# block 1

File: config.mk
export PLATFORM = sky130hd
export DESIGN_NAME = hilo_muldiv_sequencer
export DESIGN_NICKNAME = d
export VERILOG_FILES = /design/src/rtl/hilo_muldiv_sequencer.sv
export SDC_FILE = /design/constraint.sdc
export NUM_CORES = 1
export LEC_CHECK = 0
export CAP_MARGIN = 20
export CORE_MARGIN = 3
export CORE_UTILIZATION = 50
export DETAILED_ROUTE_END_ITERATION = 8
export PLACE_DENSITY = 0.72
export SKIP_CTS_REPAIR_TIMING = 1
export SYNTH_ARGS = -nofsm -noshare
export SYNTH_HDL_FRONTEND = slang
export SYNTH_SLANG_ARGS = --single-unit
File: constraint.sdc
create_clock -name clk -period 5.2 [get_ports clk]
set_input_delay 1.56 -clock clk [delete_from_list [all_inputs] [get_ports clk]]
set_output_delay 1.56 -clock clk [all_outputs]
set_load 0.02 [all_outputs]
File: src/rtl/hilo_muldiv_sequencer.sv
// rtl/hilo_muldiv_sequencer.sv - iterative MULT/MULTU/DIV/DIVU sequencer owning the HI/LO registers
// Optional feature macro: MULDIV_EARLY_TERM_EN (multiplies leave RUN once the remaining multiplier bits are zero)
module hilo_muldiv_sequencer #(
  parameter int WIDTH = 32,
  parameter int CNT_W = 6
) (
  input  logic             clk,
  input  logic             reset,
  input  logic             start,
  input  logic [1:0]       op,
  input  logic [WIDTH-1:0] operand_a,
  input  logic [WIDTH-1:0] operand_b,
  input  logic             hi_we,
  input  logic             lo_we,
  input  logic [WIDTH-1:0] wr_data,
  input  logic             hi_lo_read,
  output logic [WIDTH-1:0] hi,
  output logic [WIDTH-1:0] lo,
  output logic             busy,
  output logic             done,
  output logic             div_zero,
  output logic             stall_req
);

  typedef enum logic [1:0] {IDLE, RUN, FIX, DONE} state_t;

  state_t             state;
  logic [2*WIDTH-1:0] acc;      // multiply: {partial product, multiplier}; divide: {rem, quo}
  logic [WIDTH-1:0]   opnd;     // multiplicand or divisor magnitude
  logic [CNT_W-1:0]   cnt;
  logic               is_div;
  logic               sign_a;   // dividend sign, gives the remainder its sign
  logic               neg_res;  // operand signs differ on a signed op
  logic               b_zero;
`ifdef MULDIV_EARLY_TERM_EN
  logic [WIDTH-1:0]   mplier;   // multiplier bits not yet consumed
`endif

  logic [WIDTH-1:0]   a_mag, b_mag;
  logic [WIDTH:0]     mul_sum, rem_sh, trial;
  logic [2*WIDTH-1:0] acc_next, fix_acc, prod;
  logic [WIDTH-1:0]   rem, quo, hi_fix, lo_fix;
  logic               last_iter;

  // Operand magnitudes, one iteration step, and the sign-corrected result
  always_comb begin
    a_mag    = (op[0] && operand_a[WIDTH-1]) ? -operand_a : operand_a;
    b_mag    = (op[0] && operand_b[WIDTH-1]) ? -operand_b : operand_b;
    mul_sum  = {1'b0, acc[2*WIDTH-1:WIDTH]} + (acc[0] ? {1'b0, opnd} : {(WIDTH+1){1'b0}});
    rem_sh   = acc[2*WIDTH-1:WIDTH-1];
    trial    = rem_sh - {1'b0, opnd};
    if (is_div) begin
      acc_next = trial[WIDTH] ? {rem_sh[WIDTH-1:0], acc[WIDTH-2:0], 1'b0}
                              : {trial[WIDTH-1:0], acc[WIDTH-2:0], 1'b1};
    end else begin
      acc_next = {mul_sum, acc[WIDTH-1:1]};
    end
`ifdef MULDIV_EARLY_TERM_EN
    last_iter = (cnt == CNT_W'(WIDTH-1)) || (!is_div && (mplier[WIDTH-1:1] == '0));
    // Skipped iterations would only have shifted, so shift them out in one go
    fix_acc   = is_div ? acc : (acc >> (CNT_W'(WIDTH) - cnt));
`else
    last_iter = (cnt == CNT_W'(WIDTH-1));
    fix_acc   = acc;
`endif
    prod   = neg_res ? -fix_acc : fix_acc;
    rem    = acc[2*WIDTH-1:WIDTH];
    quo    = acc[WIDTH-1:0];
    if (is_div) begin
      hi_fix = sign_a ? -rem : rem;
      lo_fix = b_zero ? {WIDTH{1'b1}} : (neg_res ? -quo : quo);
    end else begin
      hi_fix = prod[2*WIDTH-1:WIDTH];
      lo_fix = prod[WIDTH-1:0];
    end
  end

  // Sequencer FSM with HI/LO ownership and registered status outputs
  always_ff @(posedge clk or negedge reset) begin
    if (!reset) begin
      state    <= IDLE;
      acc      <= '0;
      opnd     <= '0;
      cnt      <= '0;
      is_div   <= 1'b0;
      sign_a   <= 1'b0;
      neg_res  <= 1'b0;
      b_zero   <= 1'b0;
      hi       <= '0;
      lo       <= '0;
      busy     <= 1'b0;
      done     <= 1'b0;
      div_zero <= 1'b0;
`ifdef MULDIV_EARLY_TERM_EN
      mplier   <= '0;
`endif
    end else begin
      done <= 1'b0;
      case (state)
        IDLE: begin
          if (hi_we) hi <= wr_data;
          if (lo_we) lo <= wr_data;
          if (start) begin
            is_div   <= op[1];
            sign_a   <= op[0] & operand_a[WIDTH-1];
            neg_res  <= op[0] & (operand_a[WIDTH-1] ^ operand_b[WIDTH-1]);
            b_zero   <= (operand_b == '0);
            opnd     <= op[1] ? b_mag : a_mag;
            acc      <= {{WIDTH{1'b0}}, (op[1] ? a_mag : b_mag)};
            cnt      <= '0;
            div_zero <= 1'b0;
            busy     <= 1'b1;
            state    <= RUN;
`ifdef MULDIV_EARLY_TERM_EN
            mplier   <= b_mag;
`endif
          end
        end
        RUN: begin
          acc <= acc_next;
          cnt <= cnt + CNT_W'(1);
`ifdef MULDIV_EARLY_TERM_EN
          mplier <= mplier >> 1;
`endif
          if (last_iter) state <= FIX;
        end
        FIX: begin
          hi       <= hi_fix;
          lo       <= lo_fix;
          div_zero <= is_div & b_zero;
          done     <= 1'b1;
          state    <= DONE;
        end
        DONE: begin
          busy  <= 1'b0;
          state <= IDLE;
        end
        default: state <= IDLE;
      endcase
    end
  end

  // Hold the front of the pipe while a HI/LO read waits on an unfinished result
  assign stall_req = hi_lo_read & ((state == RUN) | (state == FIX));

endmodule

==> results.txt <==
Flow results are below.

- The standard-cell row count is 62, for reference.
- The post-detailed-route count of antenna-violating nets is 0, for reference.
- The deepest clock path buffer count is 2, for reference.
- During I/O placement, the number of pins put on the boundary was 172.
- The synthesized netlist contains 74 unique library cells.
- Entering global routing, the biggest net connects 84 pins.
- The area of the synthesized netlist per yosys stat is 15100 µm², for reference.
- By count the netlist is led by 230 x sky130_fd_sc_hd__a21oi_1, 194 x sky130_fd_sc_hd__nor2_1, 179 x sky130_fd_sc_hd__nand2_1.
- The worst setup path is launched from a flip-flop.
- The post-route fraction of the period consumed by the critical path is 84.3%, for reference.
- The critical path is of the reg -> reg type.
- The DRC violation count after routing is 0, for reference.
- The cell area power density is 676 nW/µm², for reference.
- The share of synthesized area spent on multiplexers is 4.89%, for reference.
- The run reported a max-capacitance violation count of 0.
- After the last flow step, the layout net total stands at 2222.
- For reference, the critical path cell chain is inv_1, ha_1, fa_1, nand2b_1, a21oi_1, o22ai_1, buf_4, a2111oi_0, a221oi_2, a32oi_4, xor2_4, buf_4, mux2_2, o221ai_1.
- The per-cell via count in the routed design is 6.25, for reference.
- The share of the synthesized area in the top cell type is 29.0%, for reference.
- At the worst endpoint, the arrival time is 4.73 ns.
- The share of the yosys chip area belonging to registers is 29.0%, for reference.
- The most common cell in the synthesized netlist is sky130_fd_sc_hd__a21oi_1.
- The most common logic cell in the final layout is sky130_fd_sc_hd__a21oi_1.
- The clock tree from TritonCTS is done, for reference.
- The xor-xnor portion of the synthesized cell area is 9.98%, for reference.
- The depth of the CTS H-tree is 4, for reference.
- Power comes to 12.0 mW.
- In the layout the commonest cells are 230 x sky130_fd_sc_hd__a21oi_1, 194 x sky130_fd_sc_hd__nor2_1, 178 x sky130_fd_sc_hd__nand2_1.
- The run finished with clean final reports.
- The floorplan step defined a core boundary enclosing 29200 µm².
- The kind of end point of the critical path is a flip-flop, for reference.
- The via count of the first global-routing pass is 14177, for reference.
- The floorplan step records an initial core utilization of 51.6%.
- Max-slew check failures listed in the final report amount to 0.
- The clock latency of the later-clocked register in the worst-skew pair is 0.44 ns, for reference.
- The synthesized instance count is 1935, for reference.
- The delay of the slowest cell on the worst path is 0.87 ns, for reference.
- The number of flops mapped to enable cells by yosys is 0, for reference.
- The area growth from synthesis to layout is 17.4%.
- The total stage count of the critical path is 14, for reference.
- For reference, simple AND, OR, NAND and NOR cells occupy 19.8% of the area reported after synthesis.
- After synthesis, the cell types taking the most area are sky130_fd_sc_hd__dfrtp_1 29%, sky130_fd_sc_hd__a21oi_1 7.6%, sky130_fd_sc_hd__ha_1 6.0%, sky130_fd_sc_hd__xnor2_1 5.5%, sky130_fd_sc_hd__o21ai_0 5.2%.
- The area of the die is 32300 µm², for reference.
- The minimum setup slack in the final design is 0.817 ns, for reference.
- The hold slack is 0.479 ns, for reference.
- The first TritonRoute pass finished after 6 iterations.
- Hold-check failures listed in the final report amount to 0.
==> worst min-delay path, delay by kind of cell (launching register included) <==
kind,cells,cell delay [ns]
flops,1,0.34
compound gates,1,0.06
simple gates,1,0.04
==> layer usage <==
metal	vias to the layer above	track usage, %	share of wire, %
met2	717	47.8	45
met5	-	0	0
met3	95	4.93	7.7
met1	7258	43.2	44
li1	7195	-	-
met4	0	9.87	3.3
==> worst min-delay path by stage <==
stage,start,to,cells after the start
global route,opnd[26],opnd[26],2
floorplan,opnd[26],opnd[26],2
CTS,opnd[28],opnd[28],2
finish,hi[0],hi[0],2
detailed placement,opnd[28],opnd[28],2
global placement,opnd[28],opnd[28],2
==> power breakdown <==
group	switching (mW)	total [mW]	internal, mW
Sequential	0.780	2.75	1.97
Clock	0.664	1.36	0.697
Combinational	4.75	7.89	3.14
Total	6.19	12.0	5.80
==> layout make-up <==
type	instances	area, µm²
antenna	1	2.50
clock buffer	17	425
clock inverter	15	193
fill	2565	11500
inverter	65	244
multi-input combinational	1584	10100
sequential	175	4380
tap	384	480
timing repair buffer	200	1960
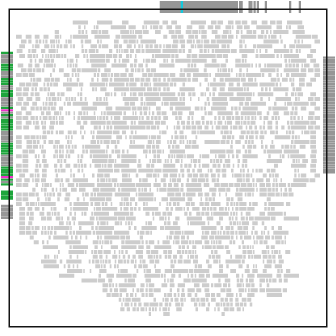
**Above:** block 1 (pin map).
Pins as bars across the die edge, other pins in gray.
Key: div_zero = cyan [pins 1, direction output, edge top]; operand_a = green [pins 32, direction input, edge left]; op = magenta [pins 2, direction input, edge left]
All pins by edge: 66 left, 57 top, 49 right.


# block 2

$ cat src/rtl/ram_arb_pkg.sv
// ram_arb_pkg: arbiter FSM state type and port index constants shared by the ram_arbiter slice
package ram_arb_pkg;
  typedef enum logic [1:0] {IDLE, OWN0, OWN1} arb_state_t;
  localparam logic P0 = 1'b0;
  localparam logic P1 = 1'b1;
endpackage

$ cat src/rtl/ram_arbiter_if.sv
// ram_arbiter_if: two requester ports (req/lock/wr/addr/wdata in, gnt/rvalid/rdata out); master = requesters, slave = arbiter
interface ram_arbiter_if #(parameter int AW = 3, parameter int DW = 8);
  logic req0, lock0, wr0, gnt0, rvalid0;
  logic [AW-1:0] addr0;
  logic [DW-1:0] wdata0, rdata0;
  logic req1, lock1, wr1, gnt1, rvalid1;
  logic [AW-1:0] addr1;
  logic [DW-1:0] wdata1, rdata1;
  modport master(
    output req0, lock0, wr0, addr0, wdata0, req1, lock1, wr1, addr1, wdata1,
    input gnt0, rvalid0, rdata0, gnt1, rvalid1, rdata1
  );
  modport slave(
    input req0, lock0, wr0, addr0, wdata0, req1, lock1, wr1, addr1, wdata1,
    output gnt0, rvalid0, rdata0, gnt1, rvalid1, rdata1
  );
endinterface

$ cat src/rtl/ram8x8.sv
// ram8x8: single-port RAM, synchronous write and registered read on en (ports clk, en, wr, addr, wdata, rdata)
module ram8x8 #(parameter int AW = 3, parameter int DW = 8) (
  input  logic          clk,
  input  logic          en,
  input  logic          wr,
  input  logic [AW-1:0] addr,
  input  logic [DW-1:0] wdata,
  output logic [DW-1:0] rdata
);
  logic [DW-1:0] mem [2**AW];
  always_ff @(posedge clk)
    if (en) begin
      if (wr) mem[addr] <= wdata;
      else rdata <= mem[addr];
    end
endmodule

$ cat src/rtl/ram_arbiter.sv
// ram_arbiter: round-robin arbiter with bounded lock sharing one ram8x8 between two ports (clk, sync active-low nrst, bus slave)
module ram_arbiter
  import ram_arb_pkg::*;
#(
  parameter int AW      = 3,
  parameter int DW      = 8,
  parameter int MAXHOLD = 4
) (
  input logic           clk,
  input logic           nrst,
  ram_arbiter_if.slave  bus
);
  localparam int HW = $clog2(MAXHOLD + 1);
  arb_state_t    state, state_n;
  logic          last, forced, g, win, wr, rv0, rv1;
  logic [HW-1:0] hc;
  logic [AW-1:0] addr;
  logic [DW-1:0] wdata, q, h0, h1;
  always_comb begin
    forced    = hc == HW'(MAXHOLD) && (last == P0 ? bus.req1 : bus.req0);
    g         = nrst && (bus.req0 || bus.req1);
    win       = (state == OWN0 && bus.req0 && !forced) ? P0 :
                (state == OWN1 && bus.req1 && !forced) ? P1 :
                (bus.req0 && bus.req1) ? ~last :
                bus.req1 ? P1 : P0;
    bus.gnt0  = g && win == P0;
    bus.gnt1  = g && win == P1;
    wr        = win ? bus.wr1 : bus.wr0;
    addr      = win ? bus.addr1 : bus.addr0;
    wdata     = win ? bus.wdata1 : bus.wdata0;
    state_n   = !g ? IDLE :
                win ? (bus.lock1 ? OWN1 : IDLE) : (bus.lock0 ? OWN0 : IDLE);
  end
  ram8x8 #(.AW(AW), .DW(DW)) u_ram (
    .clk(clk), .en(g), .wr(wr), .addr(addr), .wdata(wdata), .rdata(q)
  );
  always_ff @(posedge clk) begin
    if (!nrst) begin
      state <= IDLE;
      last  <= P1;
      hc    <= '0;
      rv0   <= 1'b0;
      rv1   <= 1'b0;
      h0    <= '0;
      h1    <= '0;
    end else begin
      state <= state_n;
      if (g) last <= win;
      hc    <= !g ? '0 :
               (win == last && hc != '0) ? (hc == HW'(MAXHOLD) ? hc : hc + 1'b1) : HW'(1);
      rv0   <= bus.gnt0 && !bus.wr0;
      rv1   <= bus.gnt1 && !bus.wr1;
      if (rv0) h0 <= q;
      if (rv1) h1 <= q;
    end
  end
  // RAM output is live only in the cycle after a read; otherwise show the held copy
  assign bus.rvalid0 = rv0;
  assign bus.rvalid1 = rv1;
  assign bus.rdata0  = rv0 ? q : h0;
  assign bus.rdata1  = rv1 ? q : h1;
endmodule

$ cat src/flat_wrapper.sv
// flat-port wrapper written by rule: the top's interface ports become plain ports
module ram_arbiter_flat import ram_arb_pkg::*;
#(
  parameter int AW      = 3,
  parameter int DW      = 8,
  parameter int MAXHOLD = 4
)
  (clk, nrst, bus_req0, bus_lock0, bus_wr0, bus_addr0, bus_wdata0, bus_req1, bus_lock1, bus_wr1, bus_addr1, bus_wdata1, bus_gnt0, bus_rvalid0, bus_rdata0, bus_gnt1, bus_rvalid1, bus_rdata1);
  ram_arbiter_if #(.AW(AW), .DW(DW)) bus_i ();
  input logic clk;
  input logic nrst;
  input wire logic [$bits(bus_i.req0)-1:0] bus_req0;
  input wire logic [$bits(bus_i.lock0)-1:0] bus_lock0;
  input wire logic [$bits(bus_i.wr0)-1:0] bus_wr0;
  input wire logic [$bits(bus_i.addr0)-1:0] bus_addr0;
  input wire logic [$bits(bus_i.wdata0)-1:0] bus_wdata0;
  input wire logic [$bits(bus_i.req1)-1:0] bus_req1;
  input wire logic [$bits(bus_i.lock1)-1:0] bus_lock1;
  input wire logic [$bits(bus_i.wr1)-1:0] bus_wr1;
  input wire logic [$bits(bus_i.addr1)-1:0] bus_addr1;
  input wire logic [$bits(bus_i.wdata1)-1:0] bus_wdata1;
  output wire logic [$bits(bus_i.gnt0)-1:0] bus_gnt0;
  output wire logic [$bits(bus_i.rvalid0)-1:0] bus_rvalid0;
  output wire logic [$bits(bus_i.rdata0)-1:0] bus_rdata0;
  output wire logic [$bits(bus_i.gnt1)-1:0] bus_gnt1;
  output wire logic [$bits(bus_i.rvalid1)-1:0] bus_rvalid1;
  output wire logic [$bits(bus_i.rdata1)-1:0] bus_rdata1;
  assign bus_i.req0 = bus_req0;
  assign bus_i.lock0 = bus_lock0;
  assign bus_i.wr0 = bus_wr0;
  assign bus_i.addr0 = bus_addr0;
  assign bus_i.wdata0 = bus_wdata0;
  assign bus_i.req1 = bus_req1;
  assign bus_i.lock1 = bus_lock1;
  assign bus_i.wr1 = bus_wr1;
  assign bus_i.addr1 = bus_addr1;
  assign bus_i.wdata1 = bus_wdata1;
  assign bus_gnt0 = bus_i.gnt0;
  assign bus_rvalid0 = bus_i.rvalid0;
  assign bus_rdata0 = bus_i.rdata0;
  assign bus_gnt1 = bus_i.gnt1;
  assign bus_rvalid1 = bus_i.rvalid1;
  assign bus_rdata1 = bus_i.rdata1;
  ram_arbiter #(.AW(AW), .DW(DW), .MAXHOLD(MAXHOLD)) u_core (.clk(clk), .nrst(nrst), .bus(bus_i));
endmodule
$ cat config.mk
export PLATFORM = sky130hd
export DESIGN_NAME = ram_arbiter_flat
export DESIGN_NICKNAME = d
export VERILOG_FILES = /design/src/rtl/ram_arb_pkg.sv /design/src/rtl/ram_arbiter_if.sv /design/src/rtl/ram8x8.sv /design/src/rtl/ram_arbiter.sv /design/src/flat_wrapper.sv
export SDC_FILE = /design/constraint.sdc
export NUM_CORES = 1
export LEC_CHECK = 0
export CORE_MARGIN = 1.5
export CORE_UTILIZATION = 55
export CTS_CLUSTER_DIAMETER = 40
export DETAILED_ROUTE_END_ITERATION = 8
export DONT_BUFFER_PORTS = 1
export PLACE_DENSITY_LB_ADDON = 0.1
export SETUP_SLACK_MARGIN = 0.3
export SLEW_MARGIN = 20
export SYNTH_ARGS = -nofsm -noshare
export SYNTH_HDL_FRONTEND = slang
export SYNTH_SLANG_ARGS = --single-unit
$ cat constraint.sdc
create_clock -name clk -period 3.2 [get_ports clk]
set_input_delay 0.8 -clock clk [delete_from_list [all_inputs] [get_ports clk]]
set_output_delay 0.8 -clock clk [all_outputs]
set_load 0.02 [all_outputs]
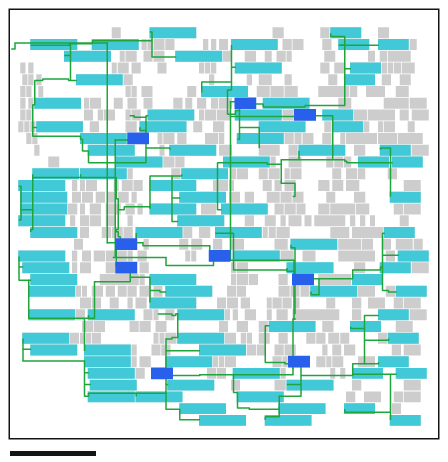
**Above:** block 2 (clock wires, drivers and flops).
The bar under the picture is 20 µm long.
Key: clock wires = green [length 1150 µm]; flip-flops = cyan [count 96]; clock-net drivers = blue [count 9]
Position of the flops: widely spread.
final clock skew: 0.0111 ns
Clock power frac: 32.7%
power in the clock group: 0.846 mW
Clock Latency Late Sink: 0.37 ns

==> results.txt <==
Flow results are below.

- The post-synth count of flops with an enable pin is 72.
- The slack of the worst reg-to-reg path is 0.52 ns, for reference.
- The number of antenna violations at the first check in global routing was 0.
- The worst reg2reg path startpoint is u_core.hc[0], for reference.
- On met3, the global router reports a usage of 6.18%.
- The maximum vdd drop is 0.000323 V, for reference.
- The portion of total power attributed to sequential cells is 54.5%, for reference.
- Setup repair after global routing left no endpoint under its margin.
- Per the STA report, the cell with the highest stage delay on the worst path is sky130_fd_sc_hd__and3_1.
- The report counts max-capacitance violations totalling 0.
- Pin placement for this block handled 50 I/O pins.
- The CTS report gives the tree buffer count as 9.
- The class occupying the most area after layout is reported as sequential cells.
- The initial detailed-routing violation count is 302, for reference.
- The Yosys warning count is 0, for reference.
- The share of the yosys chip area belonging to registers is 52.0%, for reference.
- Hold analysis lists the worst path endpoint as u_core.last.
- Across all setup checks in the final design, the least slack found is 0.433 ns.
- The final critical delay including setup and external delays is 2.77 ns, for reference.
- Summed over all instances, the cell type with the most area after synthesis is sky130_fd_sc_hd__edfxtp_1.
- According to the finish report, the design has a final net count of 503.
- The maximum fanout along the worst path is 39, for reference.
- The repair_antennas step left the layout with diodes totalling 0.
- Dividing the detail-routed via count by the number of cells gives 6.44.
- The area of the synthesized netlist per yosys stat is 5080 µm², for reference.
- The run finished with clean final reports.
- The remaining global-route overflow is 0, for reference.
- The synthesis report lists the most area-consuming cells as sky130_fd_sc_hd__edfxtp_1 43%, sky130_fd_sc_hd__dfxtp_1 9.5%, sky130_fd_sc_hd__nand2b_1 7.9%, sky130_fd_sc_hd__nand2_1 6.2%, sky130_fd_sc_hd__a211oi_1 4.7%.
- The flow inserted 108 tap cells.
- The most used standard cell by instance count after synthesis is sky130_fd_sc_hd__nand2_1, for reference.
- The DRC violation count after routing is 0, for reference.
- The kind of path behind the tightest hold check is in -> reg, for reference.
- In this run the top signal layer used is met4.
- In the detailed route, the total length drawn on met2 is 5880 µm.
- In the final layout, the share of cells above drive strength 1 is 15.3%.
- The met2 usage is 41.1%, for reference.
- According to the floorplan report, the die height is 99.1 µm.
- In the placement report, post-DP HPWL is listed as 8270 µm.
- The detailed-router iteration count before antenna repair is 5, for reference.
- The total of cells resized after clock tree synthesis is 3, for reference.
- Leaving out fill and tap cells, the most frequent cell in the layout is sky130_fd_sc_hd__nand2_1.
- The tree built by TritonCTS fans out to 96 sinks.
- Summing internal, switching and leakage power gives 2.59 mW.
- The total number of warnings across the stage logs is 28, for reference.
- The total stage count of the critical path is 6, for reference.
- STA classifies the critical path startpoint as a flip-flop.
- Detailed routing placed a total of 1140 µm of wire on met3.
- The count of instantiated cells in the yosys netlist is 478, for reference.
- The die outline width is 99.1 µm, for reference.
- The placeable core region is 8850 µm², for reference.
- In the per-layer breakdown of the detailed-route log, met1 shows 5480 µm.
- The first global-routing pass estimated 19500 µm of wire.
- STA puts the critical path data required time at 2.40 ns.
- The depth of the most critical reg-to-reg path is 8, for reference.
- The net switching power is 0.647 mW, for reference.
- The most critical setup path has its endpoint at bus_gnt1.
- Summed over all failing endpoints, the final setup total negative slack is 0 ns.
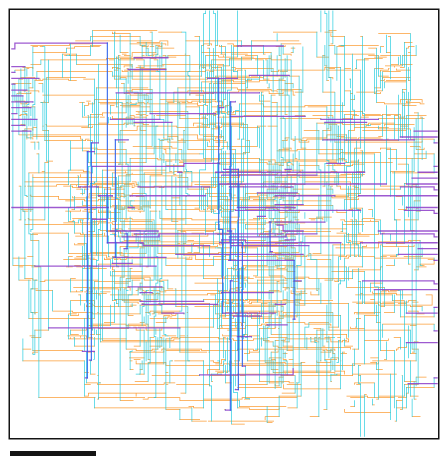
**Above:** block 2 (routed metal, one color a layer).
The bar under the picture is 20 µm long.
Key: M3 = purple [wire length 1140 µm]; M1 = orange [wire length 5480 µm]; M4 = blue [wire length 401 µm]; M2 = cyan [wire length 5880 µm]
via count: 3759
Wirelength per Cell: 22.1 µm
aggregate global-route resource usage: 26.7%

## flip-flops by register name, summed over array words and instances (netlist names)
name and count:
u_core.h0 8, u_core.hc 3, u_core.h1 8, u_core.bus.rvalid1 1, u_core.state 2, u_core.u_ram.mem 64, u_core.bus.rvalid0 1, u_core.u_ram.rdata 8
u_core.last 1
## per-stage QoR
step	cell area (µm²)	instances
2_1_floorplan	5080	478
3_3_place_gp	5100	560
3_5_place_dp	5100	560
4_1_cts	5330	577
5_1_grt	5420	584
6_report	5420	584
## kinds of logic (layout without fill, tap and decap cells)
kind of cell,count (synthesis),in the layout,synth area share [%]
AOI/OAI and AO/OA,122,124,18.4
xor gates and xnor gates,3,3,0.517
adders and majority gates,2,2,0.492
buffers and inverters,41,37,4.48
DFF,96,96,52.0
muxes,16,16,3.55
and+or+nand+nor,198,198,20.6
## power groups by stage
stage / logic (mW) / clock network, mW / registers, mW
2_1_floorplan: 0.267 / 0 / 1.42
3_3_place_gp: 0.311 / 0 / 1.44
3_5_place_dp: 0.316 / 0 / 1.44
4_1_cts: 0.319 / 0.854 / 1.41
5_1_grt: 0.358 / 0.902 / 1.41
6_report: 0.333 / 0.846 / 1.41

# block 3

**Block 3: clock wires, drivers and flops**

The bar under the picture is 20 µm long.
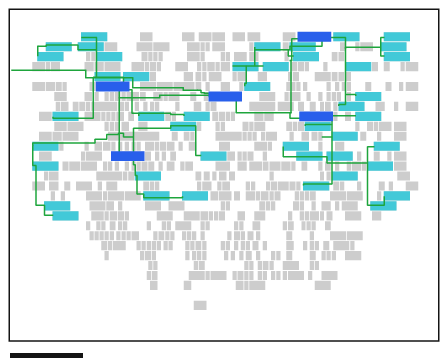
**Block 3: routed metal, one color a layer**

The bar under the picture is 20 µm long.
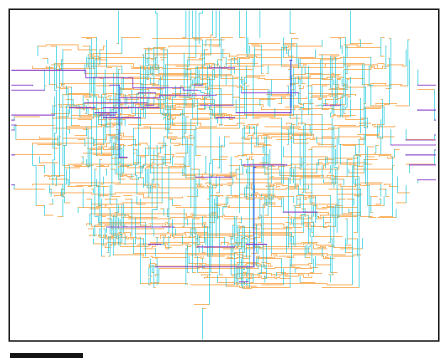
**Block 3: clock routing**

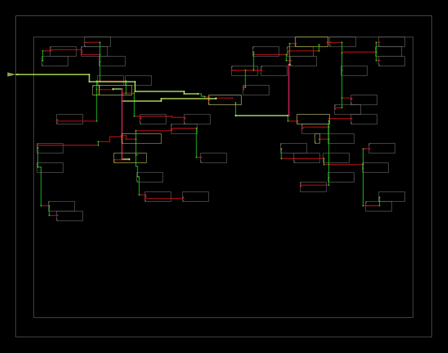
--- src/rtl/ascii_dec_stream2bin.sv ---
// Streaming ASCII decimal field decoder: accumulates digits until a delimiter, then
// presents the binary value with error flag and digit count. Optional macro ASCII_DEC_SIGN_EN.
module ascii_dec_stream2bin #(
  parameter int p_nbits      = 16,
  parameter int p_max_digits = 5
) (
  input  logic               clk,
  input  logic               reset,
  input  logic               in_val,
  output logic               in_rdy,
  input  logic [7:0]         in_char,
  output logic               out_val,
  input  logic               out_rdy,
  output logic [p_nbits-1:0] out_value,
  output logic               out_err,
  output logic [3:0]         out_ndigits
);

  localparam int W = p_nbits + 4;
`ifdef ASCII_DEC_SIGN_EN
  localparam logic [W-1:0] LIM_POS = (W'(1) << (p_nbits - 1)) - W'(1);
  localparam logic [W-1:0] LIM_NEG = W'(1) << (p_nbits - 1);
`else
  localparam logic [W-1:0] LIM_POS = (W'(1) << p_nbits) - W'(1);
  localparam logic [W-1:0] LIM_NEG = LIM_POS;
`endif

  typedef enum logic [1:0] {IDLE, ACCUM, DONE} state_t;

  state_t             state, state_nx;
  logic [p_nbits-1:0] acc, acc_nx;
  logic [3:0]         count, count_nx, count_inc;
  logic               err, err_nx;
  logic               neg, neg_nx;
  logic               is_digit, is_delim, fire, load_out, final_err;
  logic [3:0]         dval;
  logic [W-1:0]       mac, lim;
  logic [p_nbits-1:0] value_nx;
`ifdef ASCII_DEC_SIGN_EN
  logic               is_minus;
  assign is_minus = (in_char == 8'h2D);
`endif

  assign in_rdy  = (state != DONE);
  assign out_val = (state == DONE);

  always_comb begin
    is_digit  = (in_char >= 8'h30) && (in_char <= 8'h39);
    is_delim  = (in_char == 8'h0A) || (in_char == 8'h0D) || (in_char == 8'h20);
    dval      = in_char[3:0];
    fire      = in_val && in_rdy;
    // Full-width multiply-add so an out-of-range value can never wrap into range
    mac       = W'(acc) * W'(10) + W'(dval);
    lim       = neg ? LIM_NEG : LIM_POS;
    count_inc = (count == 4'd15) ? count : count + 4'd1;
    // A field with no digits at all (e.g. a lone sign) is malformed
    final_err = err || (count == 4'd0);
    value_nx  = final_err ? '0 : (neg ? (~acc + p_nbits'(1)) : acc);

    state_nx = state;
    acc_nx   = acc;
    count_nx = count;
    err_nx   = err;
    neg_nx   = neg;
    load_out = 1'b0;

    case (state)
      IDLE: begin
        if (fire) begin
          if (is_digit) begin
            acc_nx   = p_nbits'(dval);
            count_nx = 4'd1;
            state_nx = ACCUM;
          end
`ifdef ASCII_DEC_SIGN_EN
          else if (is_minus) begin
            neg_nx   = 1'b1;
            state_nx = ACCUM;
          end
`endif
          else if (!is_delim) begin
            err_nx   = 1'b1;
            state_nx = ACCUM;
          end
        end
      end
      ACCUM: begin
        if (fire) begin
          if (is_digit) begin
            acc_nx   = mac[p_nbits-1:0];
            count_nx = count_inc;
            if ((mac > lim) || (int'(count_inc) > p_max_digits)) err_nx = 1'b1;
          end else if (is_delim) begin
            load_out = 1'b1;
            state_nx = DONE;
          end else begin
            err_nx = 1'b1;
          end
        end
      end
      DONE: begin
        if (out_rdy) begin
          acc_nx   = '0;
          count_nx = '0;
          err_nx   = 1'b0;
          neg_nx   = 1'b0;
          state_nx = IDLE;
        end
      end
      default: state_nx = IDLE;
    endcase
  end

  always_ff @(posedge clk) begin
    if (reset) begin
      state       <= IDLE;
      acc         <= '0;
      count       <= '0;
      err         <= 1'b0;
      neg         <= 1'b0;
      out_value   <= '0;
      out_err     <= 1'b0;
      out_ndigits <= '0;
    end else begin
      state <= state_nx;
      acc   <= acc_nx;
      count <= count_nx;
      err   <= err_nx;
      neg   <= neg_nx;
      if (load_out) begin
        out_value   <= value_nx;
        out_err     <= final_err;
        out_ndigits <= count;
      end
    end
  end

endmodule

--- config.mk ---
export PLATFORM = sky130hd
export DESIGN_NAME = ascii_dec_stream2bin
export DESIGN_NICKNAME = d
export VERILOG_FILES = /design/src/rtl/ascii_dec_stream2bin.sv
export SDC_FILE = /design/constraint.sdc
export NUM_CORES = 1
export LEC_CHECK = 0
export ABC_AREA = 1
export CORE_ASPECT_RATIO = 0.75
export CORE_MARGIN = 5
export CORE_UTILIZATION = 40
export CTS_CLUSTER_SIZE = 14
export DETAILED_ROUTE_END_ITERATION = 10
export PLACE_DENSITY = 0.65
export REMOVE_ABC_BUFFERS = 1
export SETUP_SLACK_MARGIN = 0.1
export SYNTH_ARGS = -nofsm -noshare
export SYNTH_HDL_FRONTEND = slang
export SYNTH_SLANG_ARGS = --single-unit
--- constraint.sdc ---
create_clock -name clk -period 3.45 [get_ports clk]
set_input_delay 0.69 -clock clk [delete_from_list [all_inputs] [get_ports clk]]
set_output_delay 0.69 -clock clk [all_outputs]
set_load 0.02 [all_outputs]
==> results.txt <==
Flow results are below.

- The run finished with clean final reports.
- The biggest area consumer among cell classes is logic gates, for reference.
- The met2 wire length is 3760 µm, for reference.
- Global routing used 3.55% of the available met3 tracks.
- The die boundary height is 90.3 µm, for reference.
- The maximum frequency from static timing analysis is 334 MHz, for reference.
- In the log, the iteration count for the first detailed-route pass is 5.
- Setup repair after global routing left no endpoint under its margin.
- The sequential portion of the cell area is 21.7%, for reference.
- The initial detailed-routing violation count is 176, for reference.
- The total of cells resized after clock tree synthesis is 0, for reference.
- The final weighted congestion in routability-driven placement is 0.892, for reference.
- The internal portion of the total power is 1.10 mW.
- On met1, the global router reports a usage of 24.4%.
- The delay of the slowest cell on the worst path is 0.43 ns, for reference.
- After detailed routing, the number of remaining DRC violations is 0.
- The compound-gate portion of the synthesized area is 14.4%, for reference.
- The flow inserted 108 tap cells.
- The layout report lists the multi-input gate area as 2220 µm².
- The run reported a max-capacitance violation count of 0.
- The count of final hold-check violations is 0, for reference.
- The post-layout total power is 1.73 mW, for reference.
- The depth of the most critical reg-to-reg path is 18, for reference.
- The terminating pin of the worst hold path is out_ndigits[1], for reference.
- The proportion of power drawn by the clock network is 30.8%, for reference.
- The power in the clock group is 0.533 mW, for reference.
- The via count of the first global-routing pass is 3137, for reference.
- The most common logic cells in the final layout are 136 x sky130_fd_sc_hd__nand2_1, 64 x sky130_fd_sc_hd__inv_1, 44 x sky130_fd_sc_hd__nor2_1, 44 x sky130_fd_sc_hd__dfxtp_1, 39 x sky130_fd_sc_hd__a21oi_1.
- The layout report lists the clock-cell share of area as 4.03%.
- For flop-to-flop paths, the worst setup slack is 0.46 ns.
- The share of the yosys chip area belonging to registers is 25.6%, for reference.
- Per STA, the worst path is made up of ha_1, ha_1, inv_1, fa_1, nor2_1, nand4_1, nand2_1, nand2_1, nor2_2, nand2_2, nor2_8, nand3_2, a21oi_2, nand3_1, nand2_1, nand2_1, a21oi_1, nor2_1.
- Counting flops with a built-in enable in the synthesized netlist gives 0.
- The share of synthesized area spent on multiplexers is 0.291%, for reference.
- The net switching power in the latest report is 0.629 mW.
- The post-route utilization of the core is recorded as 48.3%.
- The leading register cell type out of synthesis is sky130_fd_sc_hd__dfxtp_1, for reference.
- The summed instance area of the synthesized netlist is 3440 µm², for reference.
- Looking at the reg2reg group, the worst path ends at err.
- Net switching is 36.3% of the power.
Notes on 'clock wires, drivers and flops' of block 3 above:
Key: clock-net drivers = blue [count 5]; clock wires = green [length 567 µm]; flip-flops = cyan [count 44]
There are 6 routed clock nets.

Notes on 'routed metal, one color a layer' of block 3 above:
Key: M4 = blue [wire length 61.2 µm]; M1 = orange [wire length 4380 µm]; M2 = cyan [wire length 3760 µm]; M3 = purple [wire length 391 µm]
via count: 3321
detailed-route wire length: 8590 µm
aggregate global-route resource usage: 17.0%
Wirelength per Cell: 13.1 µm

Notes on 'clock routing' of block 3 above:
CTS Sinks: 44
final clock skew: 0.00390 ns
number of buffers added by the clock tree synthesis step: 5
clk_buf instances: 6
Clock Latency Late Sink: 0.29 ns

synth_stat cells, types with 5 or more instances:
cell	instances	area, µm²
sky130_fd_sc_hd__nand3_2	5	50.1
sky130_fd_sc_hd__ha_1	38	475
sky130_fd_sc_hd__nor2_2	6	37.5
sky130_fd_sc_hd__nand2_2	6	37.5
sky130_fd_sc_hd__nand3_1	34	170
sky130_fd_sc_hd__a22oi_1	13	97.6
sky130_fd_sc_hd__nand2_1	136	510
sky130_fd_sc_hd__nor2_1	44	165
sky130_fd_sc_hd__dfxtp_1	44	881
sky130_fd_sc_hd__a21oi_1	40	200
sky130_fd_sc_hd__inv_2	10	37.5
sky130_fd_sc_hd__clkbuf_1	7	26.3
sky130_fd_sc_hd__o21ai_0	15	75.1
sky130_fd_sc_hd__xor2_1	5	43.8
sky130_fd_sc_hd__nand4_1	7	43.8
sky130_fd_sc_hd__a31oi_1	5	31.3
sky130_fd_sc_hd__inv_1	64	240
flip-flops by register name, summed over array words and instances (netlist names):
| signal | flops |
|---|---|
| err | 1 |
| count | 4 |
| out_err | 1 |
| acc | 16 |
| state | 2 |
| out_ndigits | 4 |
| out_value | 16 |

# block 4

**Block 4: sequential cells grouped by signal name**

Other sequential cells in the stronger gray, the rest of the logic in the fainter gray.
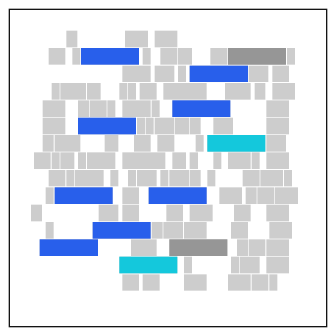
==> config.mk <==
export PLATFORM = sky130hd
export DESIGN_NAME = grn_node_gen
export DESIGN_NICKNAME = d
export VERILOG_FILES = /design/src/rtl/grn_pkg.sv /design/src/rtl/grn_node_lane.sv /design/src/rtl/grn_node_gen.sv
export SDC_FILE = /design/constraint.sdc
export NUM_CORES = 1
export LEC_CHECK = 0
export CAP_MARGIN = 15
export CORE_MARGIN = 3
export CORE_UTILIZATION = 45
export CTS_CLUSTER_DIAMETER = 120
export DETAILED_ROUTE_END_ITERATION = 8
export GPL_TIMING_DRIVEN = 0
export PLACE_DENSITY = 0.76
export SLEW_MARGIN = 20
export SYNTH_ARGS = -nofsm -noshare
export SYNTH_HDL_FRONTEND = slang
export SYNTH_HIERARCHICAL = 1
export SYNTH_SLANG_ARGS = --single-unit
==> constraint.sdc <==
create_clock -name clk -period 4.4 [get_ports clk]
set_input_delay 0.44 -clock clk [delete_from_list [all_inputs] [get_ports clk]]
set_output_delay 0.44 -clock clk [all_outputs]
set_load 0.01 [all_outputs]
==> src/rtl/grn_pkg.sv <==
`default_nettype none
// ============================================================================
//  Package     : grn_pkg
//  Description : Shared definitions for the gene-regulatory-network node
//                generator: activator combine-mode encodings, parameter
//                range limits and the Boolean node-update function.
//  Revision    : 1.0 - initial release
// ============================================================================
package grn_pkg;

    // Activator combine mode.
    typedef enum logic {
        GRN_MODE_AND = 1'b0,
        GRN_MODE_OR  = 1'b1
    } grn_mode_e;

    // Legal parameter ranges.
    localparam int c_GRN_NUM_IN_MIN      = 1;
    localparam int c_GRN_NUM_IN_MAX      = 16;
    localparam int c_GRN_NUM_STREAMS_MIN = 1;
    localparam int c_GRN_NUM_STREAMS_MAX = 32;

    // Width of the optional per-stream transition counter.
    localparam int c_GRN_TRANS_W         = 8;

    // Node update rule on zero-extended operands. Padding bits carry zero
    // masks, so they are neutral for both the AND and OR activator forms.
    // A bit selected by both masks is removed from the activator set.
    function automatic logic grn_eval(
        input logic [c_GRN_NUM_IN_MAX-1:0] bits,
        input logic [c_GRN_NUM_IN_MAX-1:0] act_mask,
        input logic [c_GRN_NUM_IN_MAX-1:0] inh_mask,
        input logic                        mode
    );
        logic [c_GRN_NUM_IN_MAX-1:0] act_sel;
        logic                        act_term;
        logic                        inh_term;
        act_sel  = act_mask & ~inh_mask;
        inh_term = |(bits & inh_mask);
        if (act_sel == '0) begin
            act_term = 1'b1;
        end else if (mode == GRN_MODE_OR) begin
            act_term = |(bits & act_sel);
        end else begin
            act_term = &(bits | ~act_sel);
        end
        return act_term & ~inh_term;
    endfunction

endpackage : grn_pkg
`default_nettype wire

==> src/rtl/grn_node_lane.sv <==
`default_nettype none
// ============================================================================
//  Module      : grn_node_lane
//  Description : One node-state stream: update-period counter, registered
//                state, one-cycle changed pulse and, when the macro
//                GRN_NODE_TRANS_CNT_EN is defined, a saturating 8-bit count
//                of state transitions.
//  Ports       : clk, rst (async, active-high), reset_nos (sync re-init),
//                init_state, start, in_bits[NUM_IN], act_mask, inh_mask,
//                mode, delay_cfg -> state, changed [, trans_cnt]
//  Revision    : 1.0 - initial release
// ============================================================================
module grn_node_lane #(
    parameter int NUM_IN  = 2,
    parameter int DELAY_W = 4
) (
    input  logic               clk,
    input  logic               rst,
    input  logic               reset_nos,
    input  logic               init_state,
    input  logic               start,
    input  logic [NUM_IN-1:0]  in_bits,
    input  logic [NUM_IN-1:0]  act_mask,
    input  logic [NUM_IN-1:0]  inh_mask,
    input  logic               mode,
    input  logic [DELAY_W-1:0] delay_cfg,
    output logic               state,
    output logic               changed
`ifdef GRN_NODE_TRANS_CNT_EN
    ,
    output logic [7:0]         trans_cnt
`endif
);
    import grn_pkg::*;

    logic               w_next;
    logic               state_q,   state_d;
    logic               changed_q, changed_d;
    logic [DELAY_W-1:0] cnt_q,     cnt_d;

    assign w_next = grn_eval(c_GRN_NUM_IN_MAX'(in_bits),
                             c_GRN_NUM_IN_MAX'(act_mask),
                             c_GRN_NUM_IN_MAX'(inh_mask),
                             mode);

    // reset_nos wins over a coincident strobe. A strobe with the counter at
    // zero updates and reloads it from delay_cfg; any other strobe only
    // counts down, so delay_cfg changes are picked up at the next reload.
    always_comb begin
        state_d   = state_q;
        cnt_d     = cnt_q;
        changed_d = 1'b0;
        if (reset_nos) begin
            state_d = init_state;
            cnt_d   = '0;
        end else if (start) begin
            if (cnt_q == '0) begin
                state_d   = w_next;
                cnt_d     = delay_cfg;
                changed_d = w_next ^ state_q;
            end else begin
                cnt_d = cnt_q - DELAY_W'(1);
            end
        end
    end

    always_ff @(posedge clk or posedge rst) begin
        if (rst) begin
            state_q   <= 1'b0;
            changed_q <= 1'b0;
            cnt_q     <= '0;
        end else begin
            state_q   <= state_d;
            changed_q <= changed_d;
            cnt_q     <= cnt_d;
        end
    end

    assign state   = state_q;
    assign changed = changed_q;

`ifdef GRN_NODE_TRANS_CNT_EN
    logic [7:0] trans_cnt_q, trans_cnt_d;

    // Counts on the same edge that raises changed, so the count already
    // includes a transition while its pulse is visible.
    always_comb begin
        trans_cnt_d = trans_cnt_q;
        if (reset_nos) begin
            trans_cnt_d = '0;
        end else if (changed_d && (trans_cnt_q != 8'hFF)) begin
            trans_cnt_d = trans_cnt_q + 8'd1;
        end
    end

    always_ff @(posedge clk or posedge rst) begin
        if (rst) begin
            trans_cnt_q <= '0;
        end else begin
            trans_cnt_q <= trans_cnt_d;
        end
    end

    assign trans_cnt = trans_cnt_q;
`endif

endmodule : grn_node_lane
`default_nettype wire

==> src/rtl/grn_node_gen.sv <==
`default_nettype none
// ============================================================================
//  Module      : grn_node_gen
//  Description : Array of NUM_STREAMS independent Boolean network nodes
//                sharing one activator/inhibitor configuration. Each stream
//                updates on its own start strobe, with delay_cfg strobes
//                skipped between updates.
//                Optional feature: define GRN_NODE_TRANS_CNT_EN to add the
//                trans_cnt output (8-bit saturating transition count per
//                stream).
//  Ports       : clk, rst (async, active-high), reset_nos, init_state,
//                start, in_bits[NUM_STREAMS*NUM_IN], act_mask, inh_mask,
//                mode, delay_cfg -> state, changed [, trans_cnt]
//  Revision    : 1.0 - initial release
// ============================================================================
module grn_node_gen #(
    parameter int NUM_IN      = 2,
    parameter int NUM_STREAMS = 2,
    parameter int DELAY_W     = 4
) (
    input  logic                          clk,
    input  logic                          rst,
    input  logic                          reset_nos,
    input  logic [NUM_STREAMS-1:0]        init_state,
    input  logic [NUM_STREAMS-1:0]        start,
    input  logic [NUM_STREAMS*NUM_IN-1:0] in_bits,
    input  logic [NUM_IN-1:0]             act_mask,
    input  logic [NUM_IN-1:0]             inh_mask,
    input  logic                          mode,
    input  logic [DELAY_W-1:0]            delay_cfg,
    output logic [NUM_STREAMS-1:0]        state,
    output logic [NUM_STREAMS-1:0]        changed
`ifdef GRN_NODE_TRANS_CNT_EN
    ,
    output logic [NUM_STREAMS*8-1:0]      trans_cnt
`endif
);
    import grn_pkg::*;

    for (genvar k = 0; k < NUM_STREAMS; k++) begin : g_lane
        grn_node_lane #(
            .NUM_IN  (NUM_IN),
            .DELAY_W (DELAY_W)
        ) u_lane (
            .clk        (clk),
            .rst        (rst),
            .reset_nos  (reset_nos),
            .init_state (init_state[k]),
            .start      (start[k]),
            .in_bits    (in_bits[k*NUM_IN +: NUM_IN]),
            .act_mask   (act_mask),
            .inh_mask   (inh_mask),
            .mode       (mode),
            .delay_cfg  (delay_cfg),
            .state      (state[k]),
            .changed    (changed[k])
`ifdef GRN_NODE_TRANS_CNT_EN
            ,
            .trans_cnt  (trans_cnt[k*8 +: 8])
`endif
        );
    end

endmodule : grn_node_gen
`default_nettype wire

==> results.txt <==
Flow results are below.

- Ranked by instance count, the synthesized netlist is headed by 12 x sky130_fd_sc_hd__dfrtp_1, 10 x sky130_fd_sc_hd__nand2_1, 8 x sky130_fd_sc_hd__inv_1, 8 x sky130_fd_sc_hd__nor2_1.
- The final routed wire length divided by cell count is 13.4 µm, for reference.
- For this design, the sink count on the clock tree is 12.
- In this run the cell area measured after placement is 1080 µm².
- The logic area is 500 µm², for reference.
- The met3 demand-to-capacity share in global routing is 5.50%, for reference.
- Per the OpenROAD floorplan log, the width of the die is 49.4 µm.
- The critical path in this run is classified as reg -> reg.
- The die boundary height is 49.4 µm, for reference.
- For met2 alone, demand over resource in global routing was 32.6%.
- Counting cells, the worst reg-to-reg path comes to 6.
- The most critical hold endpoint after final layout shows a slack of 0.416 ns.
- The run finished with clean final reports.
- The multi-input combinational gate total is 70, for reference.
- The most used standard cell by instance count after synthesis is sky130_fd_sc_hd__dfrtp_1, for reference.
- The distinct cell type count after synthesis is 26, for reference.
- The total overflow left after global routing is 0.
- Port buffering added 20 buffers.
- The detailed router reports a met3 wire length of 144 µm.
- The initial core utilization is 48.6%, for reference.
- Overall routing resource usage recorded by global route was 18.9%.
- g_lane.u_lane/cnt_q holds more flip-flops than any other register.
- The clock network consumes a total of 0.0653 mW.
- For the final database, setup skew stands at 0.000444 ns.
- The final instance area is 1100 µm², for reference.
- The clock tree from TritonCTS is done, for reference.
- The final weighted congestion in routability-driven placement is 0.769, for reference.
- Total power normalized to cell area comes to 293 nW/µm².
- The net count after synthesis is 118, for reference.
- Looking at the global route congestion table, the highest-usage layer is met2.
- The most frequently placed logic cell in the final layout is sky130_fd_sc_hd__clkdlybuf4s50_1, for reference.
- The proportion of power drawn by the clock network is 20.2%, for reference.
- The routed layout reports a DRC error count of 0.
- Ranking logic cells in the layout by count gives the top entries 20 x sky130_fd_sc_hd__clkdlybuf4s50_1, 12 x sky130_fd_sc_hd__dfrtp_1, 10 x sky130_fd_sc_hd__nand2_1.
- The post-CTS setup buffer count is 0, for reference.
- The maximum number of pins on one net before global-route repair is 10, for reference.
- Setup repair after global routing left no endpoint under its margin.
About 'sequential cells grouped by signal name' of block 4:
Key: g_lane.u_lane/changed = cyan [sequential cells 2]; g_lane.u_lane/cnt_q = blue [sequential cells 8]
Another 2 sequential cells are not colored.
sequential portion of the cell area: 27.2%
sequential power: 0.140 mW

worst min-delay path by stage:
stage	slack, ns	startpoint	cells past startpoint	endpoint
floorplan	0.23	rst	1	g_lane[0].u_lane/changed
global placement	0.54	g_lane[0].u_lane/cnt_q[0]	1	g_lane[0].u_lane/cnt_q[0]
detailed placement	0.54	g_lane[1].u_lane/cnt_q[0]	1	g_lane[1].u_lane/cnt_q[0]
CTS	0.42	rst	2	g_lane[0].u_lane/changed
global route	0.43	rst	2	g_lane[0].u_lane/cnt_q[3]
finish	0.42	rst	2	g_lane[0].u_lane/cnt_q[0]
critical path, cell delays in order, from the launching register on:
cell	delay [ns]
sky130_fd_sc_hd__dfrtp_1	0.43
sky130_fd_sc_hd__inv_1	0.10
sky130_fd_sc_hd__ha_1	0.22
sky130_fd_sc_hd__nor3b_4	0.31
sky130_fd_sc_hd__mux2_1	0.35
sky130_fd_sc_hd__a22oi_1	0.20
sky130_fd_sc_hd__nor2_1	0.06
per-stage QoR:
step | cells | total power, mW
finish | 142 | 0.323
global placement | 139 | 0.253
floorplan | 94 | 0.216
global route | 142 | 0.352
detailed placement | 139 | 0.259
CTS | 142 | 0.326

# block 5

$ cat config.mk
export PLATFORM = sky130hd
export DESIGN_NAME = hazard_ctrl_unit
export DESIGN_NICKNAME = d
export VERILOG_FILES = /design/src/rtl/hazard_ctrl_unit.sv
export SDC_FILE = /design/constraint.sdc
export NUM_CORES = 1
export LEC_CHECK = 0
export ABC_AREA = 1
export CORE_MARGIN = 1.5
export CORE_UTILIZATION = 36
export DETAILED_ROUTE_END_ITERATION = 10
export GPL_TIMING_DRIVEN = 0
export PLACE_DENSITY = 0.89
export SLEW_MARGIN = 25
export SYNTH_ARGS = -nofsm -noshare
export SYNTH_HDL_FRONTEND = slang
export SYNTH_SLANG_ARGS = --single-unit
$ cat constraint.sdc
create_clock -name clk -period 4.6 [get_ports clk]
set_input_delay 0.46 -clock clk [delete_from_list [all_inputs] [get_ports clk]]
set_output_delay 0.46 -clock clk [all_outputs]
set_load 0.02 [all_outputs]
$ cat src/rtl/hazard_ctrl_unit.sv
// hazard_ctrl_unit: pipeline hazard controller for the five-stage CPU.
// Resolves register and HI/LO data conflicts (forwarding or stall-only),
// tracks multi-cycle MUL/DIV occupancy, drives all stage enables, bubbles
// and flushes, and runs the syscall halt / GO resume state machine.
// Optional performance counters are built when HAZARD_PERF_CNT_EN is defined;
// otherwise cyc_cnt, stall_cnt and flush_cnt are tied to zero.
module hazard_ctrl_unit #(
   parameter int RNUM_W     = 5,
   parameter int FORWARD    = 1,
   parameter int MULDIV_LAT = 4,
   parameter int CNT_W      = 32
) (
   input  logic              clk,
   input  logic              CLR,
   input  logic              GO,
   input  logic              id_r1_used,
   input  logic              id_r2_used,
   input  logic              id_hi_used,
   input  logic              id_lo_used,
   input  logic [RNUM_W-1:0] id_r1_num,
   input  logic [RNUM_W-1:0] id_r2_num,
   input  logic              id_muldiv,
   input  logic              ex_reg_write,
   input  logic              ex_load,
   input  logic              ex_hilo_write,
   input  logic [RNUM_W-1:0] ex_wb_num,
   input  logic              mem_reg_write,
   input  logic              mem_hilo_write,
   input  logic [RNUM_W-1:0] mem_wb_num,
   input  logic              wb_reg_write,
   input  logic [RNUM_W-1:0] wb_wb_num,
   input  logic              ex_branch_taken,
   input  logic              wb_syscall_halt,
   output logic              pc_en,
   output logic              if_id_en,
   output logic              id_ex_en,
   output logic              ex_mem_en,
   output logic              mem_wb_en,
   output logic              if_id_flush,
   output logic              id_ex_flush,
   output logic [1:0]        fwd_a,
   output logic [1:0]        fwd_b,
   output logic              stall_data,
   output logic              muldiv_busy,
   output logic              halted,
   output logic [CNT_W-1:0]  cyc_cnt,
   output logic [CNT_W-1:0]  stall_cnt,
   output logic [CNT_W-1:0]  flush_cnt
);

   typedef enum logic [1:0] {
      ST_RUN    = 2'd0,
      ST_HALT   = 2'd1,
      ST_RESUME = 2'd2
   } state_t;

   localparam logic [3:0] MD_LAT = 4'(MULDIV_LAT);

   state_t     state_reg, state_next;
   logic       go_reg;
   logic [3:0] md_cnt_reg, md_cnt_next;
   logic       go_rise, halt_now, md_issue;
   logic       ex_a, ex_b, mem_a, mem_b, wb_a, wb_b;
   logic       reg_hazard, hilo_hazard, md_hazard;

   // A source matches a destination only when both sides are live and the
   // destination is not r0 (r0 is hard-wired to zero and never written).
   function automatic logic reg_match(input logic used, input logic wr,
                                      input logic [RNUM_W-1:0] src,
                                      input logic [RNUM_W-1:0] dst);
      return used & wr & (src == dst) & (dst != '0);
   endfunction

   assign ex_a  = reg_match(id_r1_used, ex_reg_write,  id_r1_num, ex_wb_num);
   assign ex_b  = reg_match(id_r2_used, ex_reg_write,  id_r2_num, ex_wb_num);
   assign mem_a = reg_match(id_r1_used, mem_reg_write, id_r1_num, mem_wb_num);
   assign mem_b = reg_match(id_r2_used, mem_reg_write, id_r2_num, mem_wb_num);
   assign wb_a  = reg_match(id_r1_used, wb_reg_write,  id_r1_num, wb_wb_num);
   assign wb_b  = reg_match(id_r2_used, wb_reg_write,  id_r2_num, wb_wb_num);

   assign muldiv_busy = (md_cnt_reg != 4'd0);
   assign hilo_hazard = (id_hi_used | id_lo_used) &
                        (ex_hilo_write | mem_hilo_write | muldiv_busy);
   assign md_hazard   = id_muldiv & muldiv_busy;
   assign stall_data  = reg_hazard | hilo_hazard | md_hazard;
   assign go_rise     = GO & ~go_reg;
   assign halted      = (state_reg == ST_HALT);

   // Register-operand resolution: forwarding mux select or stall-only.
   always_comb begin
      reg_hazard = 1'b0;
      fwd_a      = 2'd0;
      fwd_b      = 2'd0;
      if (FORWARD == 0) begin
         reg_hazard = ex_a | ex_b | mem_a | mem_b;
      end else begin
         // Only a load in EX has no result yet; everything else forwards.
         reg_hazard = ex_load & (ex_a | ex_b);
         fwd_a = ex_a ? 2'd1 : mem_a ? 2'd2 : wb_a ? 2'd3 : 2'd0;
         fwd_b = ex_b ? 2'd1 : mem_b ? 2'd2 : wb_b ? 2'd3 : 2'd0;
      end
   end

   // Halt FSM next state plus the prioritised enable/flush outputs.
   always_comb begin
      state_next  = state_reg;
      halt_now    = 1'b0;
      pc_en       = 1'b1;
      if_id_en    = 1'b1;
      id_ex_en    = 1'b1;
      ex_mem_en   = 1'b1;
      mem_wb_en   = 1'b1;
      if_id_flush = 1'b0;
      id_ex_flush = 1'b0;
      case (state_reg)
         ST_RUN: begin
            if (wb_syscall_halt) begin
               state_next = ST_HALT;
               halt_now   = 1'b1;
            end
         end
         ST_HALT: begin
            halt_now = 1'b1;
            if (go_rise) state_next = ST_RESUME;
         end
         // The syscall still sits in WB here; ignoring it lets it retire.
         ST_RESUME: state_next = ST_RUN;
         default:   state_next = ST_RUN;
      endcase
      if (halt_now) begin
         pc_en     = 1'b0;
         if_id_en  = 1'b0;
         id_ex_en  = 1'b0;
         ex_mem_en = 1'b0;
         mem_wb_en = 1'b0;
      end else if (ex_branch_taken) begin
         // The stalled ID instruction is wrong-path, so the branch wins.
         if_id_flush = 1'b1;
         id_ex_flush = 1'b1;
      end else if (stall_data) begin
         pc_en       = 1'b0;
         if_id_en    = 1'b0;
         id_ex_flush = 1'b1;
      end
   end

   // MUL/DIV occupancy: reload on a real issue into EX, else count down.
   assign md_issue = id_muldiv & ~halt_now & ~ex_branch_taken & ~stall_data;

   always_comb begin
      md_cnt_next = md_cnt_reg;
      if (state_reg != ST_HALT) begin
         if (md_issue)
            md_cnt_next = MD_LAT;
         else if (md_cnt_reg != 4'd0)
            md_cnt_next = md_cnt_reg - 4'd1;
      end
   end

   // State, GO history and MUL/DIV counter registers.
   always_ff @(posedge clk or negedge CLR) begin
      if (!CLR) begin
         state_reg  <= ST_RUN;
         go_reg     <= 1'b0;
         md_cnt_reg <= 4'd0;
      end else begin
         state_reg  <= state_next;
         go_reg     <= GO;
         md_cnt_reg <= md_cnt_next;
      end
   end

`ifdef HAZARD_PERF_CNT_EN
   localparam logic [CNT_W-1:0] CNT_ONE = CNT_W'(1);

   logic [CNT_W-1:0] cyc_reg, stall_reg, flush_reg;

   // Saturating performance counters.
   always_ff @(posedge clk or negedge CLR) begin
      if (!CLR) begin
         cyc_reg   <= '0;
         stall_reg <= '0;
         flush_reg <= '0;
      end else begin
         if (state_reg != ST_HALT && cyc_reg != '1)
            cyc_reg <= cyc_reg + CNT_ONE;
         if (stall_data && !ex_branch_taken && stall_reg != '1)
            stall_reg <= stall_reg + CNT_ONE;
         if (ex_branch_taken && flush_reg != '1)
            flush_reg <= flush_reg + CNT_ONE;
      end
   end

   assign cyc_cnt   = cyc_reg;
   assign stall_cnt = stall_reg;
   assign flush_cnt = flush_reg;
`else
   assign cyc_cnt   = '0;
   assign stall_cnt = '0;
   assign flush_cnt = '0;
`endif

endmodule
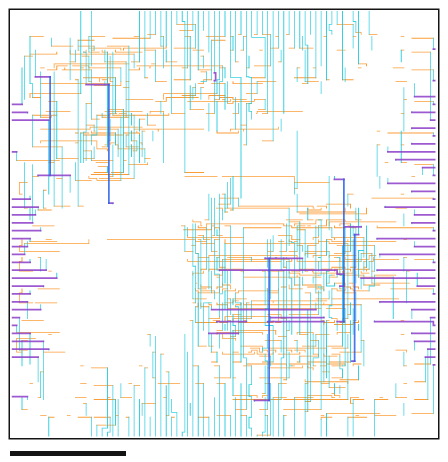
**Above:** block 5 (routed metal, one color a layer).
The bar under the picture is 20 µm long.
Key: M4 = blue [wire length 108 µm]; M2 = cyan [wire length 2320 µm]; M1 = orange [wire length 1660 µm]; M3 = purple [wire length 341 µm]

==> results.txt <==
Flow results are below.

- The routed length on met1 is 1660 µm, for reference.
- The fraction of final cell area spent on clock buffers and inverters in this run is 1.59%.
- The synthesis report lists the most area-consuming cells as sky130_fd_sc_hd__buf_4 41%, sky130_fd_sc_hd__nand2_1 14%, sky130_fd_sc_hd__dfrtp_1 9.7%, sky130_fd_sc_hd__inv_1 5.4%, sky130_fd_sc_hd__nand4_1 2.8%.
- The sequential portion of the cell area is 6.20%, for reference.
- The later pin in the worst-skew pair is clocked with a latency of 0.22 ns.
- Per the area breakdown, the dominant cell category is non-clock buffers.
- The maximum fanout along the worst path is 4, for reference.
- Timing analysis after detailed placement gives a worst setup slack of 1.58 ns.
- The flow ran to the end, and the final reports show no timing, DRC or antenna violations.
- After detailed routing, the number of vias per cell comes to 3.70.
- The total stage count of the critical path is 14, for reference.
- The sum of negative setup slack is 0 ns, for reference.
- The critical path is of the in -> out type.
- For reference, compound AND-OR and OR-AND cells occupy 7.64% of the area reported after synthesis.
- The layout buffering overhead excluding clock cells is 45.4%, for reference.
- The standard-cell row count is 25, for reference.
- The met3 wirelength from detailed routing is 341 µm, for reference.
- The post-detailed-route count of antenna-violating nets is 0, for reference.
- Setup repair after global routing left no endpoint under its margin.
- The total wire length after detailed routing is 4430 µm, for reference.
- The leakage component of the power is 1.69 nW, for reference.
- The share of the synthesized area in the top cell type is 41.3%, for reference.
- The depth of the most critical reg-to-reg path is 12, for reference.
- The maximum number of pins on one net before global-route repair is 8, for reference.
- After synthesis the cells add up to 1800 µm².
- The category of cells accounting for the largest share of critical-path delay is buffers and inverters, for reference.
- The storage element area is 175 µm², for reference.
- Yosys reports that the most numerous cell types are 99 x sky130_fd_sc_hd__buf_4, 69 x sky130_fd_sc_hd__nand2_1, 26 x sky130_fd_sc_hd__inv_1.
- The depth of the CTS H-tree is 1, for reference.
- The final layout contains a sequential cell count of 7.
- Measured against the total synthesized area, the mux share comes to 0%.
- Yosys mapped a number of flops with a built-in enable equal to 0.
- The final timing report gives a worst setup slack of 1.58 ns.
- The clock tree from TritonCTS is done, for reference.
- The number of buffers added to fix hold violations after cts is 0, for reference.
- The share of flip-flops with an asynchronous set or reset after synthesis is 100%, for reference.
- The buffer cell driving the clock tree root is sky130_fd_sc_hd__clkbuf_8, for reference.
- Per the synthesis report, the simple-gate share of the synthesized area is 29.3%.
- The number of antenna diodes in the final layout is 0.
- After layout, the inverter instance count without clock inverters stands at 41.
- The met3 demand-to-capacity share in global routing is 1.23%, for reference.
- The number of buffer and inverter instances along the worst setup path is 5, for reference.
- Across every metal layer, demand over resource in global routing totals 15.1%.
- The startpoint type of the worst setup path is a primary input, for reference.
- The highest supply drop recorded on VDD is 0.000291 V.
- Power attributed to sequential cells is 0.106 mW.
- The synthesized netlist contains 31 unique library cells.
- The floorplan step records an initial core utilization of 37.6%.
- The post-CTS setup buffer count is 0, for reference.
- The number of antenna violations at the first check in global routing is 0.
- The most critical min-delay path falls under reg -> reg.
## worst reg2reg max path: cells and delay by family (launching register included)
family | cells | cell delay, ns
AOI/OAI and AO/OA | 1 | 0.16
adders and majority gates | 1 | 0.15
buffers and inverters | 3 | 0.24
DFF | 1 | 0.38
and+or+nand+nor | 7 | 0.59
## placed cells by master, fill, tap and decap left out, drive strengths merged, types with 3 or more instances in the layout
cell           synthesis  final
a21oi                  5      5
buf                   99     99
clkbuf                 0      4
clkdlybuf4s50          0     54
conb                   1     96
dfrtp                  7      7
inv                   39     39
nand2                 76     76
nand3                  8      8
nand4                  8      8
nor2                  13     13
nor3                   5      5
o22ai                  5      5
xnor2                  3      3
## per-stage QoR
stage | power (mW) | hold WS [ns] | cells | area (µm²)
final | 0.746 | 0.447 | 507 | 2830
after global routing | 0.808 | 0.486 | 507 | 2830
after CTS | 0.747 | 0.457 | 507 | 2830
after detailed placement | 0.661 | 0.448 | 503 | 2780
after global placement | 0.646 | 0.413 | 503 | 2780
after floorplan | 0.491 | 0.164 | 382 | 2160

# block 6

**Block 6: clock wires, drivers and flops**

The bar under the picture is 100 µm long.
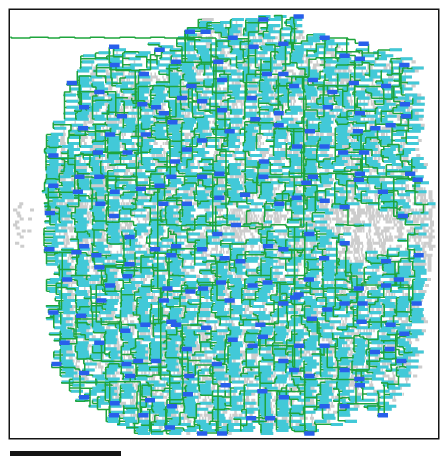
File: src/rtl/label_resolver.sv
// label_resolver: resolves a connected-component equivalence table at end of
// frame. Flatten each entry to its root, then stream (label, root) records
// through a valid/ready handshake.
// Optional feature macro: LABEL_COMPACT_EN -- adds the cid RAM so that
// out_root carries a dense 1..num_objects ID instead of the root label.
`ifndef WORD_SIZE
`define WORD_SIZE 8
`endif

module label_resolver #(
  parameter int W = `WORD_SIZE
) (
  input  logic         clk,
  input  logic         reset_n,
  input  logic         en,
  input  logic         wen,
  input  logic [W-1:0] w_addr,
  input  logic [W-1:0] data_in,
  input  logic [W-1:0] num_labels,
  input  logic         frame_end,
  output logic         out_valid,
  input  logic         out_ready,
  output logic [W-1:0] out_label,
  output logic [W-1:0] out_root,
  output logic [W-1:0] num_objects,
  output logic         busy,
  output logic         done
);

  localparam int DEPTH = 2 ** W;

  typedef enum logic [2:0] {
    COLLECT, FL_RD, FL_PAR, FL_WR, EM_RD, EM_OUT, DONE
  } state_t;

  state_t       state_q, state_d;
  logic [W-1:0] i_q, i_d;
  logic [W-1:0] n_q, n_d;
  logic [W-1:0] p_q, p_d;
  logic [W-1:0] num_objects_q, num_objects_d;

  // Equivalence table: one write port, one synchronous read port.
  logic [W-1:0] tbl_mem [DEPTH];
  logic [W-1:0] tbl_rd_q;
  logic         tbl_we, tbl_re;
  logic [W-1:0] tbl_waddr, tbl_wdata, tbl_raddr;

  // An entry whose parent is itself or a later label is a root of its own.
  logic         is_root;
  logic [W-1:0] root_val;
  logic [W-1:0] root_out;
  logic         last_idx;

  assign is_root  = (p_q >= i_q);
  assign root_val = is_root ? i_q : tbl_rd_q;
  assign last_idx = (i_q == n_q - W'(1));

  // State and counter register with synchronous active-low reset.
  always_ff @(posedge clk) begin
    // NOTE: sequential state uses non-blocking assignments so every register
    // samples pre-edge values regardless of statement order.
    if (!reset_n) begin
      state_q       <= COLLECT;
      i_q           <= '0;
      n_q           <= '0;
      p_q           <= '0;
      num_objects_q <= '0;
    end else if (en) begin
      state_q       <= state_d;
      i_q           <= i_d;
      n_q           <= n_d;
      p_q           <= p_d;
      num_objects_q <= num_objects_d;
    end
  end

  // Next-state, counter updates and table port control.
  always_comb begin
    // NOTE: every signal gets a default first so no path leaves it unassigned,
    // which would otherwise infer a latch.
    state_d       = state_q;
    i_d           = i_q;
    n_d           = n_q;
    p_d           = p_q;
    num_objects_d = num_objects_q;
    tbl_we        = 1'b0;
    tbl_waddr     = w_addr;
    tbl_wdata     = data_in;
    tbl_re        = 1'b0;
    tbl_raddr     = i_q;
    if (en) begin
      unique case (state_q)
        COLLECT: begin
          tbl_we = wen;
          if (frame_end) begin
            n_d           = num_labels;
            i_d           = W'(1);
            num_objects_d = '0;
            state_d       = (num_labels <= W'(1)) ? DONE : FL_RD;
          end
        end
        FL_RD: begin
          tbl_re  = 1'b1;
          state_d = FL_PAR;
        end
        FL_PAR: begin
          p_d       = tbl_rd_q;
          tbl_re    = 1'b1;
          tbl_raddr = tbl_rd_q;
          state_d   = FL_WR;
        end
        FL_WR: begin
          tbl_we    = 1'b1;
          tbl_waddr = i_q;
          tbl_wdata = root_val;
          if (is_root) num_objects_d = num_objects_q + W'(1);
          if (last_idx) begin
            i_d     = W'(1);
            state_d = EM_RD;
          end else begin
            i_d     = i_q + W'(1);
            state_d = FL_RD;
          end
        end
        EM_RD: begin
          tbl_re  = 1'b1;
          state_d = EM_OUT;
        end
        EM_OUT: begin
          if (out_ready) begin
            if (last_idx) begin
              state_d = DONE;
            end else begin
              i_d     = i_q + W'(1);
              state_d = EM_RD;
            end
          end
        end
        DONE:    state_d = COLLECT;
        default: state_d = COLLECT;
      endcase
    end
  end

  // Table RAM: synchronous write and registered read.
  always_ff @(posedge clk) begin
    // NOTE: RAM contents and its read register carry no reset; they map onto
    // block RAM, and nothing reads them before a frame rewrites them.
    if (tbl_we && reset_n) tbl_mem[tbl_waddr] <= tbl_wdata;
    if (tbl_re)            tbl_rd_q <= tbl_mem[tbl_raddr];
  end

`ifdef LABEL_COMPACT_EN
  logic [W-1:0] cid_mem [DEPTH];
  logic [W-1:0] cid_rd_q;
  logic [W-1:0] next_id_q, next_id_d;
  logic         cid_we, cid_re;
  logic [W-1:0] cid_raddr, cid_wdata;

  // Dense-ID allocation and cid RAM port control, tracking the flatten walk.
  always_comb begin
    next_id_d = next_id_q;
    cid_we    = 1'b0;
    cid_re    = 1'b0;
    cid_raddr = i_q;
    cid_wdata = cid_rd_q;
    if (en) begin
      unique case (state_q)
        COLLECT: if (frame_end) next_id_d = W'(1);
        FL_PAR: begin
          cid_re    = 1'b1;
          cid_raddr = tbl_rd_q;
        end
        FL_WR: begin
          cid_we = 1'b1;
          if (is_root) begin
            cid_wdata = next_id_q;
            next_id_d = next_id_q + W'(1);
          end
        end
        EM_RD:   cid_re = 1'b1;
        default: ;
      endcase
    end
  end

  // Next-ID counter register.
  always_ff @(posedge clk) begin
    if (!reset_n) next_id_q <= W'(1);
    else          next_id_q <= next_id_d;
  end

  // cid RAM: synchronous write and registered read.
  always_ff @(posedge clk) begin
    if (cid_we && reset_n) cid_mem[i_q] <= cid_wdata;
    if (cid_re)            cid_rd_q <= cid_mem[cid_raddr];
  end

  assign root_out = cid_rd_q;
`else
  assign root_out = tbl_rd_q;
`endif

  // Outputs decoded from state; record fields read zero outside EM_OUT.
  always_comb begin
    busy        = (state_q != COLLECT);
    done        = (state_q == DONE);
    out_valid   = (state_q == EM_OUT);
    out_label   = out_valid ? i_q : '0;
    out_root    = out_valid ? root_out : '0;
    num_objects = num_objects_q;
  end

endmodule

File: config.mk
export PLATFORM = sky130hd
export DESIGN_NAME = label_resolver
export DESIGN_NICKNAME = d
export VERILOG_FILES = /design/src/rtl/label_resolver.sv
export SDC_FILE = /design/constraint.sdc
export NUM_CORES = 2
export LEC_CHECK = 0
export CAP_MARGIN = 20
export CORE_MARGIN = 2
export CORE_UTILIZATION = 57
export DETAILED_ROUTE_END_ITERATION = 8
export GPL_ROUTABILITY_DRIVEN = 0
export PLACE_DENSITY = 0.76
export RECOVER_POWER = 50
export REMOVE_ABC_BUFFERS = 1
export SYNTH_ARGS = -nofsm -noshare
export SYNTH_HDL_FRONTEND = slang
export SYNTH_SLANG_ARGS = --single-unit
File: constraint.sdc
create_clock -name clk -period 15.4 [get_ports clk]
set_input_delay 1.54 -clock clk [delete_from_list [all_inputs] [get_ports clk]]
set_output_delay 1.54 -clock clk [all_outputs]
set_load 0.01 [all_outputs]
==> results.txt <==
Flow results are below.

- For this run the aggregate overflow at the end of global routing stands at 0.
- After synthesis, the chip area reported by Yosys is 82900 µm².
- Per the cell usage report, the commonest logic cell in the layout is sky130_fd_sc_hd__edfxtp_1.
- The number of synthesized register bits is 2091, for reference.
- The highest signal layer in the routed design is met5, for reference.
- The number of max-cap violations is 27, for reference.
- The clock-pin slew on the worst setup and hold paths is 0.06 ns, for reference.
- Per STA, the startpoint of the critical path is i_q[0].
- The terminating pin of the worst hold path is p_q[4], for reference.
- By instance count after routing, the leading logic cell types are 2056 x sky130_fd_sc_hd__edfxtp_1, 1640 x sky130_fd_sc_hd__nand2_1, 520 x sky130_fd_sc_hd__a31oi_1.
- Per the TritonCTS log, the buffer count is 196.
- The final layout report lists a clock buffer count of 245.
- The internal portion of the total power is 9.07 mW.
- The buffer cell driving the clock tree root is sky130_fd_sc_hd__clkbuf_16, for reference.
- Buffers placed on the I/O ports in this run total 56.
- For this run, combinational gates with multiple inputs come to 3345.
- More flip-flops sit in one register than any other, and that register is tbl_mem.
- The clock tree synthesis step divided the H-tree into 4 levels.
- Net switching is 23.2% of the power.
- Once the clock tree was built, the resizer swapped 0 gates to a different size.
- The relative max-transition margin is -208%, for reference.
- The data required time at the worst endpoint is 15.93 ns, for reference.
- The delay of the slowest cell on the worst path is 2.97 ns, for reference.
- The flow inserted 1903 tap cells.
- The placed cell count is 7500, for reference.
- For this run, the final setup violation count is recorded as 0.
- The layout buffering overhead excluding clock cells is 1.35%, for reference.
- The total stage count of the critical path is 11, for reference.
- The number of antenna violations at the first check in global routing is 10, for reference.
- The first global-routing pass estimated 317000 µm of wire.
- The checks that failed: max-capacitance violations, max-slew violations.
- The I/O pin total is 57, for reference.
- The run finished, with violations left.
- For reference, the top cells by area after synthesis are sky130_fd_sc_hd__edfxtp_1 74%, sky130_fd_sc_hd__nand2_1 7.4%, sky130_fd_sc_hd__a31oi_1 3.9%, sky130_fd_sc_hd__mux2i_1 3.2%, sky130_fd_sc_hd__a32o_1 3.1%.
- The register with the most flip-flops in the layout has 2048 of them.
- The total number of warnings across the stage logs is 62, for reference.
- The number of buffers and inverters on the critical path is 2.
- The final timing report lists a max-slew violation count of 1343.
- The layout inverter count without the clock tree is 20, for reference.
- Logic depth along the worst register-to-register path is recorded as 11.
- The worst reg2reg path startpoint is i_q[0], for reference.
## Picture notes: 'clock wires, drivers and flops' of block 6
Key: clock-net drivers = blue [count 196]; flip-flops = cyan [count 2091]; clock wires = green [length 21.1 mm]
Position of the flops: widely spread. There are 197 routed clock nets.

-- synth_stat cells (21+ instances only) --
cell                       count
sky130_fd_sc_hd__dfxtp_1      35
sky130_fd_sc_hd__nand2_1    1642
sky130_fd_sc_hd__a32o_1      256
sky130_fd_sc_hd__a31oi_1     520
sky130_fd_sc_hd__o21ai_0      24
sky130_fd_sc_hd__a22oi_1     128
sky130_fd_sc_hd__edfxtp_1   2056
sky130_fd_sc_hd__mux2i_1     266
sky130_fd_sc_hd__nor2_1      293
sky130_fd_sc_hd__clkbuf_1    193
sky130_fd_sc_hd__buf_1        21
sky130_fd_sc_hd__buf_6        26
sky130_fd_sc_hd__a41oi_1      32
sky130_fd_sc_hd__buf_2       136
-- kinds of logic (layout without fill, tap and decap cells) --
| logic type | count (synthesis) | in the layout | synth area share [%] |
|---|---|---|---|
| compound gates | 1029 | 1029 | 9.29 |
| xor+xnor | 14 | 14 | 0.148 |
| fa+ha+maj | 11 | 11 | 0.166 |
| buf+inv | 412 | 516 | 2.38 |
| flops | 2091 | 2091 | 75.3 |
| mux | 268 | 268 | 3.24 |
| other cells | 0 | 6 | 0 |
| simple gates | 2023 | 2023 | 9.44 |

# block 7

**Block 7: clock routing**

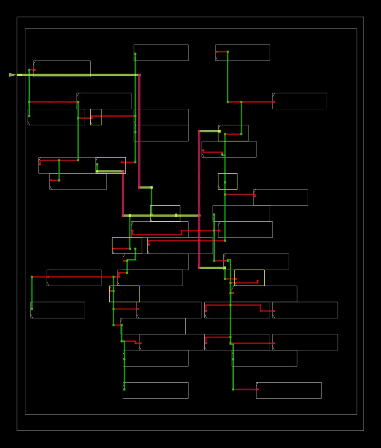
--- config.mk ---
export PLATFORM = sky130hd
export DESIGN_NAME = counter_load_ctrl
export DESIGN_NICKNAME = d
export VERILOG_FILES = /design/src/rtl/counter_load_ctrl.sv
export SDC_FILE = /design/constraint.sdc
export NUM_CORES = 1
export LEC_CHECK = 0
export CAP_MARGIN = 30
export CELL_PAD_IN_SITES_DETAIL_PLACEMENT = 0
export CELL_PAD_IN_SITES_GLOBAL_PLACEMENT = 1
export CORE_ASPECT_RATIO = 1.2
export CORE_UTILIZATION = 40
export CTS_CLUSTER_SIZE = 14
export DETAILED_ROUTE_END_ITERATION = 10
export PLACE_DENSITY_LB_ADDON = 0.1
export SETUP_SLACK_MARGIN = 0.5
export SYNTH_ARGS = -nofsm -noshare
export SYNTH_HDL_FRONTEND = slang
export SYNTH_SLANG_ARGS = --single-unit
--- constraint.sdc ---
create_clock -name clk -period 2.39 [get_ports clk]
set_input_delay 0.3585 -clock clk [delete_from_list [all_inputs] [get_ports clk]]
set_output_delay 0.3585 -clock clk [all_outputs]
set_load 0.05 [all_outputs]
--- src/rtl/counter_load_ctrl.sv ---
// Preset queue and terminal-count reload control for a loadable counter.
// Optional: define COUNTER_LOAD_CTRL_AUTO_RELOAD_EN to replay the last preset on an empty-queue hit.
module counter_load_ctrl #(
    parameter int WIDTH   = 4,
    parameter int DEPTH   = 4,
    parameter int TALLY_W = 8
) (
    input  logic                     clk,
    input  logic                     reset_n,
    input  logic                     enable,
    input  logic [WIDTH-1:0]         term_value,
    input  logic                     preset_valid,
    input  logic [WIDTH-1:0]         preset_data,
    output logic                     preset_ready,
    input  logic [WIDTH-1:0]         count,
    output logic                     load,
    output logic [WIDTH-1:0]         load_data,
    output logic [$clog2(DEPTH):0]   fifo_level,
    output logic                     underrun,
    output logic [TALLY_W-1:0]       reload_tally
);

    localparam int PTR_W = $clog2(DEPTH);
    localparam int LVL_W = PTR_W + 1;
    localparam logic [LVL_W-1:0] DEPTH_L = LVL_W'(DEPTH);

    typedef enum logic {IDLE, ARMED} state_e;

    state_e             state_q;
    logic [WIDTH-1:0]   mem_q [DEPTH];
    logic [PTR_W-1:0]   wr_ptr_q, rd_ptr_q;
    logic [LVL_W-1:0]   level_q;
    logic               underrun_q;
    logic [TALLY_W-1:0] tally_q;

    logic hit, empty, push, pop, underrun_d;

`ifdef COUNTER_LOAD_CTRL_AUTO_RELOAD_EN
    logic [WIDTH-1:0] last_q;
    logic             last_vld_q;
`endif

    assign empty        = (level_q == '0);
    assign preset_ready = (level_q < DEPTH_L);
    assign hit          = (state_q == ARMED) && (count == term_value);
    assign push         = preset_valid && preset_ready;
    assign pop          = hit && !empty;

`ifdef COUNTER_LOAD_CTRL_AUTO_RELOAD_EN
    assign load       = hit && (!empty || last_vld_q);
    assign load_data  = empty ? last_q : mem_q[rd_ptr_q];
    assign underrun_d = hit && empty && !last_vld_q;
`else
    assign load       = pop;
    assign load_data  = empty ? '0 : mem_q[rd_ptr_q];
    assign underrun_d = hit && empty;
`endif

    assign fifo_level   = level_q;
    assign underrun     = underrun_q;
    assign reload_tally = tally_q;

    // NOTE: queue storage has no reset; it is only read while level_q says an entry is valid.
    always_ff @(posedge clk) begin
        if (push) begin
            mem_q[wr_ptr_q] <= preset_data;
        end
    end

    // NOTE: all state below uses non-blocking assignments so every register samples pre-edge values.
    always_ff @(posedge clk or negedge reset_n) begin
        if (!reset_n) begin
            state_q    <= IDLE;
            wr_ptr_q   <= '0;
            rd_ptr_q   <= '0;
            level_q    <= '0;
            underrun_q <= 1'b0;
            tally_q    <= '0;
`ifdef COUNTER_LOAD_CTRL_AUTO_RELOAD_EN
            last_q     <= '0;
            last_vld_q <= 1'b0;
`endif
        end else begin
            case (state_q)
                IDLE:    if (enable)  state_q <= ARMED;
                ARMED:   if (!enable) state_q <= IDLE;
                default: state_q <= IDLE;
            endcase

            if (push) wr_ptr_q <= wr_ptr_q + 1'b1;
            if (pop)  rd_ptr_q <= rd_ptr_q + 1'b1;

            case ({push, pop})
                2'b10:   level_q <= level_q + 1'b1;
                2'b01:   level_q <= level_q - 1'b1;
                default: level_q <= level_q;
            endcase

            underrun_q <= underrun_d;

            if (load && (tally_q != '1)) begin
                tally_q <= tally_q + 1'b1;
            end

`ifdef COUNTER_LOAD_CTRL_AUTO_RELOAD_EN
            if (pop) begin
                last_q     <= mem_q[rd_ptr_q];
                last_vld_q <= 1'b1;
            end
`endif
        end
    end

endmodule
==> results.txt <==
Flow results are below.

- The count of instantiated cells in the yosys netlist is 103, for reference.
- The half-perimeter wire length after detailed placement is 1970 µm, for reference.
- The clock tree from TritonCTS is done, for reference.
- The category of cells accounting for the largest share of critical-path delay is simple AND/OR/NAND/NOR gates, for reference.
- The number of flops mapped to enable cells by yosys is 16, for reference.
- The deepest clock path buffer count is 2, for reference.
- At the end of routability-driven placement, the weighted congestion stood at 0.739.
- Hold timing on the final database bottoms out at a slack of 0.406 ns.
- The worst-case reg-to-reg setup slack stands at 0.54 ns.
- The initialized floorplan defines 24 standard-cell rows.
- The worst register-to-register path begins at fifo_level[1].
- The leakage component of the power is 0.978 nW, for reference.
- Based on the critical path, the design can be clocked at up to 518 MHz.
- The relative max-transition margin is 65.9%, for reference.
- The area of the die is 4100 µm², for reference.
- The commonest register cell is sky130_fd_sc_hd__dfrtp_1.
- The number of buffers added to fix hold violations after cts is 0, for reference.
- Global routing put the most usage on met2.
- Port buffering added 33 buffers.
- For this floorplan the total number of well-tap instances is 52.
- The final max-slew violation count recorded for this run is 0.
- The cell type with the largest total area after synthesis is sky130_fd_sc_hd__edfxtp_1, for reference.
- The total of cells resized after clock tree synthesis is 21, for reference.
- The clock network accounts for 17.1% of the total power.
- Per the post-route antenna check, the number of violating nets is 0.
- The synthesis run shows the most used standard cells to be 17 x sky130_fd_sc_hd__dfrtp_1, 16 x sky130_fd_sc_hd__edfxtp_1, 9 x sky130_fd_sc_hd__xnor2_1.
- The highest signal layer in the routed design is met4, for reference.
- The most critical setup path has its endpoint at load_data[3].
- The run finished with clean final reports.
- Setup repair after global routing could not meet its margin everywhere.
- The buffer cell driving the clock tree root is sky130_fd_sc_hd__clkbuf_8, for reference.
- The layout has 6 clock buffers.
- The maximum fanout along the worst path is 4, for reference.
- The area of the synthesized netlist per yosys stat is 1540 µm², for reference.
- The met1 track demand over resource in global routing is 19.2%, for reference.
- The depth of the most critical reg-to-reg path is 7, for reference.
- The post-layout total power is 2.53 mW, for reference.
- Combinational power for this build is 1.25 mW.
- The number of buffer and inverter instances along the worst setup path is 2, for reference.
- The area after detailed placement is 1980 µm², for reference.
- The count of final hold-check violations is 0, for reference.
- The final antenna diode tally reported by the flow is 0.
- Once layout is complete, the utilization of the core stands at 60.3%.
- The minimum setup slack in the final design is 0.458 ns, for reference.
- The share of the yosys chip area belonging to registers is 58.8%, for reference.
- Per the breakdown, switching nets consume 39.1% of all power.
- The placed cell count is 190, for reference.
- The post-route fraction of the period consumed by the critical path is 80.8%, for reference.
- For this block, wires on met1 add up to 1210 µm.
- The Yosys warning count is 0, for reference.
- The summed instance area of the synthesized netlist is 1540 µm², for reference.
- The net count after synthesis is 126, for reference.
## Picture notes: 'clock routing' of block 7
CTS Sinks: 33
flip-flops: 33
final clock skew: 0.00631 ns

-- placed cells by master (no fill, tap or decap), drive strengths merged, types with 2 or more instances in the layout --
| master | count |
|---|---|
| mux2 | 2 |
| dlymetal6s2s | 3 |
| edfxtp | 16 |
| xor2 | 3 |
| nand3 | 2 |
| nor2 | 2 |
| nand2 | 5 |
| clkdlybuf4s50 | 14 |
| buf | 20 |
| and2 | 8 |
| inv | 7 |
| clkbuf | 6 |
| dlygate4sd2 | 11 |
| clkinv | 2 |
| dfrtp | 17 |
| ha | 6 |
| mux4 | 4 |
| nand4 | 4 |
| xnor2 | 13 |
| nor3 | 2 |
| and3 | 4 |
-- logic make-up after synthesis --
logic type                 Yosys count  share of synthesized area, %
DFF                                 33                          58.8
and+or+nand+nor                     30                          13.4
xor gates and xnor gates            16                          11.0
buffers and inverters                9                          2.27
muxes                                7                          7.96
adders and majority gates            7                          6.17
AOI/OAI and AO/OA                    1                         0.325
-- registers in the layout, summed over array words and instances (netlist names) --
register      cells
underrun          1
reload_tally      8
rd_ptr_q          2
state_q           1
fifo_level        3
wr_ptr_q          2
mem_q            16

# block 8

**Block 8: sequential cells grouped by signal name**

Other sequential cells in the stronger gray, the rest of the logic in the fainter gray.
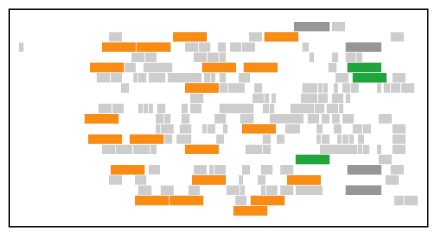
**Block 8: routed metal, one color a layer**

The bar under the picture is 20 µm long.
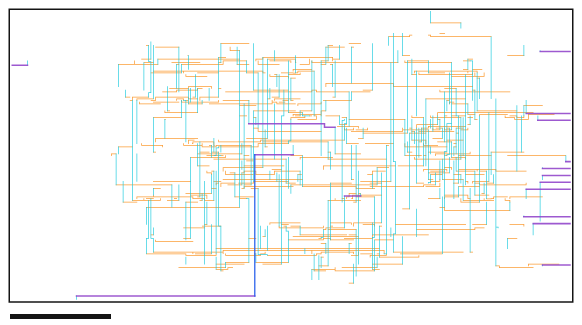
==> config.mk <==
export PLATFORM = sky130hd
export DESIGN_NAME = reset_sequencer_flat
export DESIGN_NICKNAME = d
export VERILOG_FILES = /design/src/rtl/reset_sequencer_if.sv /design/src/rtl/reset_sequencer.sv /design/src/flat_wrapper.sv
export SDC_FILE = /design/constraint.sdc
export NUM_CORES = 1
export LEC_CHECK = 0
export CAP_MARGIN = 20
export CORE_ASPECT_RATIO = 0.5
export CORE_MARGIN = 2
export CORE_UTILIZATION = 30
export CTS_CLUSTER_DIAMETER = 50
export DETAILED_ROUTE_END_ITERATION = 16
export PLACE_DENSITY_LB_ADDON = 0.1
export SETUP_SLACK_MARGIN = 0.1
export SYNTH_ARGS = -nofsm -noshare
export SYNTH_HDL_FRONTEND = slang
export SYNTH_SLANG_ARGS = --single-unit
==> constraint.sdc <==
create_clock -name clk -period 3 [get_ports clk]
set_clock_uncertainty 0.1 [all_clocks]
set_input_delay 0.75 -clock clk [delete_from_list [all_inputs] [get_ports clk]]
set_output_delay 0.75 -clock clk [all_outputs]
set_load 0.05 [all_outputs]
==> src/rtl/reset_sequencer_if.sv <==
// rtl/reset_sequencer_if.sv - status inputs and staged reset outputs of the reset sequencer
interface reset_sequencer_if;
   logic [1:0] pll_lock;
   logic       ddr_calib_done;
   logic       sw_rst_req;
   logic       sw_rst_ack;
   logic       ddr_rst_o;
   logic       periph_rst_o;
   logic       core_rst_o;
   logic [2:0] seq_state_o;
   logic       calib_fail_o;

   modport master (
      output pll_lock, ddr_calib_done, sw_rst_req,
      input  sw_rst_ack, ddr_rst_o, periph_rst_o, core_rst_o, seq_state_o, calib_fail_o
   );

   modport slave (
      input  pll_lock, ddr_calib_done, sw_rst_req,
      output sw_rst_ack, ddr_rst_o, periph_rst_o, core_rst_o, seq_state_o, calib_fail_o
   );
endinterface

==> src/rtl/reset_sequencer.sv <==
// rtl/reset_sequencer.sv - staged PLL/DDR/peripheral/core reset release; RESET_SEQ_CALIB_TIMEOUT_EN adds calibration timeout/retry
module reset_sequencer #(
   parameter int HOLD_CYCLES   = 16,
   parameter int CALIB_TIMEOUT = 1000000,
   parameter int MAX_RETRY     = 3,
   parameter int CNT_W         = 20
) (
   input  logic             clk,
   input  logic             rstn,
   reset_sequencer_if.slave bus
);

`ifdef RESET_SEQ_CALIB_TIMEOUT_EN
   typedef enum logic [2:0] {
      S_WAIT_LOCK   = 3'd0,
      S_HOLD_DDR    = 3'd1,
      S_WAIT_CALIB  = 3'd2,
      S_HOLD_PERIPH = 3'd3,
      S_HOLD_CORE   = 3'd4,
      S_RUN         = 3'd5,
      S_FAIL        = 3'd6
   } state_t;

   localparam int RETRY_W = $clog2(MAX_RETRY + 2);
`else
   typedef enum logic [2:0] {
      S_WAIT_LOCK   = 3'd0,
      S_HOLD_DDR    = 3'd1,
      S_WAIT_CALIB  = 3'd2,
      S_HOLD_PERIPH = 3'd3,
      S_HOLD_CORE   = 3'd4,
      S_RUN         = 3'd5
   } state_t;
`endif

   if (HOLD_CYCLES < 1 || HOLD_CYCLES >= (1 << CNT_W) ||
       CALIB_TIMEOUT < 1 || CALIB_TIMEOUT >= (1 << CNT_W) || MAX_RETRY < 0) begin : g_param_err
      $error("reset_sequencer: illegal parameter combination");
   end

   state_t           state;
   state_t           state_nxt;
   logic [CNT_W-1:0] cnt;
   logic             lock_ok;
   logic             hold_done;
   logic             ack_q, ack_nxt;
   logic             ddr_q, ddr_nxt;
   logic             per_q, per_nxt;
   logic             core_q, core_nxt;
`ifdef RESET_SEQ_CALIB_TIMEOUT_EN
   logic [RETRY_W-1:0] retry;
   logic               retry_inc;
   logic               fail_q, fail_nxt;
`endif

   assign lock_ok   = (bus.pll_lock == 2'b11);
   assign hold_done = (cnt == CNT_W'(HOLD_CYCLES - 1));

   // Next-state decode; lock loss dominates everything except the RUN software request, which also acks.
   always_comb begin
      state_nxt = state;
      ack_nxt   = 1'b0;
`ifdef RESET_SEQ_CALIB_TIMEOUT_EN
      retry_inc = 1'b0;
`endif
      case (state)
         S_WAIT_LOCK: begin
            if (lock_ok) state_nxt = S_HOLD_DDR;
         end
         S_HOLD_DDR: begin
            if (!lock_ok)       state_nxt = S_WAIT_LOCK;
            else if (hold_done) state_nxt = S_WAIT_CALIB;
         end
         S_WAIT_CALIB: begin
            if (!lock_ok)                state_nxt = S_WAIT_LOCK;
            else if (bus.ddr_calib_done) state_nxt = S_HOLD_PERIPH;
`ifdef RESET_SEQ_CALIB_TIMEOUT_EN
            else if (cnt == CNT_W'(CALIB_TIMEOUT - 1)) begin
               if (retry == RETRY_W'(MAX_RETRY)) begin
                  state_nxt = S_FAIL;
               end else begin
                  state_nxt = S_HOLD_DDR;
                  retry_inc = 1'b1;
               end
            end
`endif
         end
         S_HOLD_PERIPH: begin
            if (!lock_ok)                 state_nxt = S_WAIT_LOCK;
            else if (!bus.ddr_calib_done) state_nxt = S_WAIT_CALIB;
            else if (hold_done)           state_nxt = S_HOLD_CORE;
         end
         S_HOLD_CORE: begin
            if (!lock_ok)                 state_nxt = S_WAIT_LOCK;
            else if (!bus.ddr_calib_done) state_nxt = S_WAIT_CALIB;
            else if (hold_done)           state_nxt = S_RUN;
         end
         S_RUN: begin
            if (bus.sw_rst_req) begin
               state_nxt = S_WAIT_LOCK;
               ack_nxt   = 1'b1;
            end else if (!lock_ok) begin
               state_nxt = S_WAIT_LOCK;
            end else if (!bus.ddr_calib_done) begin
               state_nxt = S_WAIT_CALIB;
            end
         end
`ifdef RESET_SEQ_CALIB_TIMEOUT_EN
         S_FAIL: state_nxt = S_FAIL;
`endif
         default: state_nxt = S_WAIT_LOCK;
      endcase

      // Reset levels are decoded from the next state so they register on the same edge as the state.
      ddr_nxt  = (state_nxt == S_WAIT_LOCK) || (state_nxt == S_HOLD_DDR);
      per_nxt  = (state_nxt != S_HOLD_CORE) && (state_nxt != S_RUN);
      core_nxt = (state_nxt != S_RUN);
`ifdef RESET_SEQ_CALIB_TIMEOUT_EN
      ddr_nxt  = ddr_nxt || (state_nxt == S_FAIL);
      fail_nxt = (state_nxt == S_FAIL);
`endif
   end

   // State, stage counter and registered outputs; counter restarts on every state change.
   always_ff @(posedge clk or negedge rstn) begin
      if (!rstn) begin
         state  <= S_WAIT_LOCK;
         cnt    <= '0;
         ack_q  <= 1'b0;
         ddr_q  <= 1'b1;
         per_q  <= 1'b1;
         core_q <= 1'b1;
      end else begin
         state  <= state_nxt;
         cnt    <= (state_nxt != state) ? '0 : cnt + CNT_W'(1);
         ack_q  <= ack_nxt;
         ddr_q  <= ddr_nxt;
         per_q  <= per_nxt;
         core_q <= core_nxt;
      end
   end

`ifdef RESET_SEQ_CALIB_TIMEOUT_EN
   // Retry count and sticky failure flag; only rstn clears them.
   always_ff @(posedge clk or negedge rstn) begin
      if (!rstn) begin
         retry  <= '0;
         fail_q <= 1'b0;
      end else begin
         if (retry_inc) retry <= retry + RETRY_W'(1);
         fail_q <= fail_nxt;
      end
   end

   assign bus.calib_fail_o = fail_q;
`else
   assign bus.calib_fail_o = 1'b0;
`endif

   assign bus.seq_state_o  = state;
   assign bus.sw_rst_ack   = ack_q;
   assign bus.ddr_rst_o    = ddr_q;
   assign bus.periph_rst_o = per_q;
   assign bus.core_rst_o   = core_q;

endmodule

==> src/flat_wrapper.sv <==
// flat-port wrapper written by rule: the top's interface ports become plain ports
module reset_sequencer_flat 
#(
   parameter int HOLD_CYCLES   = 16,
   parameter int CALIB_TIMEOUT = 1000000,
   parameter int MAX_RETRY     = 3,
   parameter int CNT_W         = 20
)
  (clk, rstn, bus_pll_lock, bus_ddr_calib_done, bus_sw_rst_req, bus_sw_rst_ack, bus_ddr_rst_o, bus_periph_rst_o, bus_core_rst_o, bus_seq_state_o, bus_calib_fail_o);
  reset_sequencer_if bus_i ();
  input  logic clk;
  input  logic rstn;
  input wire logic [$bits(bus_i.pll_lock)-1:0] bus_pll_lock;
  input wire logic [$bits(bus_i.ddr_calib_done)-1:0] bus_ddr_calib_done;
  input wire logic [$bits(bus_i.sw_rst_req)-1:0] bus_sw_rst_req;
  output wire logic [$bits(bus_i.sw_rst_ack)-1:0] bus_sw_rst_ack;
  output wire logic [$bits(bus_i.ddr_rst_o)-1:0] bus_ddr_rst_o;
  output wire logic [$bits(bus_i.periph_rst_o)-1:0] bus_periph_rst_o;
  output wire logic [$bits(bus_i.core_rst_o)-1:0] bus_core_rst_o;
  output wire logic [$bits(bus_i.seq_state_o)-1:0] bus_seq_state_o;
  output wire logic [$bits(bus_i.calib_fail_o)-1:0] bus_calib_fail_o;
  assign bus_i.pll_lock = bus_pll_lock;
  assign bus_i.ddr_calib_done = bus_ddr_calib_done;
  assign bus_i.sw_rst_req = bus_sw_rst_req;
  assign bus_sw_rst_ack = bus_i.sw_rst_ack;
  assign bus_ddr_rst_o = bus_i.ddr_rst_o;
  assign bus_periph_rst_o = bus_i.periph_rst_o;
  assign bus_core_rst_o = bus_i.core_rst_o;
  assign bus_seq_state_o = bus_i.seq_state_o;
  assign bus_calib_fail_o = bus_i.calib_fail_o;
  reset_sequencer #(.HOLD_CYCLES(HOLD_CYCLES), .CALIB_TIMEOUT(CALIB_TIMEOUT), .MAX_RETRY(MAX_RETRY), .CNT_W(CNT_W)) u_core (.clk(clk), .rstn(rstn), .bus(bus_i));
endmodule
==> results.txt <==
Flow results are below.

- The flow ran to the end, and the final reports show no timing, DRC or antenna violations.
- Power attributed to combinational cells is 0.0811 mW.
- In this run the critical register-to-register path is launched from u_core.cnt[0].
- For reference, the critical path is captured by bus_seq_state_o[0].
- The met1 track demand over resource in global routing is 15.3%, for reference.
- The layout summary lists the proportion of cells stronger than drive strength 1 as 24.6%.
- The initial detailed-routing violation count is 73, for reference.
- Counting every sink on the clock net gives 27.
- The endpoint identified for the worst register-to-register timing path is u_core.cnt[9].
- The most frequently placed logic cell in the final layout is sky130_fd_sc_hd__dfrtp_1, for reference.
- The maximum number of pins on one net before global-route repair is 28, for reference.
- The detailed router used layers up to and including met4.
- On the critical path, the stage with the largest delay is an instance of sky130_fd_sc_hd__clkdlybuf4s50_1.
- The type of the setup path with the least slack is reg -> out, for reference.
- The timing report notes that buffer and inverter cells on the critical path total 1.
- The final routed wire length divided by cell count is 14.1 µm, for reference.
- The category of cells accounting for the largest share of critical-path delay is buffers and inverters, for reference.
- In the final timing run, aggregate negative setup slack is 0 ns.
- The number of hold buffers added after CTS was 0.
- Global routing used 19.5% of the available met2 tracks.
- The distinct cell type count after synthesis is 41, for reference.
- The standard-cell row count is 19, for reference.
- The global routing report lists combined usage of all routing layers as 11.9%.
- The total stage count of the critical path is 1, for reference.
- The per-cell via count in the routed design is 4.91, for reference.
- Setup repair after global routing left no endpoint under its margin.
- The switching share of power is 24.3%, for reference.
- The via count of the first global-routing pass is 1219.
- Of the post-synthesis cell area, the dominant cell type holds 35.0%.
- The area of the synthesized netlist per yosys stat is 1720 µm², for reference.
- The remaining global-route overflow is 0, for reference.
- After detailed routing, the number of remaining DRC violations is 0.
- The total clock buffers created by CTS is 3, for reference.
- The signal arrival time at the worst endpoint is 1.72 ns, for reference.
- For this configuration, the core starts out at a cell density of 31.2%.
- The area added between synthesis and finish is 13.0%, for reference.
- TritonCTS built the clock tree.
- The summed instance area of the synthesized netlist is 1720 µm², for reference.
- The count of instantiated cells in the yosys netlist is 163, for reference.
- CTS reports a maximum clock tree buffer depth of 2.
- The count of final max-slew check failures is 0, for reference.
- Measured against its own limit, the worst slew margin works out to 60.3%.
- The power report lists cell-internal power as 0.587 mW.
- The maximum frequency from static timing analysis is 390 MHz, for reference.
- The leading power group is registers, for reference.
- The post-route fraction of the period consumed by the critical path is 85.5%, for reference.
- The power in sequential cells is 0.385 mW, for reference.
- Per the post-synthesis report, the number of cells in the design is 163.
- The number of I/O port buffers is 12, for reference.
- Hold analysis shows the worst path with a depth of 1.
- The longest incremental delay of any stage on the critical path is reported as 0.88 ns.
Notes on 'sequential cells grouped by signal name' of block 8 above:
Key: u_core.bus.seq_state_o = green [sequential cells 3]; u_core.cnt = orange [sequential cells 20]

Notes on 'routed metal, one color a layer' of block 8 above:
Key: M2 = cyan [wire length 1520 µm]; M3 = purple [wire length 136 µm]; M4 = blue [wire length 27.9 µm]; M1 = orange [wire length 1760 µm]

-- stage by stage --
step                hold WS, ns  total power, mW  cell area, µm²  worst slack (ns)  utilization, %
finish                    0.433            0.775            1940             0.434            35.3
global route              0.481            0.821            1940             0.385            35.3
CTS                       0.437            0.787            1940             0.428            35.3
detailed placement        0.423            0.475            1860             0.285            33.9
global placement          0.424            0.475            1860             0.341            33.9
floorplan                 0.354            0.450            1720             0.927               -
-- synth_stat cells, drive strengths merged (2+ instances only) --
| library cell | instances |
|---|---|
| dfrtp | 24 |
| nor3 | 23 |
| nand2 | 14 |
| xnor2 | 12 |
| buf | 10 |
| nand4 | 9 |
| nor2 | 9 |
| nor4 | 9 |
| nand3 | 7 |
| xor2 | 6 |
| a31oi | 4 |
| inv | 4 |
| and3 | 3 |
| dfstp | 3 |
| a21oi | 2 |
| a22oi | 2 |
| and2b | 2 |
| nand3b | 2 |
| nor2b | 2 |
| o21ai | 2 |
| or4 | 2 |
-- cell type report --
class | instances | area, µm²
Inverter | 4 | 15.0
Timing Repair Buffer | 14 | 148
Clock buffer | 4 | 78.8
Sequential cell | 27 | 679
Multi-Input combinational cell | 122 | 926
Tap cell | 73 | 91.3
Fill cell | 555 | 3550

# block 9

**Block 9: pin map**

Pins as bars across the die edge, other pins in gray.
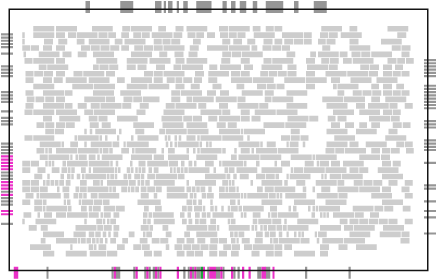
===== src/rtl/fetch_unit.sv =====
// fetch_unit: instruction fetch stage.
//
// Drives the fetch PC to a synchronous instruction memory, captures the returned
// word with the PC that fetched it into a small FIFO, and hands {insn, pc} pairs
// to decode over a valid/ready handshake. A one-cycle redirect flushes buffered
// and in-flight fetches and restarts fetching at the redirect PC.
//
// Optional feature macro: FETCH_ALIGN_CHECK_EN
//   defined   : a redirect to a PC with [1:0] != 0 flushes, then traps into a
//               FAULT state (fetch_fault=1, no requests, no valid) until reset.
//   undefined : fetch_fault port absent; redirect_pc[1:0] is forced to 2'b00.
//
// Parameters:
//   RESET_PC       first fetch address after reset
//   DEPTH          FIFO entries (power of two, >= 2)
// Ports:
//   clk, rst_n     clock (rising edge), asynchronous active-low reset
//   imem_req       fetch request this cycle
//   imem_addr      fetch address (= fetch PC register)
//   imem_insn      instruction word, valid the cycle after a request
//   redirect_valid one-cycle flush/restart pulse
//   redirect_pc    restart PC
//   id_valid       head entry available to decode
//   id_ready       decode accepts the head entry
//   id_insn        head instruction
//   id_pc          PC of head instruction
//   fetch_fault    misaligned redirect trap (only with FETCH_ALIGN_CHECK_EN)

module fetch_unit #(
  parameter logic [31:0] RESET_PC = 32'h0000_0000,
  parameter int unsigned DEPTH    = 2
) (
  input  logic        clk,
  input  logic        rst_n,
  output logic        imem_req,
  output logic [31:0] imem_addr,
  input  logic [31:0] imem_insn,
  input  logic        redirect_valid,
  input  logic [31:0] redirect_pc,
  output logic        id_valid,
  input  logic        id_ready,
  output logic [31:0] id_insn,
  output logic [31:0] id_pc
`ifdef FETCH_ALIGN_CHECK_EN
  ,
  output logic        fetch_fault
`endif
);

  localparam int unsigned AW = $clog2(DEPTH);

  typedef enum logic [1:0] {StIdle, StRun, StFault} state_e;

  state_e        state_q, state_d;
  logic [31:0]   fpc_q, fpc_d;
  logic [31:0]   issued_pc_q;
  logic          inflight_q;
  logic [31:0]   fifo_insn_q [DEPTH];
  logic [31:0]   fifo_pc_q   [DEPTH];
  logic [AW-1:0] rd_ptr_q, wr_ptr_q;
  logic [AW:0]   occ_q, occ_d;

  logic          deq, enq;
  logic          misaligned;
  logic [31:0]   redirect_target;
  int unsigned   credit_used;

`ifdef FETCH_ALIGN_CHECK_EN
  assign redirect_target = redirect_pc;
  assign misaligned      = (redirect_pc[1:0] != 2'b00);
  assign fetch_fault     = (state_q == StFault);
`else
  assign redirect_target = {redirect_pc[31:2], 2'b00};
  assign misaligned      = 1'b0;
  logic unused_redirect_lsbs;
  assign unused_redirect_lsbs = ^redirect_pc[1:0];
`endif

  assign imem_addr = fpc_q;
  assign id_valid  = (occ_q != '0) && (state_q != StFault);
  assign id_insn   = fifo_insn_q[rd_ptr_q];
  assign id_pc     = fifo_pc_q[rd_ptr_q];

  // Credit check: buffered + in-flight entries, less the one leaving this
  // cycle, must leave room for the response to a new request.
  always_comb begin
    deq         = id_valid & id_ready;
    enq         = inflight_q;
    credit_used = 32'(occ_q) + 32'(inflight_q) - 32'(deq);
    imem_req    = (state_q == StRun) && !redirect_valid && (credit_used < DEPTH);
  end

  always_comb begin
    state_d = state_q;
    unique case (state_q)
      StIdle:  state_d = StRun;
      StRun:   state_d = StRun;
      StFault: state_d = StFault;
      default: state_d = StIdle;
    endcase
    if (redirect_valid && misaligned) begin
      state_d = StFault;
    end
  end

  always_comb begin
    fpc_d = fpc_q;
    if (redirect_valid) begin
      fpc_d = redirect_target;
    end else if (imem_req) begin
      fpc_d = fpc_q + 32'd4;
    end
  end

  // A redirect empties the FIFO regardless of any same-cycle enqueue.
  always_comb begin
    occ_d = occ_q + {{AW{1'b0}}, enq} - {{AW{1'b0}}, deq};
    if (redirect_valid) begin
      occ_d = '0;
    end
  end

  always_ff @(posedge clk or negedge rst_n) begin
    if (!rst_n) begin
      state_q     <= StIdle;
      fpc_q       <= RESET_PC;
      issued_pc_q <= '0;
      inflight_q  <= 1'b0;
    end else begin
      state_q    <= state_d;
      fpc_q      <= fpc_d;
      // imem_req is already low on a redirect, which kills the next response.
      inflight_q <= imem_req;
      if (imem_req) begin
        issued_pc_q <= fpc_q;
      end
    end
  end

  always_ff @(posedge clk or negedge rst_n) begin
    if (!rst_n) begin
      for (int unsigned i = 0; i < DEPTH; i++) begin
        fifo_insn_q[i] <= '0;
        fifo_pc_q[i]   <= '0;
      end
      rd_ptr_q <= '0;
      wr_ptr_q <= '0;
      occ_q    <= '0;
    end else begin
      occ_q <= occ_d;
      if (enq) begin
        fifo_insn_q[wr_ptr_q] <= imem_insn;
        fifo_pc_q[wr_ptr_q]   <= issued_pc_q;
      end
      if (redirect_valid) begin
        rd_ptr_q <= '0;
        wr_ptr_q <= '0;
      end else begin
        if (enq) begin
          wr_ptr_q <= wr_ptr_q + AW'(1);
        end
        if (deq) begin
          rd_ptr_q <= rd_ptr_q + AW'(1);
        end
      end
    end
  end

endmodule


===== config.mk =====
export PLATFORM = sky130hd
export DESIGN_NAME = fetch_unit
export DESIGN_NICKNAME = d
export VERILOG_FILES = /design/src/rtl/fetch_unit.sv
export SDC_FILE = /design/constraint.sdc
export NUM_CORES = 1
export LEC_CHECK = 0
export CAP_MARGIN = 5
export CORE_ASPECT_RATIO = 0.6
export CORE_MARGIN = 5
export CORE_UTILIZATION = 52
export CTS_CLUSTER_DIAMETER = 100
export DETAILED_ROUTE_END_ITERATION = 10
export PLACE_DENSITY_LB_ADDON = 0.1
export SYNTH_ARGS = -nofsm -noshare
export SYNTH_HDL_FRONTEND = slang
export SYNTH_SLANG_ARGS = --single-unit

===== constraint.sdc =====
create_clock -name clk -period 4.4 [get_ports clk]
set_clock_uncertainty 0.15 [all_clocks]
set_input_delay 0.66 -clock clk [delete_from_list [all_inputs] [get_ports clk]]
set_output_delay 0.66 -clock clk [all_outputs]
set_load 0.02 [all_outputs]

==> results.txt <==
Flow results are below.

- The run finished with clean final reports.
- The flow reports that sequential cells draw 36.1% of the design power.
- The cell type with the largest total area after synthesis is sky130_fd_sc_hd__dfrtp_1, for reference.
- By instance count after routing, the leading logic cell types are 190 x sky130_fd_sc_hd__dfrtp_1, 186 x sky130_fd_sc_hd__mux2_2, 156 x sky130_fd_sc_hd__clkdlybuf4s50_1.
- The report counts max-capacitance violations totalling 0.
- The area of the synthesized netlist per yosys stat is 8650 µm², for reference.
- Yosys stat counts 711 cells in the synthesized netlist.
- The layout inverter count without the clock tree is 12, for reference.
- The via count is 6211, for reference.
- Per the power-grid run, VDD falls by no more than 0.000401 V.
- The maximum frequency from static timing analysis is 238 MHz, for reference.
- In this run the power spent charging and discharging nets is 3.35 mW.
- The standard-cell row count is 36, for reference.
- met2 is the most crowded layer.
- Registers represent a cell area share of 43.3%.
- In this run, the synthesized area fraction spent on AND-OR/OR-AND gates is recorded as 5.31%.
- The cell area power density is 795 nW/µm², for reference.
- Per the detail_route report, DRC violations left total 0.
- The share of synthesized area spent on multiplexers is 24.2%, for reference.
- The routed design has 20700 µm of wire.
- The deepest clock path buffer count is 2, for reference.
- The final weighted congestion in routability-driven placement is 0.825, for reference.
- Global routing consumed, over all layers together, 22.3% of the routing resources.
- The clock latency of the later-clocked register in the worst-skew pair is 0.42 ns, for reference.
- The signal arrival time at the worst endpoint is 3.38 ns, for reference.
- According to the timing report, the critical path is captured at imem_req.
- In the final report, the number of hold violations comes to 0.
- In the per-layer summary, the met1 wirelength comes to 9240 µm.
- Leaving out the clock tree, the finished layout contains a buffer count of 174.
- The placeable core region is 16300 µm², for reference.
- The most common cell in the synthesized netlist is sky130_fd_sc_hd__dfrtp_1.
- In the detailed route, the total length drawn on met3 is 1260 µm.
- The die boundary height is 110 µm, for reference.
- Post-synth the commonest register cell is sky130_fd_sc_hd__dfrtp_1.
- The synthesis log from Yosys contains 0 warnings.
- The via count of the first global-routing pass is 6568, for reference.
- The power share of the combinational group is 47.1%, for reference.
- Global routing used 31.5% of the available met1 tracks.
- Global routing finished with a remaining overflow of 0.
- The buffer cell driving the clock tree root is sky130_fd_sc_hd__clkbuf_16, for reference.
- The post-CTS setup buffer count is 0, for reference.
- The type recorded for the worst min-delay path is in -> async.
- Across all register-to-register paths, the minimum setup slack is 0.39 ns.
- Of all flip-flops after synthesis, the portion carrying an async set or reset was 100%.
- The registers reported with the highest flop counts are fifo_insn_q x64, fifo_pc_q x60.
- The number of antenna violations at the first check in global routing was 0.
## Picture notes: 'pin map' of block 9
Key: imem_req = green [pins 1, direction output, edge bottom]; redirect_pc = magenta [pins 32, direction input, edge 21 bottom, 11 left]
All pins by edge: 49 top, 48 bottom, 41 left, 28 right.

[power by group through the flow]
stage          combinational [mW]  clock, mW  sequential [mW]
6_report                     4.13       1.47             3.17
5_1_grt                      4.46       1.59             3.28
4_1_cts                      4.17       1.51             3.16
3_5_place_dp                 4.15          0             3.19
3_3_place_gp                 4.06          0             3.11
2_1_floorplan                2.58          0             3.09
[per-stage QoR]
stage / instances / util [%] / setup TNS [ns]
finish: 1103 / 67.9 / 0
global route: 1103 / 67.9 / 0
CTS: 1103 / 67.9 / 0
detailed placement: 1071 / 64.4 / -0.951
global placement: 1071 / 64.4 / -0.302
floorplan: 714 / - / 0
[worst max-delay path: stages (launching register included)]
cell and delay (ns):
sky130_fd_sc_hd__dfrtp_1 0.41, sky130_fd_sc_hd__nor2b_1 0.17, sky130_fd_sc_hd__or4b_4 0.52, sky130_fd_sc_hd__nand2_1 0.09, sky130_fd_sc_hd__ha_2 0.19, sky130_fd_sc_hd__fa_1 0.43, sky130_fd_sc_hd__nand2b_1 0.17, sky130_fd_sc_hd__or4_1 0.41
sky130_fd_sc_hd__or2_2 0.33, sky130_fd_sc_hd__inv_2 0.06, sky130_fd_sc_hd__buf_2 0.16

# block 10

**Block 10: clock wires, drivers and flops**

The bar under the picture is 20 µm long.
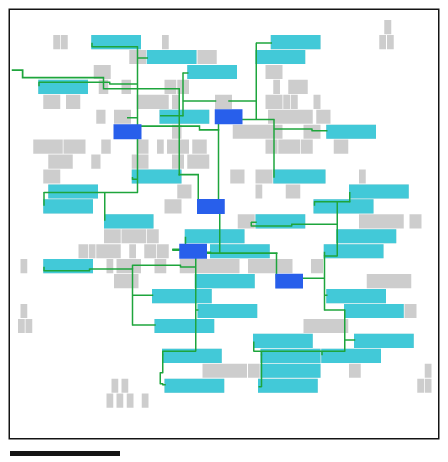
**Block 10: clock routing**

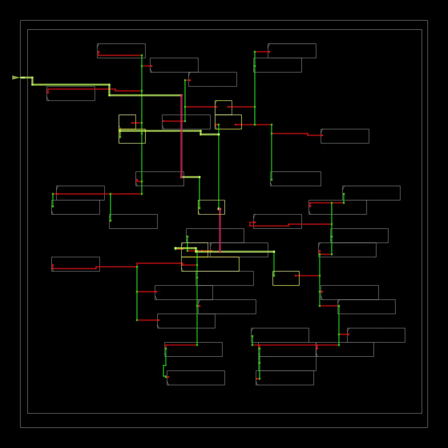
$ cat config.mk
export PLATFORM = sky130hd
export DESIGN_NAME = adder_result_collector
export DESIGN_NICKNAME = d
export VERILOG_FILES = /design/src/rtl/adder_result_collector.sv
export SDC_FILE = /design/constraint.sdc
export NUM_CORES = 1
export LEC_CHECK = 0
export CELL_PAD_IN_SITES_DETAIL_PLACEMENT = 0
export CELL_PAD_IN_SITES_GLOBAL_PLACEMENT = 1
export CORE_UTILIZATION = 30
export DETAILED_ROUTE_END_ITERATION = 8
export DONT_BUFFER_PORTS = 1
export PLACE_DENSITY_LB_ADDON = 0.1
export SETUP_SLACK_MARGIN = 0.1
export SYNTH_ARGS = -nofsm -noshare
export SYNTH_HDL_FRONTEND = slang
export SYNTH_SLANG_ARGS = --single-unit
$ cat constraint.sdc
create_clock -name clk -period 2.1 [get_ports clk]
set_input_delay 0.315 -clock clk [delete_from_list [all_inputs] [get_ports clk]]
set_output_delay 0.315 -clock clk [all_outputs]
set_load 0.01 [all_outputs]
$ cat src/rtl/adder_result_collector.sv
// rtl/adder_result_collector.sv - result FIFO and golden self-check behind the 4-bit ripple-carry adder (checker enabled by ADDER_RESULT_CHECK_EN)
module adder_result_collector #(
  parameter int DEPTH = 4,
  parameter int CNT_W = 8
) (
  input  logic             clk,
  input  logic             rst,
  input  logic             in_valid,
  output logic             in_ready,
  input  logic [3:0]       A,
  input  logic [3:0]       B,
  input  logic             Cin,
  input  logic [3:0]       Sum,
  input  logic             Cout,
  output logic             out_valid,
  input  logic             out_ready,
  output logic [4:0]       out_data,
  output logic [CNT_W-1:0] pass_cnt,
  output logic [CNT_W-1:0] fail_cnt,
  output logic             err,
  output logic [8:0]       first_err
);

  localparam int PW = $clog2(DEPTH);
  localparam logic [PW:0] FULL_CNT = (PW+1)'(DEPTH);

  logic [4:0]    mem [DEPTH];
  logic [PW-1:0] wr_ptr;
  logic [PW-1:0] rd_ptr;
  logic [PW:0]   count;
  logic          push;
  logic          pop;

  // Handshakes depend only on registered occupancy, so no input-to-output paths exist.
  assign in_ready  = (count != FULL_CNT);
  assign out_valid = (count != '0);
  assign push      = in_valid && in_ready;
  assign pop       = out_valid && out_ready;
  // Head is masked when empty so the output reads zero in and right after reset.
  assign out_data  = out_valid ? mem[rd_ptr] : 5'd0;

  // Record storage; contents need no reset because out_data is masked while empty.
  always_ff @(posedge clk) begin
    if (push) mem[wr_ptr] <= {Sum, Cout};
  end

  // Pointers wrap naturally at the power-of-two depth; count tracks occupancy.
  always_ff @(posedge clk or posedge rst) begin
    if (rst) begin
      wr_ptr <= '0;
      rd_ptr <= '0;
      count  <= '0;
    end else begin
      if (push) wr_ptr <= wr_ptr + PW'(1);
      if (pop)  rd_ptr <= rd_ptr + PW'(1);
      case ({push, pop})
        2'b10:   count <= count + (PW+1)'(1);
        2'b01:   count <= count - (PW+1)'(1);
        default: count <= count;
      endcase
    end
  end

`ifdef ADDER_RESULT_CHECK_EN
  logic [4:0] golden;
  logic       match;

  assign golden = {1'b0, A} + {1'b0, B} + {4'b0000, Cin};
  assign match  = (golden == {Cout, Sum});

  // Score each push against the golden sum; first mismatch operands are latched once.
  always_ff @(posedge clk or posedge rst) begin
    if (rst) begin
      pass_cnt  <= '0;
      fail_cnt  <= '0;
      err       <= 1'b0;
      first_err <= '0;
    end else if (push) begin
      if (match) begin
        if (pass_cnt != '1) pass_cnt <= pass_cnt + CNT_W'(1);
      end else begin
        if (fail_cnt != '1) fail_cnt <= fail_cnt + CNT_W'(1);
        if (!err) begin
          err       <= 1'b1;
          first_err <= {A, B, Cin};
        end
      end
    end
  end
`else
  logic unused_operands;

  assign unused_operands = ^{A, B, Cin};
  assign fail_cnt        = '0;
  assign err             = 1'b0;
  assign first_err       = '0;

  // Without the checker every push is counted as a pass, saturating.
  always_ff @(posedge clk or posedge rst) begin
    if (rst) begin
      pass_cnt <= '0;
    end else if (push && (pass_cnt != '1)) begin
      pass_cnt <= pass_cnt + CNT_W'(1);
    end
  end
`endif

endmodule

==> results.txt <==
Flow results are below.

- For this run, global-route usage on met1 was measured as 12.8%.
- The most used standard cell by instance count after synthesis is sky130_fd_sc_hd__edfxtp_1, for reference.
- The storage element area is 977 µm², for reference.
- The post-route fraction of the period consumed by the critical path is 94.9%, for reference.
- The power report lists cell-internal power as 1.74 mW.
- Per the final report, the share of cell area in clock cells is 6.12%.
- Looking at area per cell type in the netlist, the leader is sky130_fd_sc_hd__edfxtp_1.
- The critical path goes through or3b_4, and2_4, inv_8, ha_4, inv_2, fa_2, xor2_1, nor2_1, xor2_1.
- The highest signal layer in the routed design is met4, for reference.
- The first-pass GRT wire length is 4770 µm, for reference.
- The H-tree generated during clock tree synthesis spans 2 levels.
- The power report lists the combinational group at 0.840 mW.
- The post-CTS setup buffer count is 2, for reference.
- The half-perimeter wire length after detailed placement is 2130 µm, for reference.
- Once iteration 0 of detailed routing completed, the report listed 18 DRC markers.
- On the final layout, the worst hold slack is -0.0129 ns.
- In the final design database the tool counted 158 nets.
- The clock-pin slew on the worst setup and hold paths is 0.08 ns, for reference.
- The biggest slice of the total power is consumed by registers.
- The dominant cell type by count on the critical path is sky130_fd_sc_hd__xor2_1, for reference.
- Per the final timing report, the hold violations number 15.
- The final layout report lists a non-clock inverter count of 7.
- The DRC violation count after routing is 0, for reference.
- In this run switching power makes up 34.1% of total power.
- The final weighted congestion in routability-driven placement is 0.644, for reference.
- The commonest register cell is sky130_fd_sc_hd__edfxtp_1.
- The count of plain and timing-repair buffers in the layout is 6, for reference.
- The count of inserted antenna diode cells is 0, for reference.
- Non-clock buffers make up 2.37% of the layout cell area.
- Per the detail_route log, met3 wirelength is 210 µm.
- Before antenna repair, the detailed router went through 4 iterations.
- The synthesized instance count is 125, for reference.
- The final reports fail on negative hold slack.
- The total number of warnings across the stage logs is 41, for reference.
- Entering global routing, the biggest net connects 16 pins.
- The total wire length after detailed routing is 2890 µm, for reference.
- The final routed wire length divided by cell count is 14.0 µm, for reference.
- For reference, the final report shows the max-slew violation count at 0.
- Yosys mapped the design onto 33 distinct sky130hd cell types.
- The logic area is 639 µm², for reference.
- Routing resource usage on met3 recorded by global route was 4.82%.
- The tapcell count is 72, for reference.
- The flow ran to the end, but the final reports show violations.
- The area of the synthesized netlist per yosys stat is 1730 µm², for reference.
- The maximum vdd drop is 0.000482 V, for reference.
- The busiest layer in global routing is met2, for reference.
- The xor-xnor portion of the synthesized cell area is 5.57%, for reference.
Notes on 'clock wires, drivers and flops' of block 10 above:
Key: flip-flops = cyan [count 35]; clock wires = green [length 463 µm]; clock-net drivers = blue [count 5]
Position of the flops: widely spread. There are 6 routed clock nets.
power in the clock group: 0.621 mW
final clock skew: 0.00634 ns

Notes on 'clock routing' of block 10 above:
flip-flops: 35
number of buffers added by the clock tree synthesis step: 5
Clock Latency Late Sink: 0.29 ns
clk_buf instances: 5
CTS Sinks: 35

-- worst register-to-register path, delay by kind of cell (launching register included) --
| family | cells | cell delay (ns) |
|---|---|---|
| adder cells (fa/ha/maj) | 2 | 0.45 |
| AND/OR/NAND/NOR | 3 | 0.70 |
| flip-flops | 1 | 0.40 |
| buffers and inverters | 2 | 0.08 |
| XOR/XNOR | 2 | 0.29 |
-- per-stage QoR --
stage	cell area, µm²	instances	worst slack, ns	TNS [ns]	hold WS [ns]
floorplan	1810	142	0.000203	0	0.216
global placement	1760	195	0.0765	0	0.314
detailed placement	1760	195	0.0740	0	0.327
CTS	1890	205	0.0713	0	0.00906
global route	1900	206	-0.0167	-0.0167	0.0272
finish	1900	206	0.106	0	-0.0129
-- worst paths after layout --
| path | endpoint | slack (ns) | depth (start not counted) |
|---|---|---|---|
| setup reg to reg | count[2] | 0.11 | 9 |
| min in group clk | mem[2][0] | 0.12 | 0 |
| max in group asynchronous | rd_ptr[0] | 1.67 | 1 |
| hold reg to reg | count[2] | 0.50 | 1 |
| setup / recovery | count[2] | 0.11 | 9 |
| hold / removal | rd_ptr[1] | -0.01 | 1 |

# block 11

==> src/rtl/imem_fetch_ctrl.sv <==
// Instruction-fetch controller: walks a PC through the instruction RAM read port and
// buffers returned words in a small prefetch FIFO presented over valid/ready.
module imem_fetch_ctrl #(
  parameter int unsigned DATA_WIDTH = 32,
  parameter int unsigned ADDR_WIDTH = 6,
  parameter int unsigned FIFO_DEPTH = 4
) (
  input  logic                  clk,
  input  logic                  reset,
  input  logic                  start,
  input  logic [ADDR_WIDTH-1:0] start_addr,
  input  logic                  redirect_valid,
  input  logic [ADDR_WIDTH-1:0] redirect_addr,
  input  logic                  stop,
  output logic [ADDR_WIDTH-1:0] im_address,
  output logic                  im_cs,
  output logic                  im_oe,
  output logic                  im_we,
  input  logic [DATA_WIDTH-1:0] im_data,
  output logic                  instr_valid,
  output logic [DATA_WIDTH-1:0] instr_data,
  output logic [ADDR_WIDTH-1:0] instr_addr,
  input  logic                  instr_ready,
  output logic                  busy
);

  localparam int unsigned PtrW = (FIFO_DEPTH > 1) ? $clog2(FIFO_DEPTH) : 1;
  localparam int unsigned CntW = $clog2(FIFO_DEPTH + 1);
  localparam logic [CntW-1:0] DepthCnt = CntW'(FIFO_DEPTH);

  typedef enum logic [0:0] {StIdle, StRun} state_e;

  state_e                state_q;
  logic [ADDR_WIDTH-1:0] pc_q;
  logic [CntW-1:0]       count_q;
  logic [PtrW-1:0]       rd_ptr_q;
  logic [PtrW-1:0]       wr_ptr_q;
  logic [ADDR_WIDTH-1:0] fifo_addr_q [FIFO_DEPTH];
  logic [DATA_WIDTH-1:0] fifo_data_q [FIFO_DEPTH];

  logic issue;
  logic pop;
  logic flush;
  logic stop_run;
  logic push;

  always_comb begin
    issue       = (state_q == StRun) && (count_q < DepthCnt);
    im_cs       = issue;
    im_oe       = issue;
    im_we       = 1'b0;
    im_address  = pc_q;
    instr_valid = (count_q != '0);
    instr_data  = instr_valid ? fifo_data_q[rd_ptr_q] : '0;
    instr_addr  = instr_valid ? fifo_addr_q[rd_ptr_q] : '0;
    busy        = (state_q == StRun) || instr_valid;
    pop         = instr_valid && instr_ready;
    // start always restarts; redirect only matters while running
    flush       = start || (redirect_valid && (state_q == StRun));
    stop_run    = stop && (state_q == StRun);
    push        = issue && !stop_run;
  end

  always_ff @(posedge clk) begin
    if (reset) begin
      state_q  <= StIdle;
      pc_q     <= '0;
      count_q  <= '0;
      rd_ptr_q <= '0;
      wr_ptr_q <= '0;
    end else if (flush) begin
      // word on im_data this cycle belongs to the old stream and is dropped
      state_q  <= StRun;
      pc_q     <= start ? start_addr : redirect_addr;
      count_q  <= '0;
      rd_ptr_q <= '0;
      wr_ptr_q <= '0;
    end else begin
      if (stop_run) begin
        state_q <= StIdle;
      end
      if (push) begin
        fifo_addr_q[wr_ptr_q] <= pc_q;
        fifo_data_q[wr_ptr_q] <= im_data;
        wr_ptr_q              <= wr_ptr_q + PtrW'(1);
        pc_q                  <= pc_q + ADDR_WIDTH'(1);
      end
      if (pop) begin
        rd_ptr_q <= rd_ptr_q + PtrW'(1);
      end
      if (push && !pop) begin
        count_q <= count_q + CntW'(1);
      end else if (pop && !push) begin
        count_q <= count_q - CntW'(1);
      end
    end
  end

endmodule

==> config.mk <==
export PLATFORM = sky130hd
export DESIGN_NAME = imem_fetch_ctrl
export DESIGN_NICKNAME = d
export VERILOG_FILES = /design/src/rtl/imem_fetch_ctrl.sv
export SDC_FILE = /design/constraint.sdc
export NUM_CORES = 1
export LEC_CHECK = 0
export ABC_AREA = 1
export CORE_UTILIZATION = 45
export CTS_CLUSTER_SIZE = 28
export DETAILED_ROUTE_END_ITERATION = 8
export GPL_ROUTABILITY_DRIVEN = 0
export GPL_TIMING_DRIVEN = 0
export PLACE_DENSITY = 0.67
export SETUP_SLACK_MARGIN = 0.02
export SYNTH_ARGS = -nofsm -noshare
export SYNTH_HDL_FRONTEND = slang
export SYNTH_SLANG_ARGS = --single-unit
export TNS_END_PERCENT = 1
==> constraint.sdc <==
create_clock -name clk -period 7.9 [get_ports clk]
set_clock_uncertainty 0.2 [all_clocks]
set_input_delay 1.58 -clock clk [delete_from_list [all_inputs] [get_ports clk]]
set_output_delay 1.58 -clock clk [all_outputs]
set_load 0.01 [all_outputs]
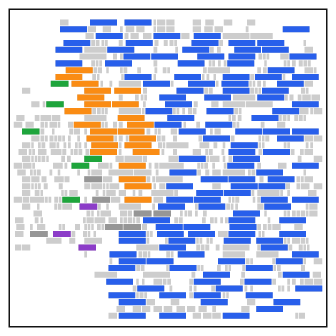
**Above:** block 11 (sequential cells grouped by signal name).
Other sequential cells in the stronger gray, the rest of the logic in the fainter gray.
Key: fifo_data_q = blue [sequential cells 128]; count_q = purple [sequential cells 3]; fifo_addr_q = orange [sequential cells 24]; im_address = green [sequential cells 6, where middle left]
sequential power: 0.988 mW
Util after Layout: 60.3%

==> results.txt <==
Flow results are below.

- The run finished with clean final reports.
- The post-detailed-route count of antenna-violating nets is 0, for reference.
- The total clock buffers created by CTS is 17, for reference.
- Setup total negative slack on the finished layout was measured at 0 ns.
- The final timing report derives a shortest allowable period of 4.14 ns.
- The per-cell via count in the routed design is 5.26, for reference.
- The share of post-route cells with drive strength above 1 is 10.3%, for reference.
- The leakage component of the power is 3.14 nW, for reference.
- The script extracted a net switching power of 0.417 mW.
- In the Yosys report, the sequential cells make up 70.6% of the chip area.
- The buffer cell driving the clock tree root is sky130_fd_sc_hd__clkbuf_16, for reference.
- The worst VDD IR drop from the latest analysis is 0.000164 V.
- The via count is 4797, for reference.
- The via count of the first global-routing pass is 4864.
- The die outline width is 126 µm, for reference.
- The overall global routing resource usage is 20.7%, for reference.
- The power share of the combinational group is 7.4%, for reference.
- Setup repair after global routing left no endpoint under its margin.
- The worst setup path is of the reg -> out kind.
- The worst flop-to-flop path endpoint is fifo_data_q[3][12], for reference.
- The clock-pin slew on the worst setup and hold paths is 0.06 ns, for reference.
- The count of final max-slew check failures is 0, for reference.
- The startpoint type of the worst setup path is a flip-flop, for reference.
- The count of inserted antenna diode cells is 0, for reference.
- The share of flip-flops with an asynchronous set or reset after synthesis is 0%, for reference.
- Including well taps, the total number of placed cells is 880.
- The delay of the slowest cell on the worst path is 0.58 ns, for reference.
- The initial core utilization is 46.9%, for reference.
- The distinct cell type count after synthesis is 33, for reference.
- The number of cells on the worst reg-to-reg path is 5.
- The last timing report of the flow puts the setup violation total at 0.
- The die boundary height is 126 µm, for reference.
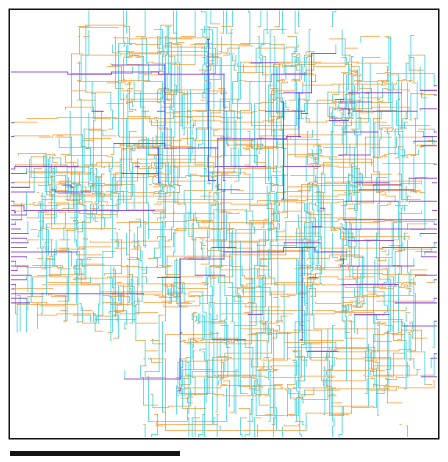
**Above:** block 11 (routed metal, one color a layer).
The bar under the picture is 50 µm long.
Key: M2 = cyan [wire length 7890 µm]; M4 = blue [wire length 260 µm]; M3 = purple [wire length 954 µm]; M1 = orange [wire length 6440 µm]

[placed cells by master, fill, tap and decap left out, drive strengths merged]
cell type	count
nand3	12
and3	1
buf	26
o21a	1
clkinv	7
clkdlybuf4s50	96
o21bai	2
a21oi	49
conb	1
dfxtp	16
or2	1
ha	6
clkbuf	27
nor3b	1
nand4	2
xnor2	1
inv	27
nor2	165
fa	1
bufinv	6
a211oi	1
nand2	42
xor2	2
o21ai	82
clkinvlp	1
edfxtp	152
[worst register-to-register path, delay by kind of cell, from the launching register on]
family                 cells  cell delay, ns
buffers and inverters      1            0.26
flip-flops                 1            0.50
AND/OR/NAND/NOR            4            1.11
[per-layer routing]
metal,wire length [µm],track usage [%],up-vias
met4,260,7.02,0
met3,953,5.31,27
met2,7890,36.5,165
met1,6440,24.6,2299
li1,-,-,2306
met5,0,0,-
[layout make-up]
class	instances	area (µm²)	area share [%]
Clock buffer	17	425	4.78
Tap cell	184	230	2.59
Multi-Input combinational cell	370	1770	19.9
Sequential cell	168	4880	54.9
Clock inverter	15	230	2.59
Buffer	32	198	2.22
Timing Repair Buffer	100	1060	11.9
Inverter	26	97.6	1.10


==> screenshots <==
Pin map.
Pins as bars across the die edge, other pins in gray.
picture 1
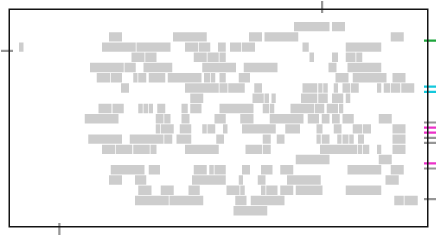
picture 2
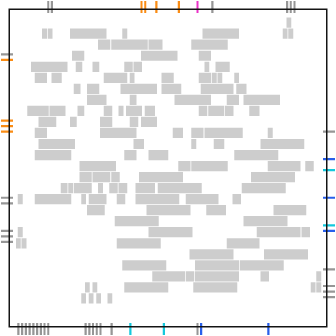
picture 3
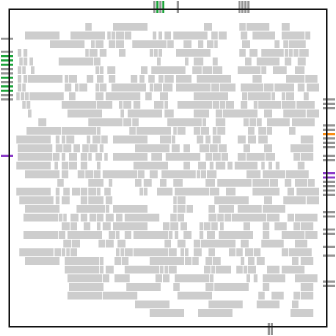
picture 4
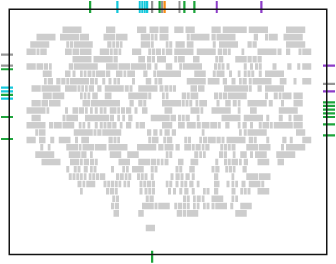
picture 5
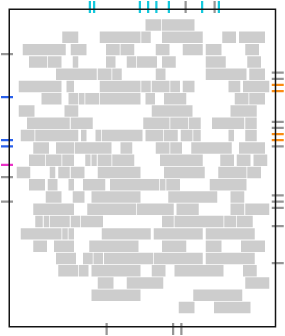
picture 6
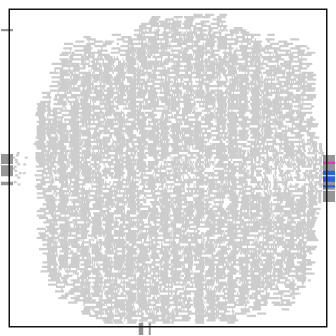
block 8: picture 1
block 7: picture 5
block 6: picture 6
block 3: picture 4
block 10: picture 2
block 2: picture 3


## Gallery

Routed metal, one color a layer.
panel A
The bar under the picture is 20 µm long.
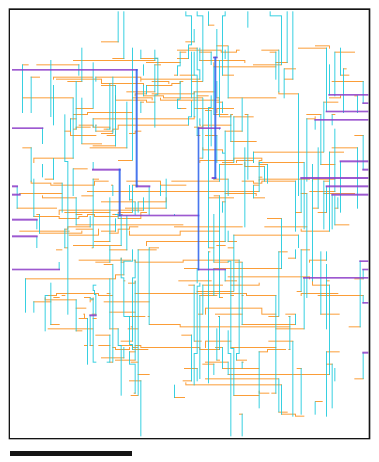
panel B
The bar under the picture is 50 µm long.
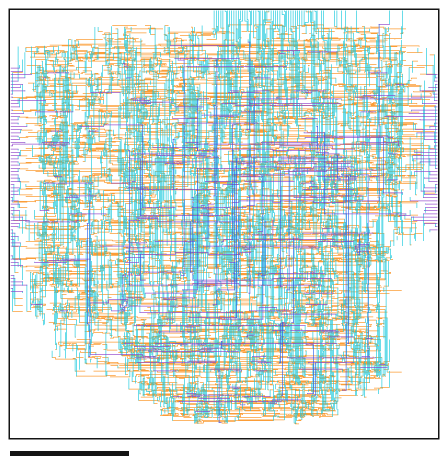
panel C
The bar under the picture is 10 µm long.
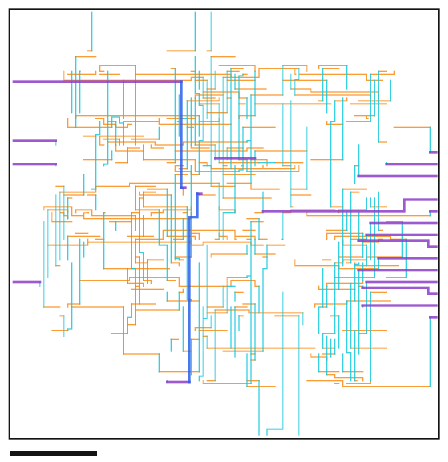
panel D
The bar under the picture is 20 µm long.
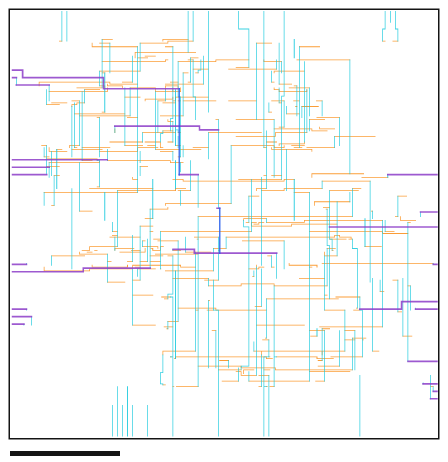
panel E
The bar under the picture is 100 µm long.
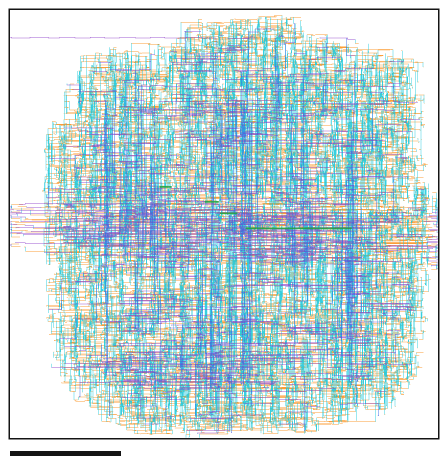
panel F
The bar under the picture is 50 µm long.
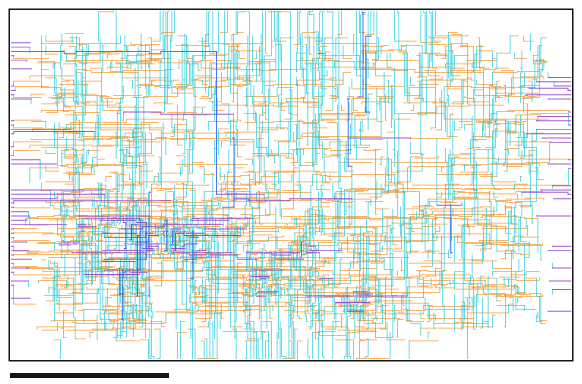
Panel C is block 4.
Panel A is block 7.
Panel F is block 9.
Panel D is block 10.
Panel E is block 6.
Panel B is block 1.

No activity file was given, so power comes from the tool's default toggle rates.
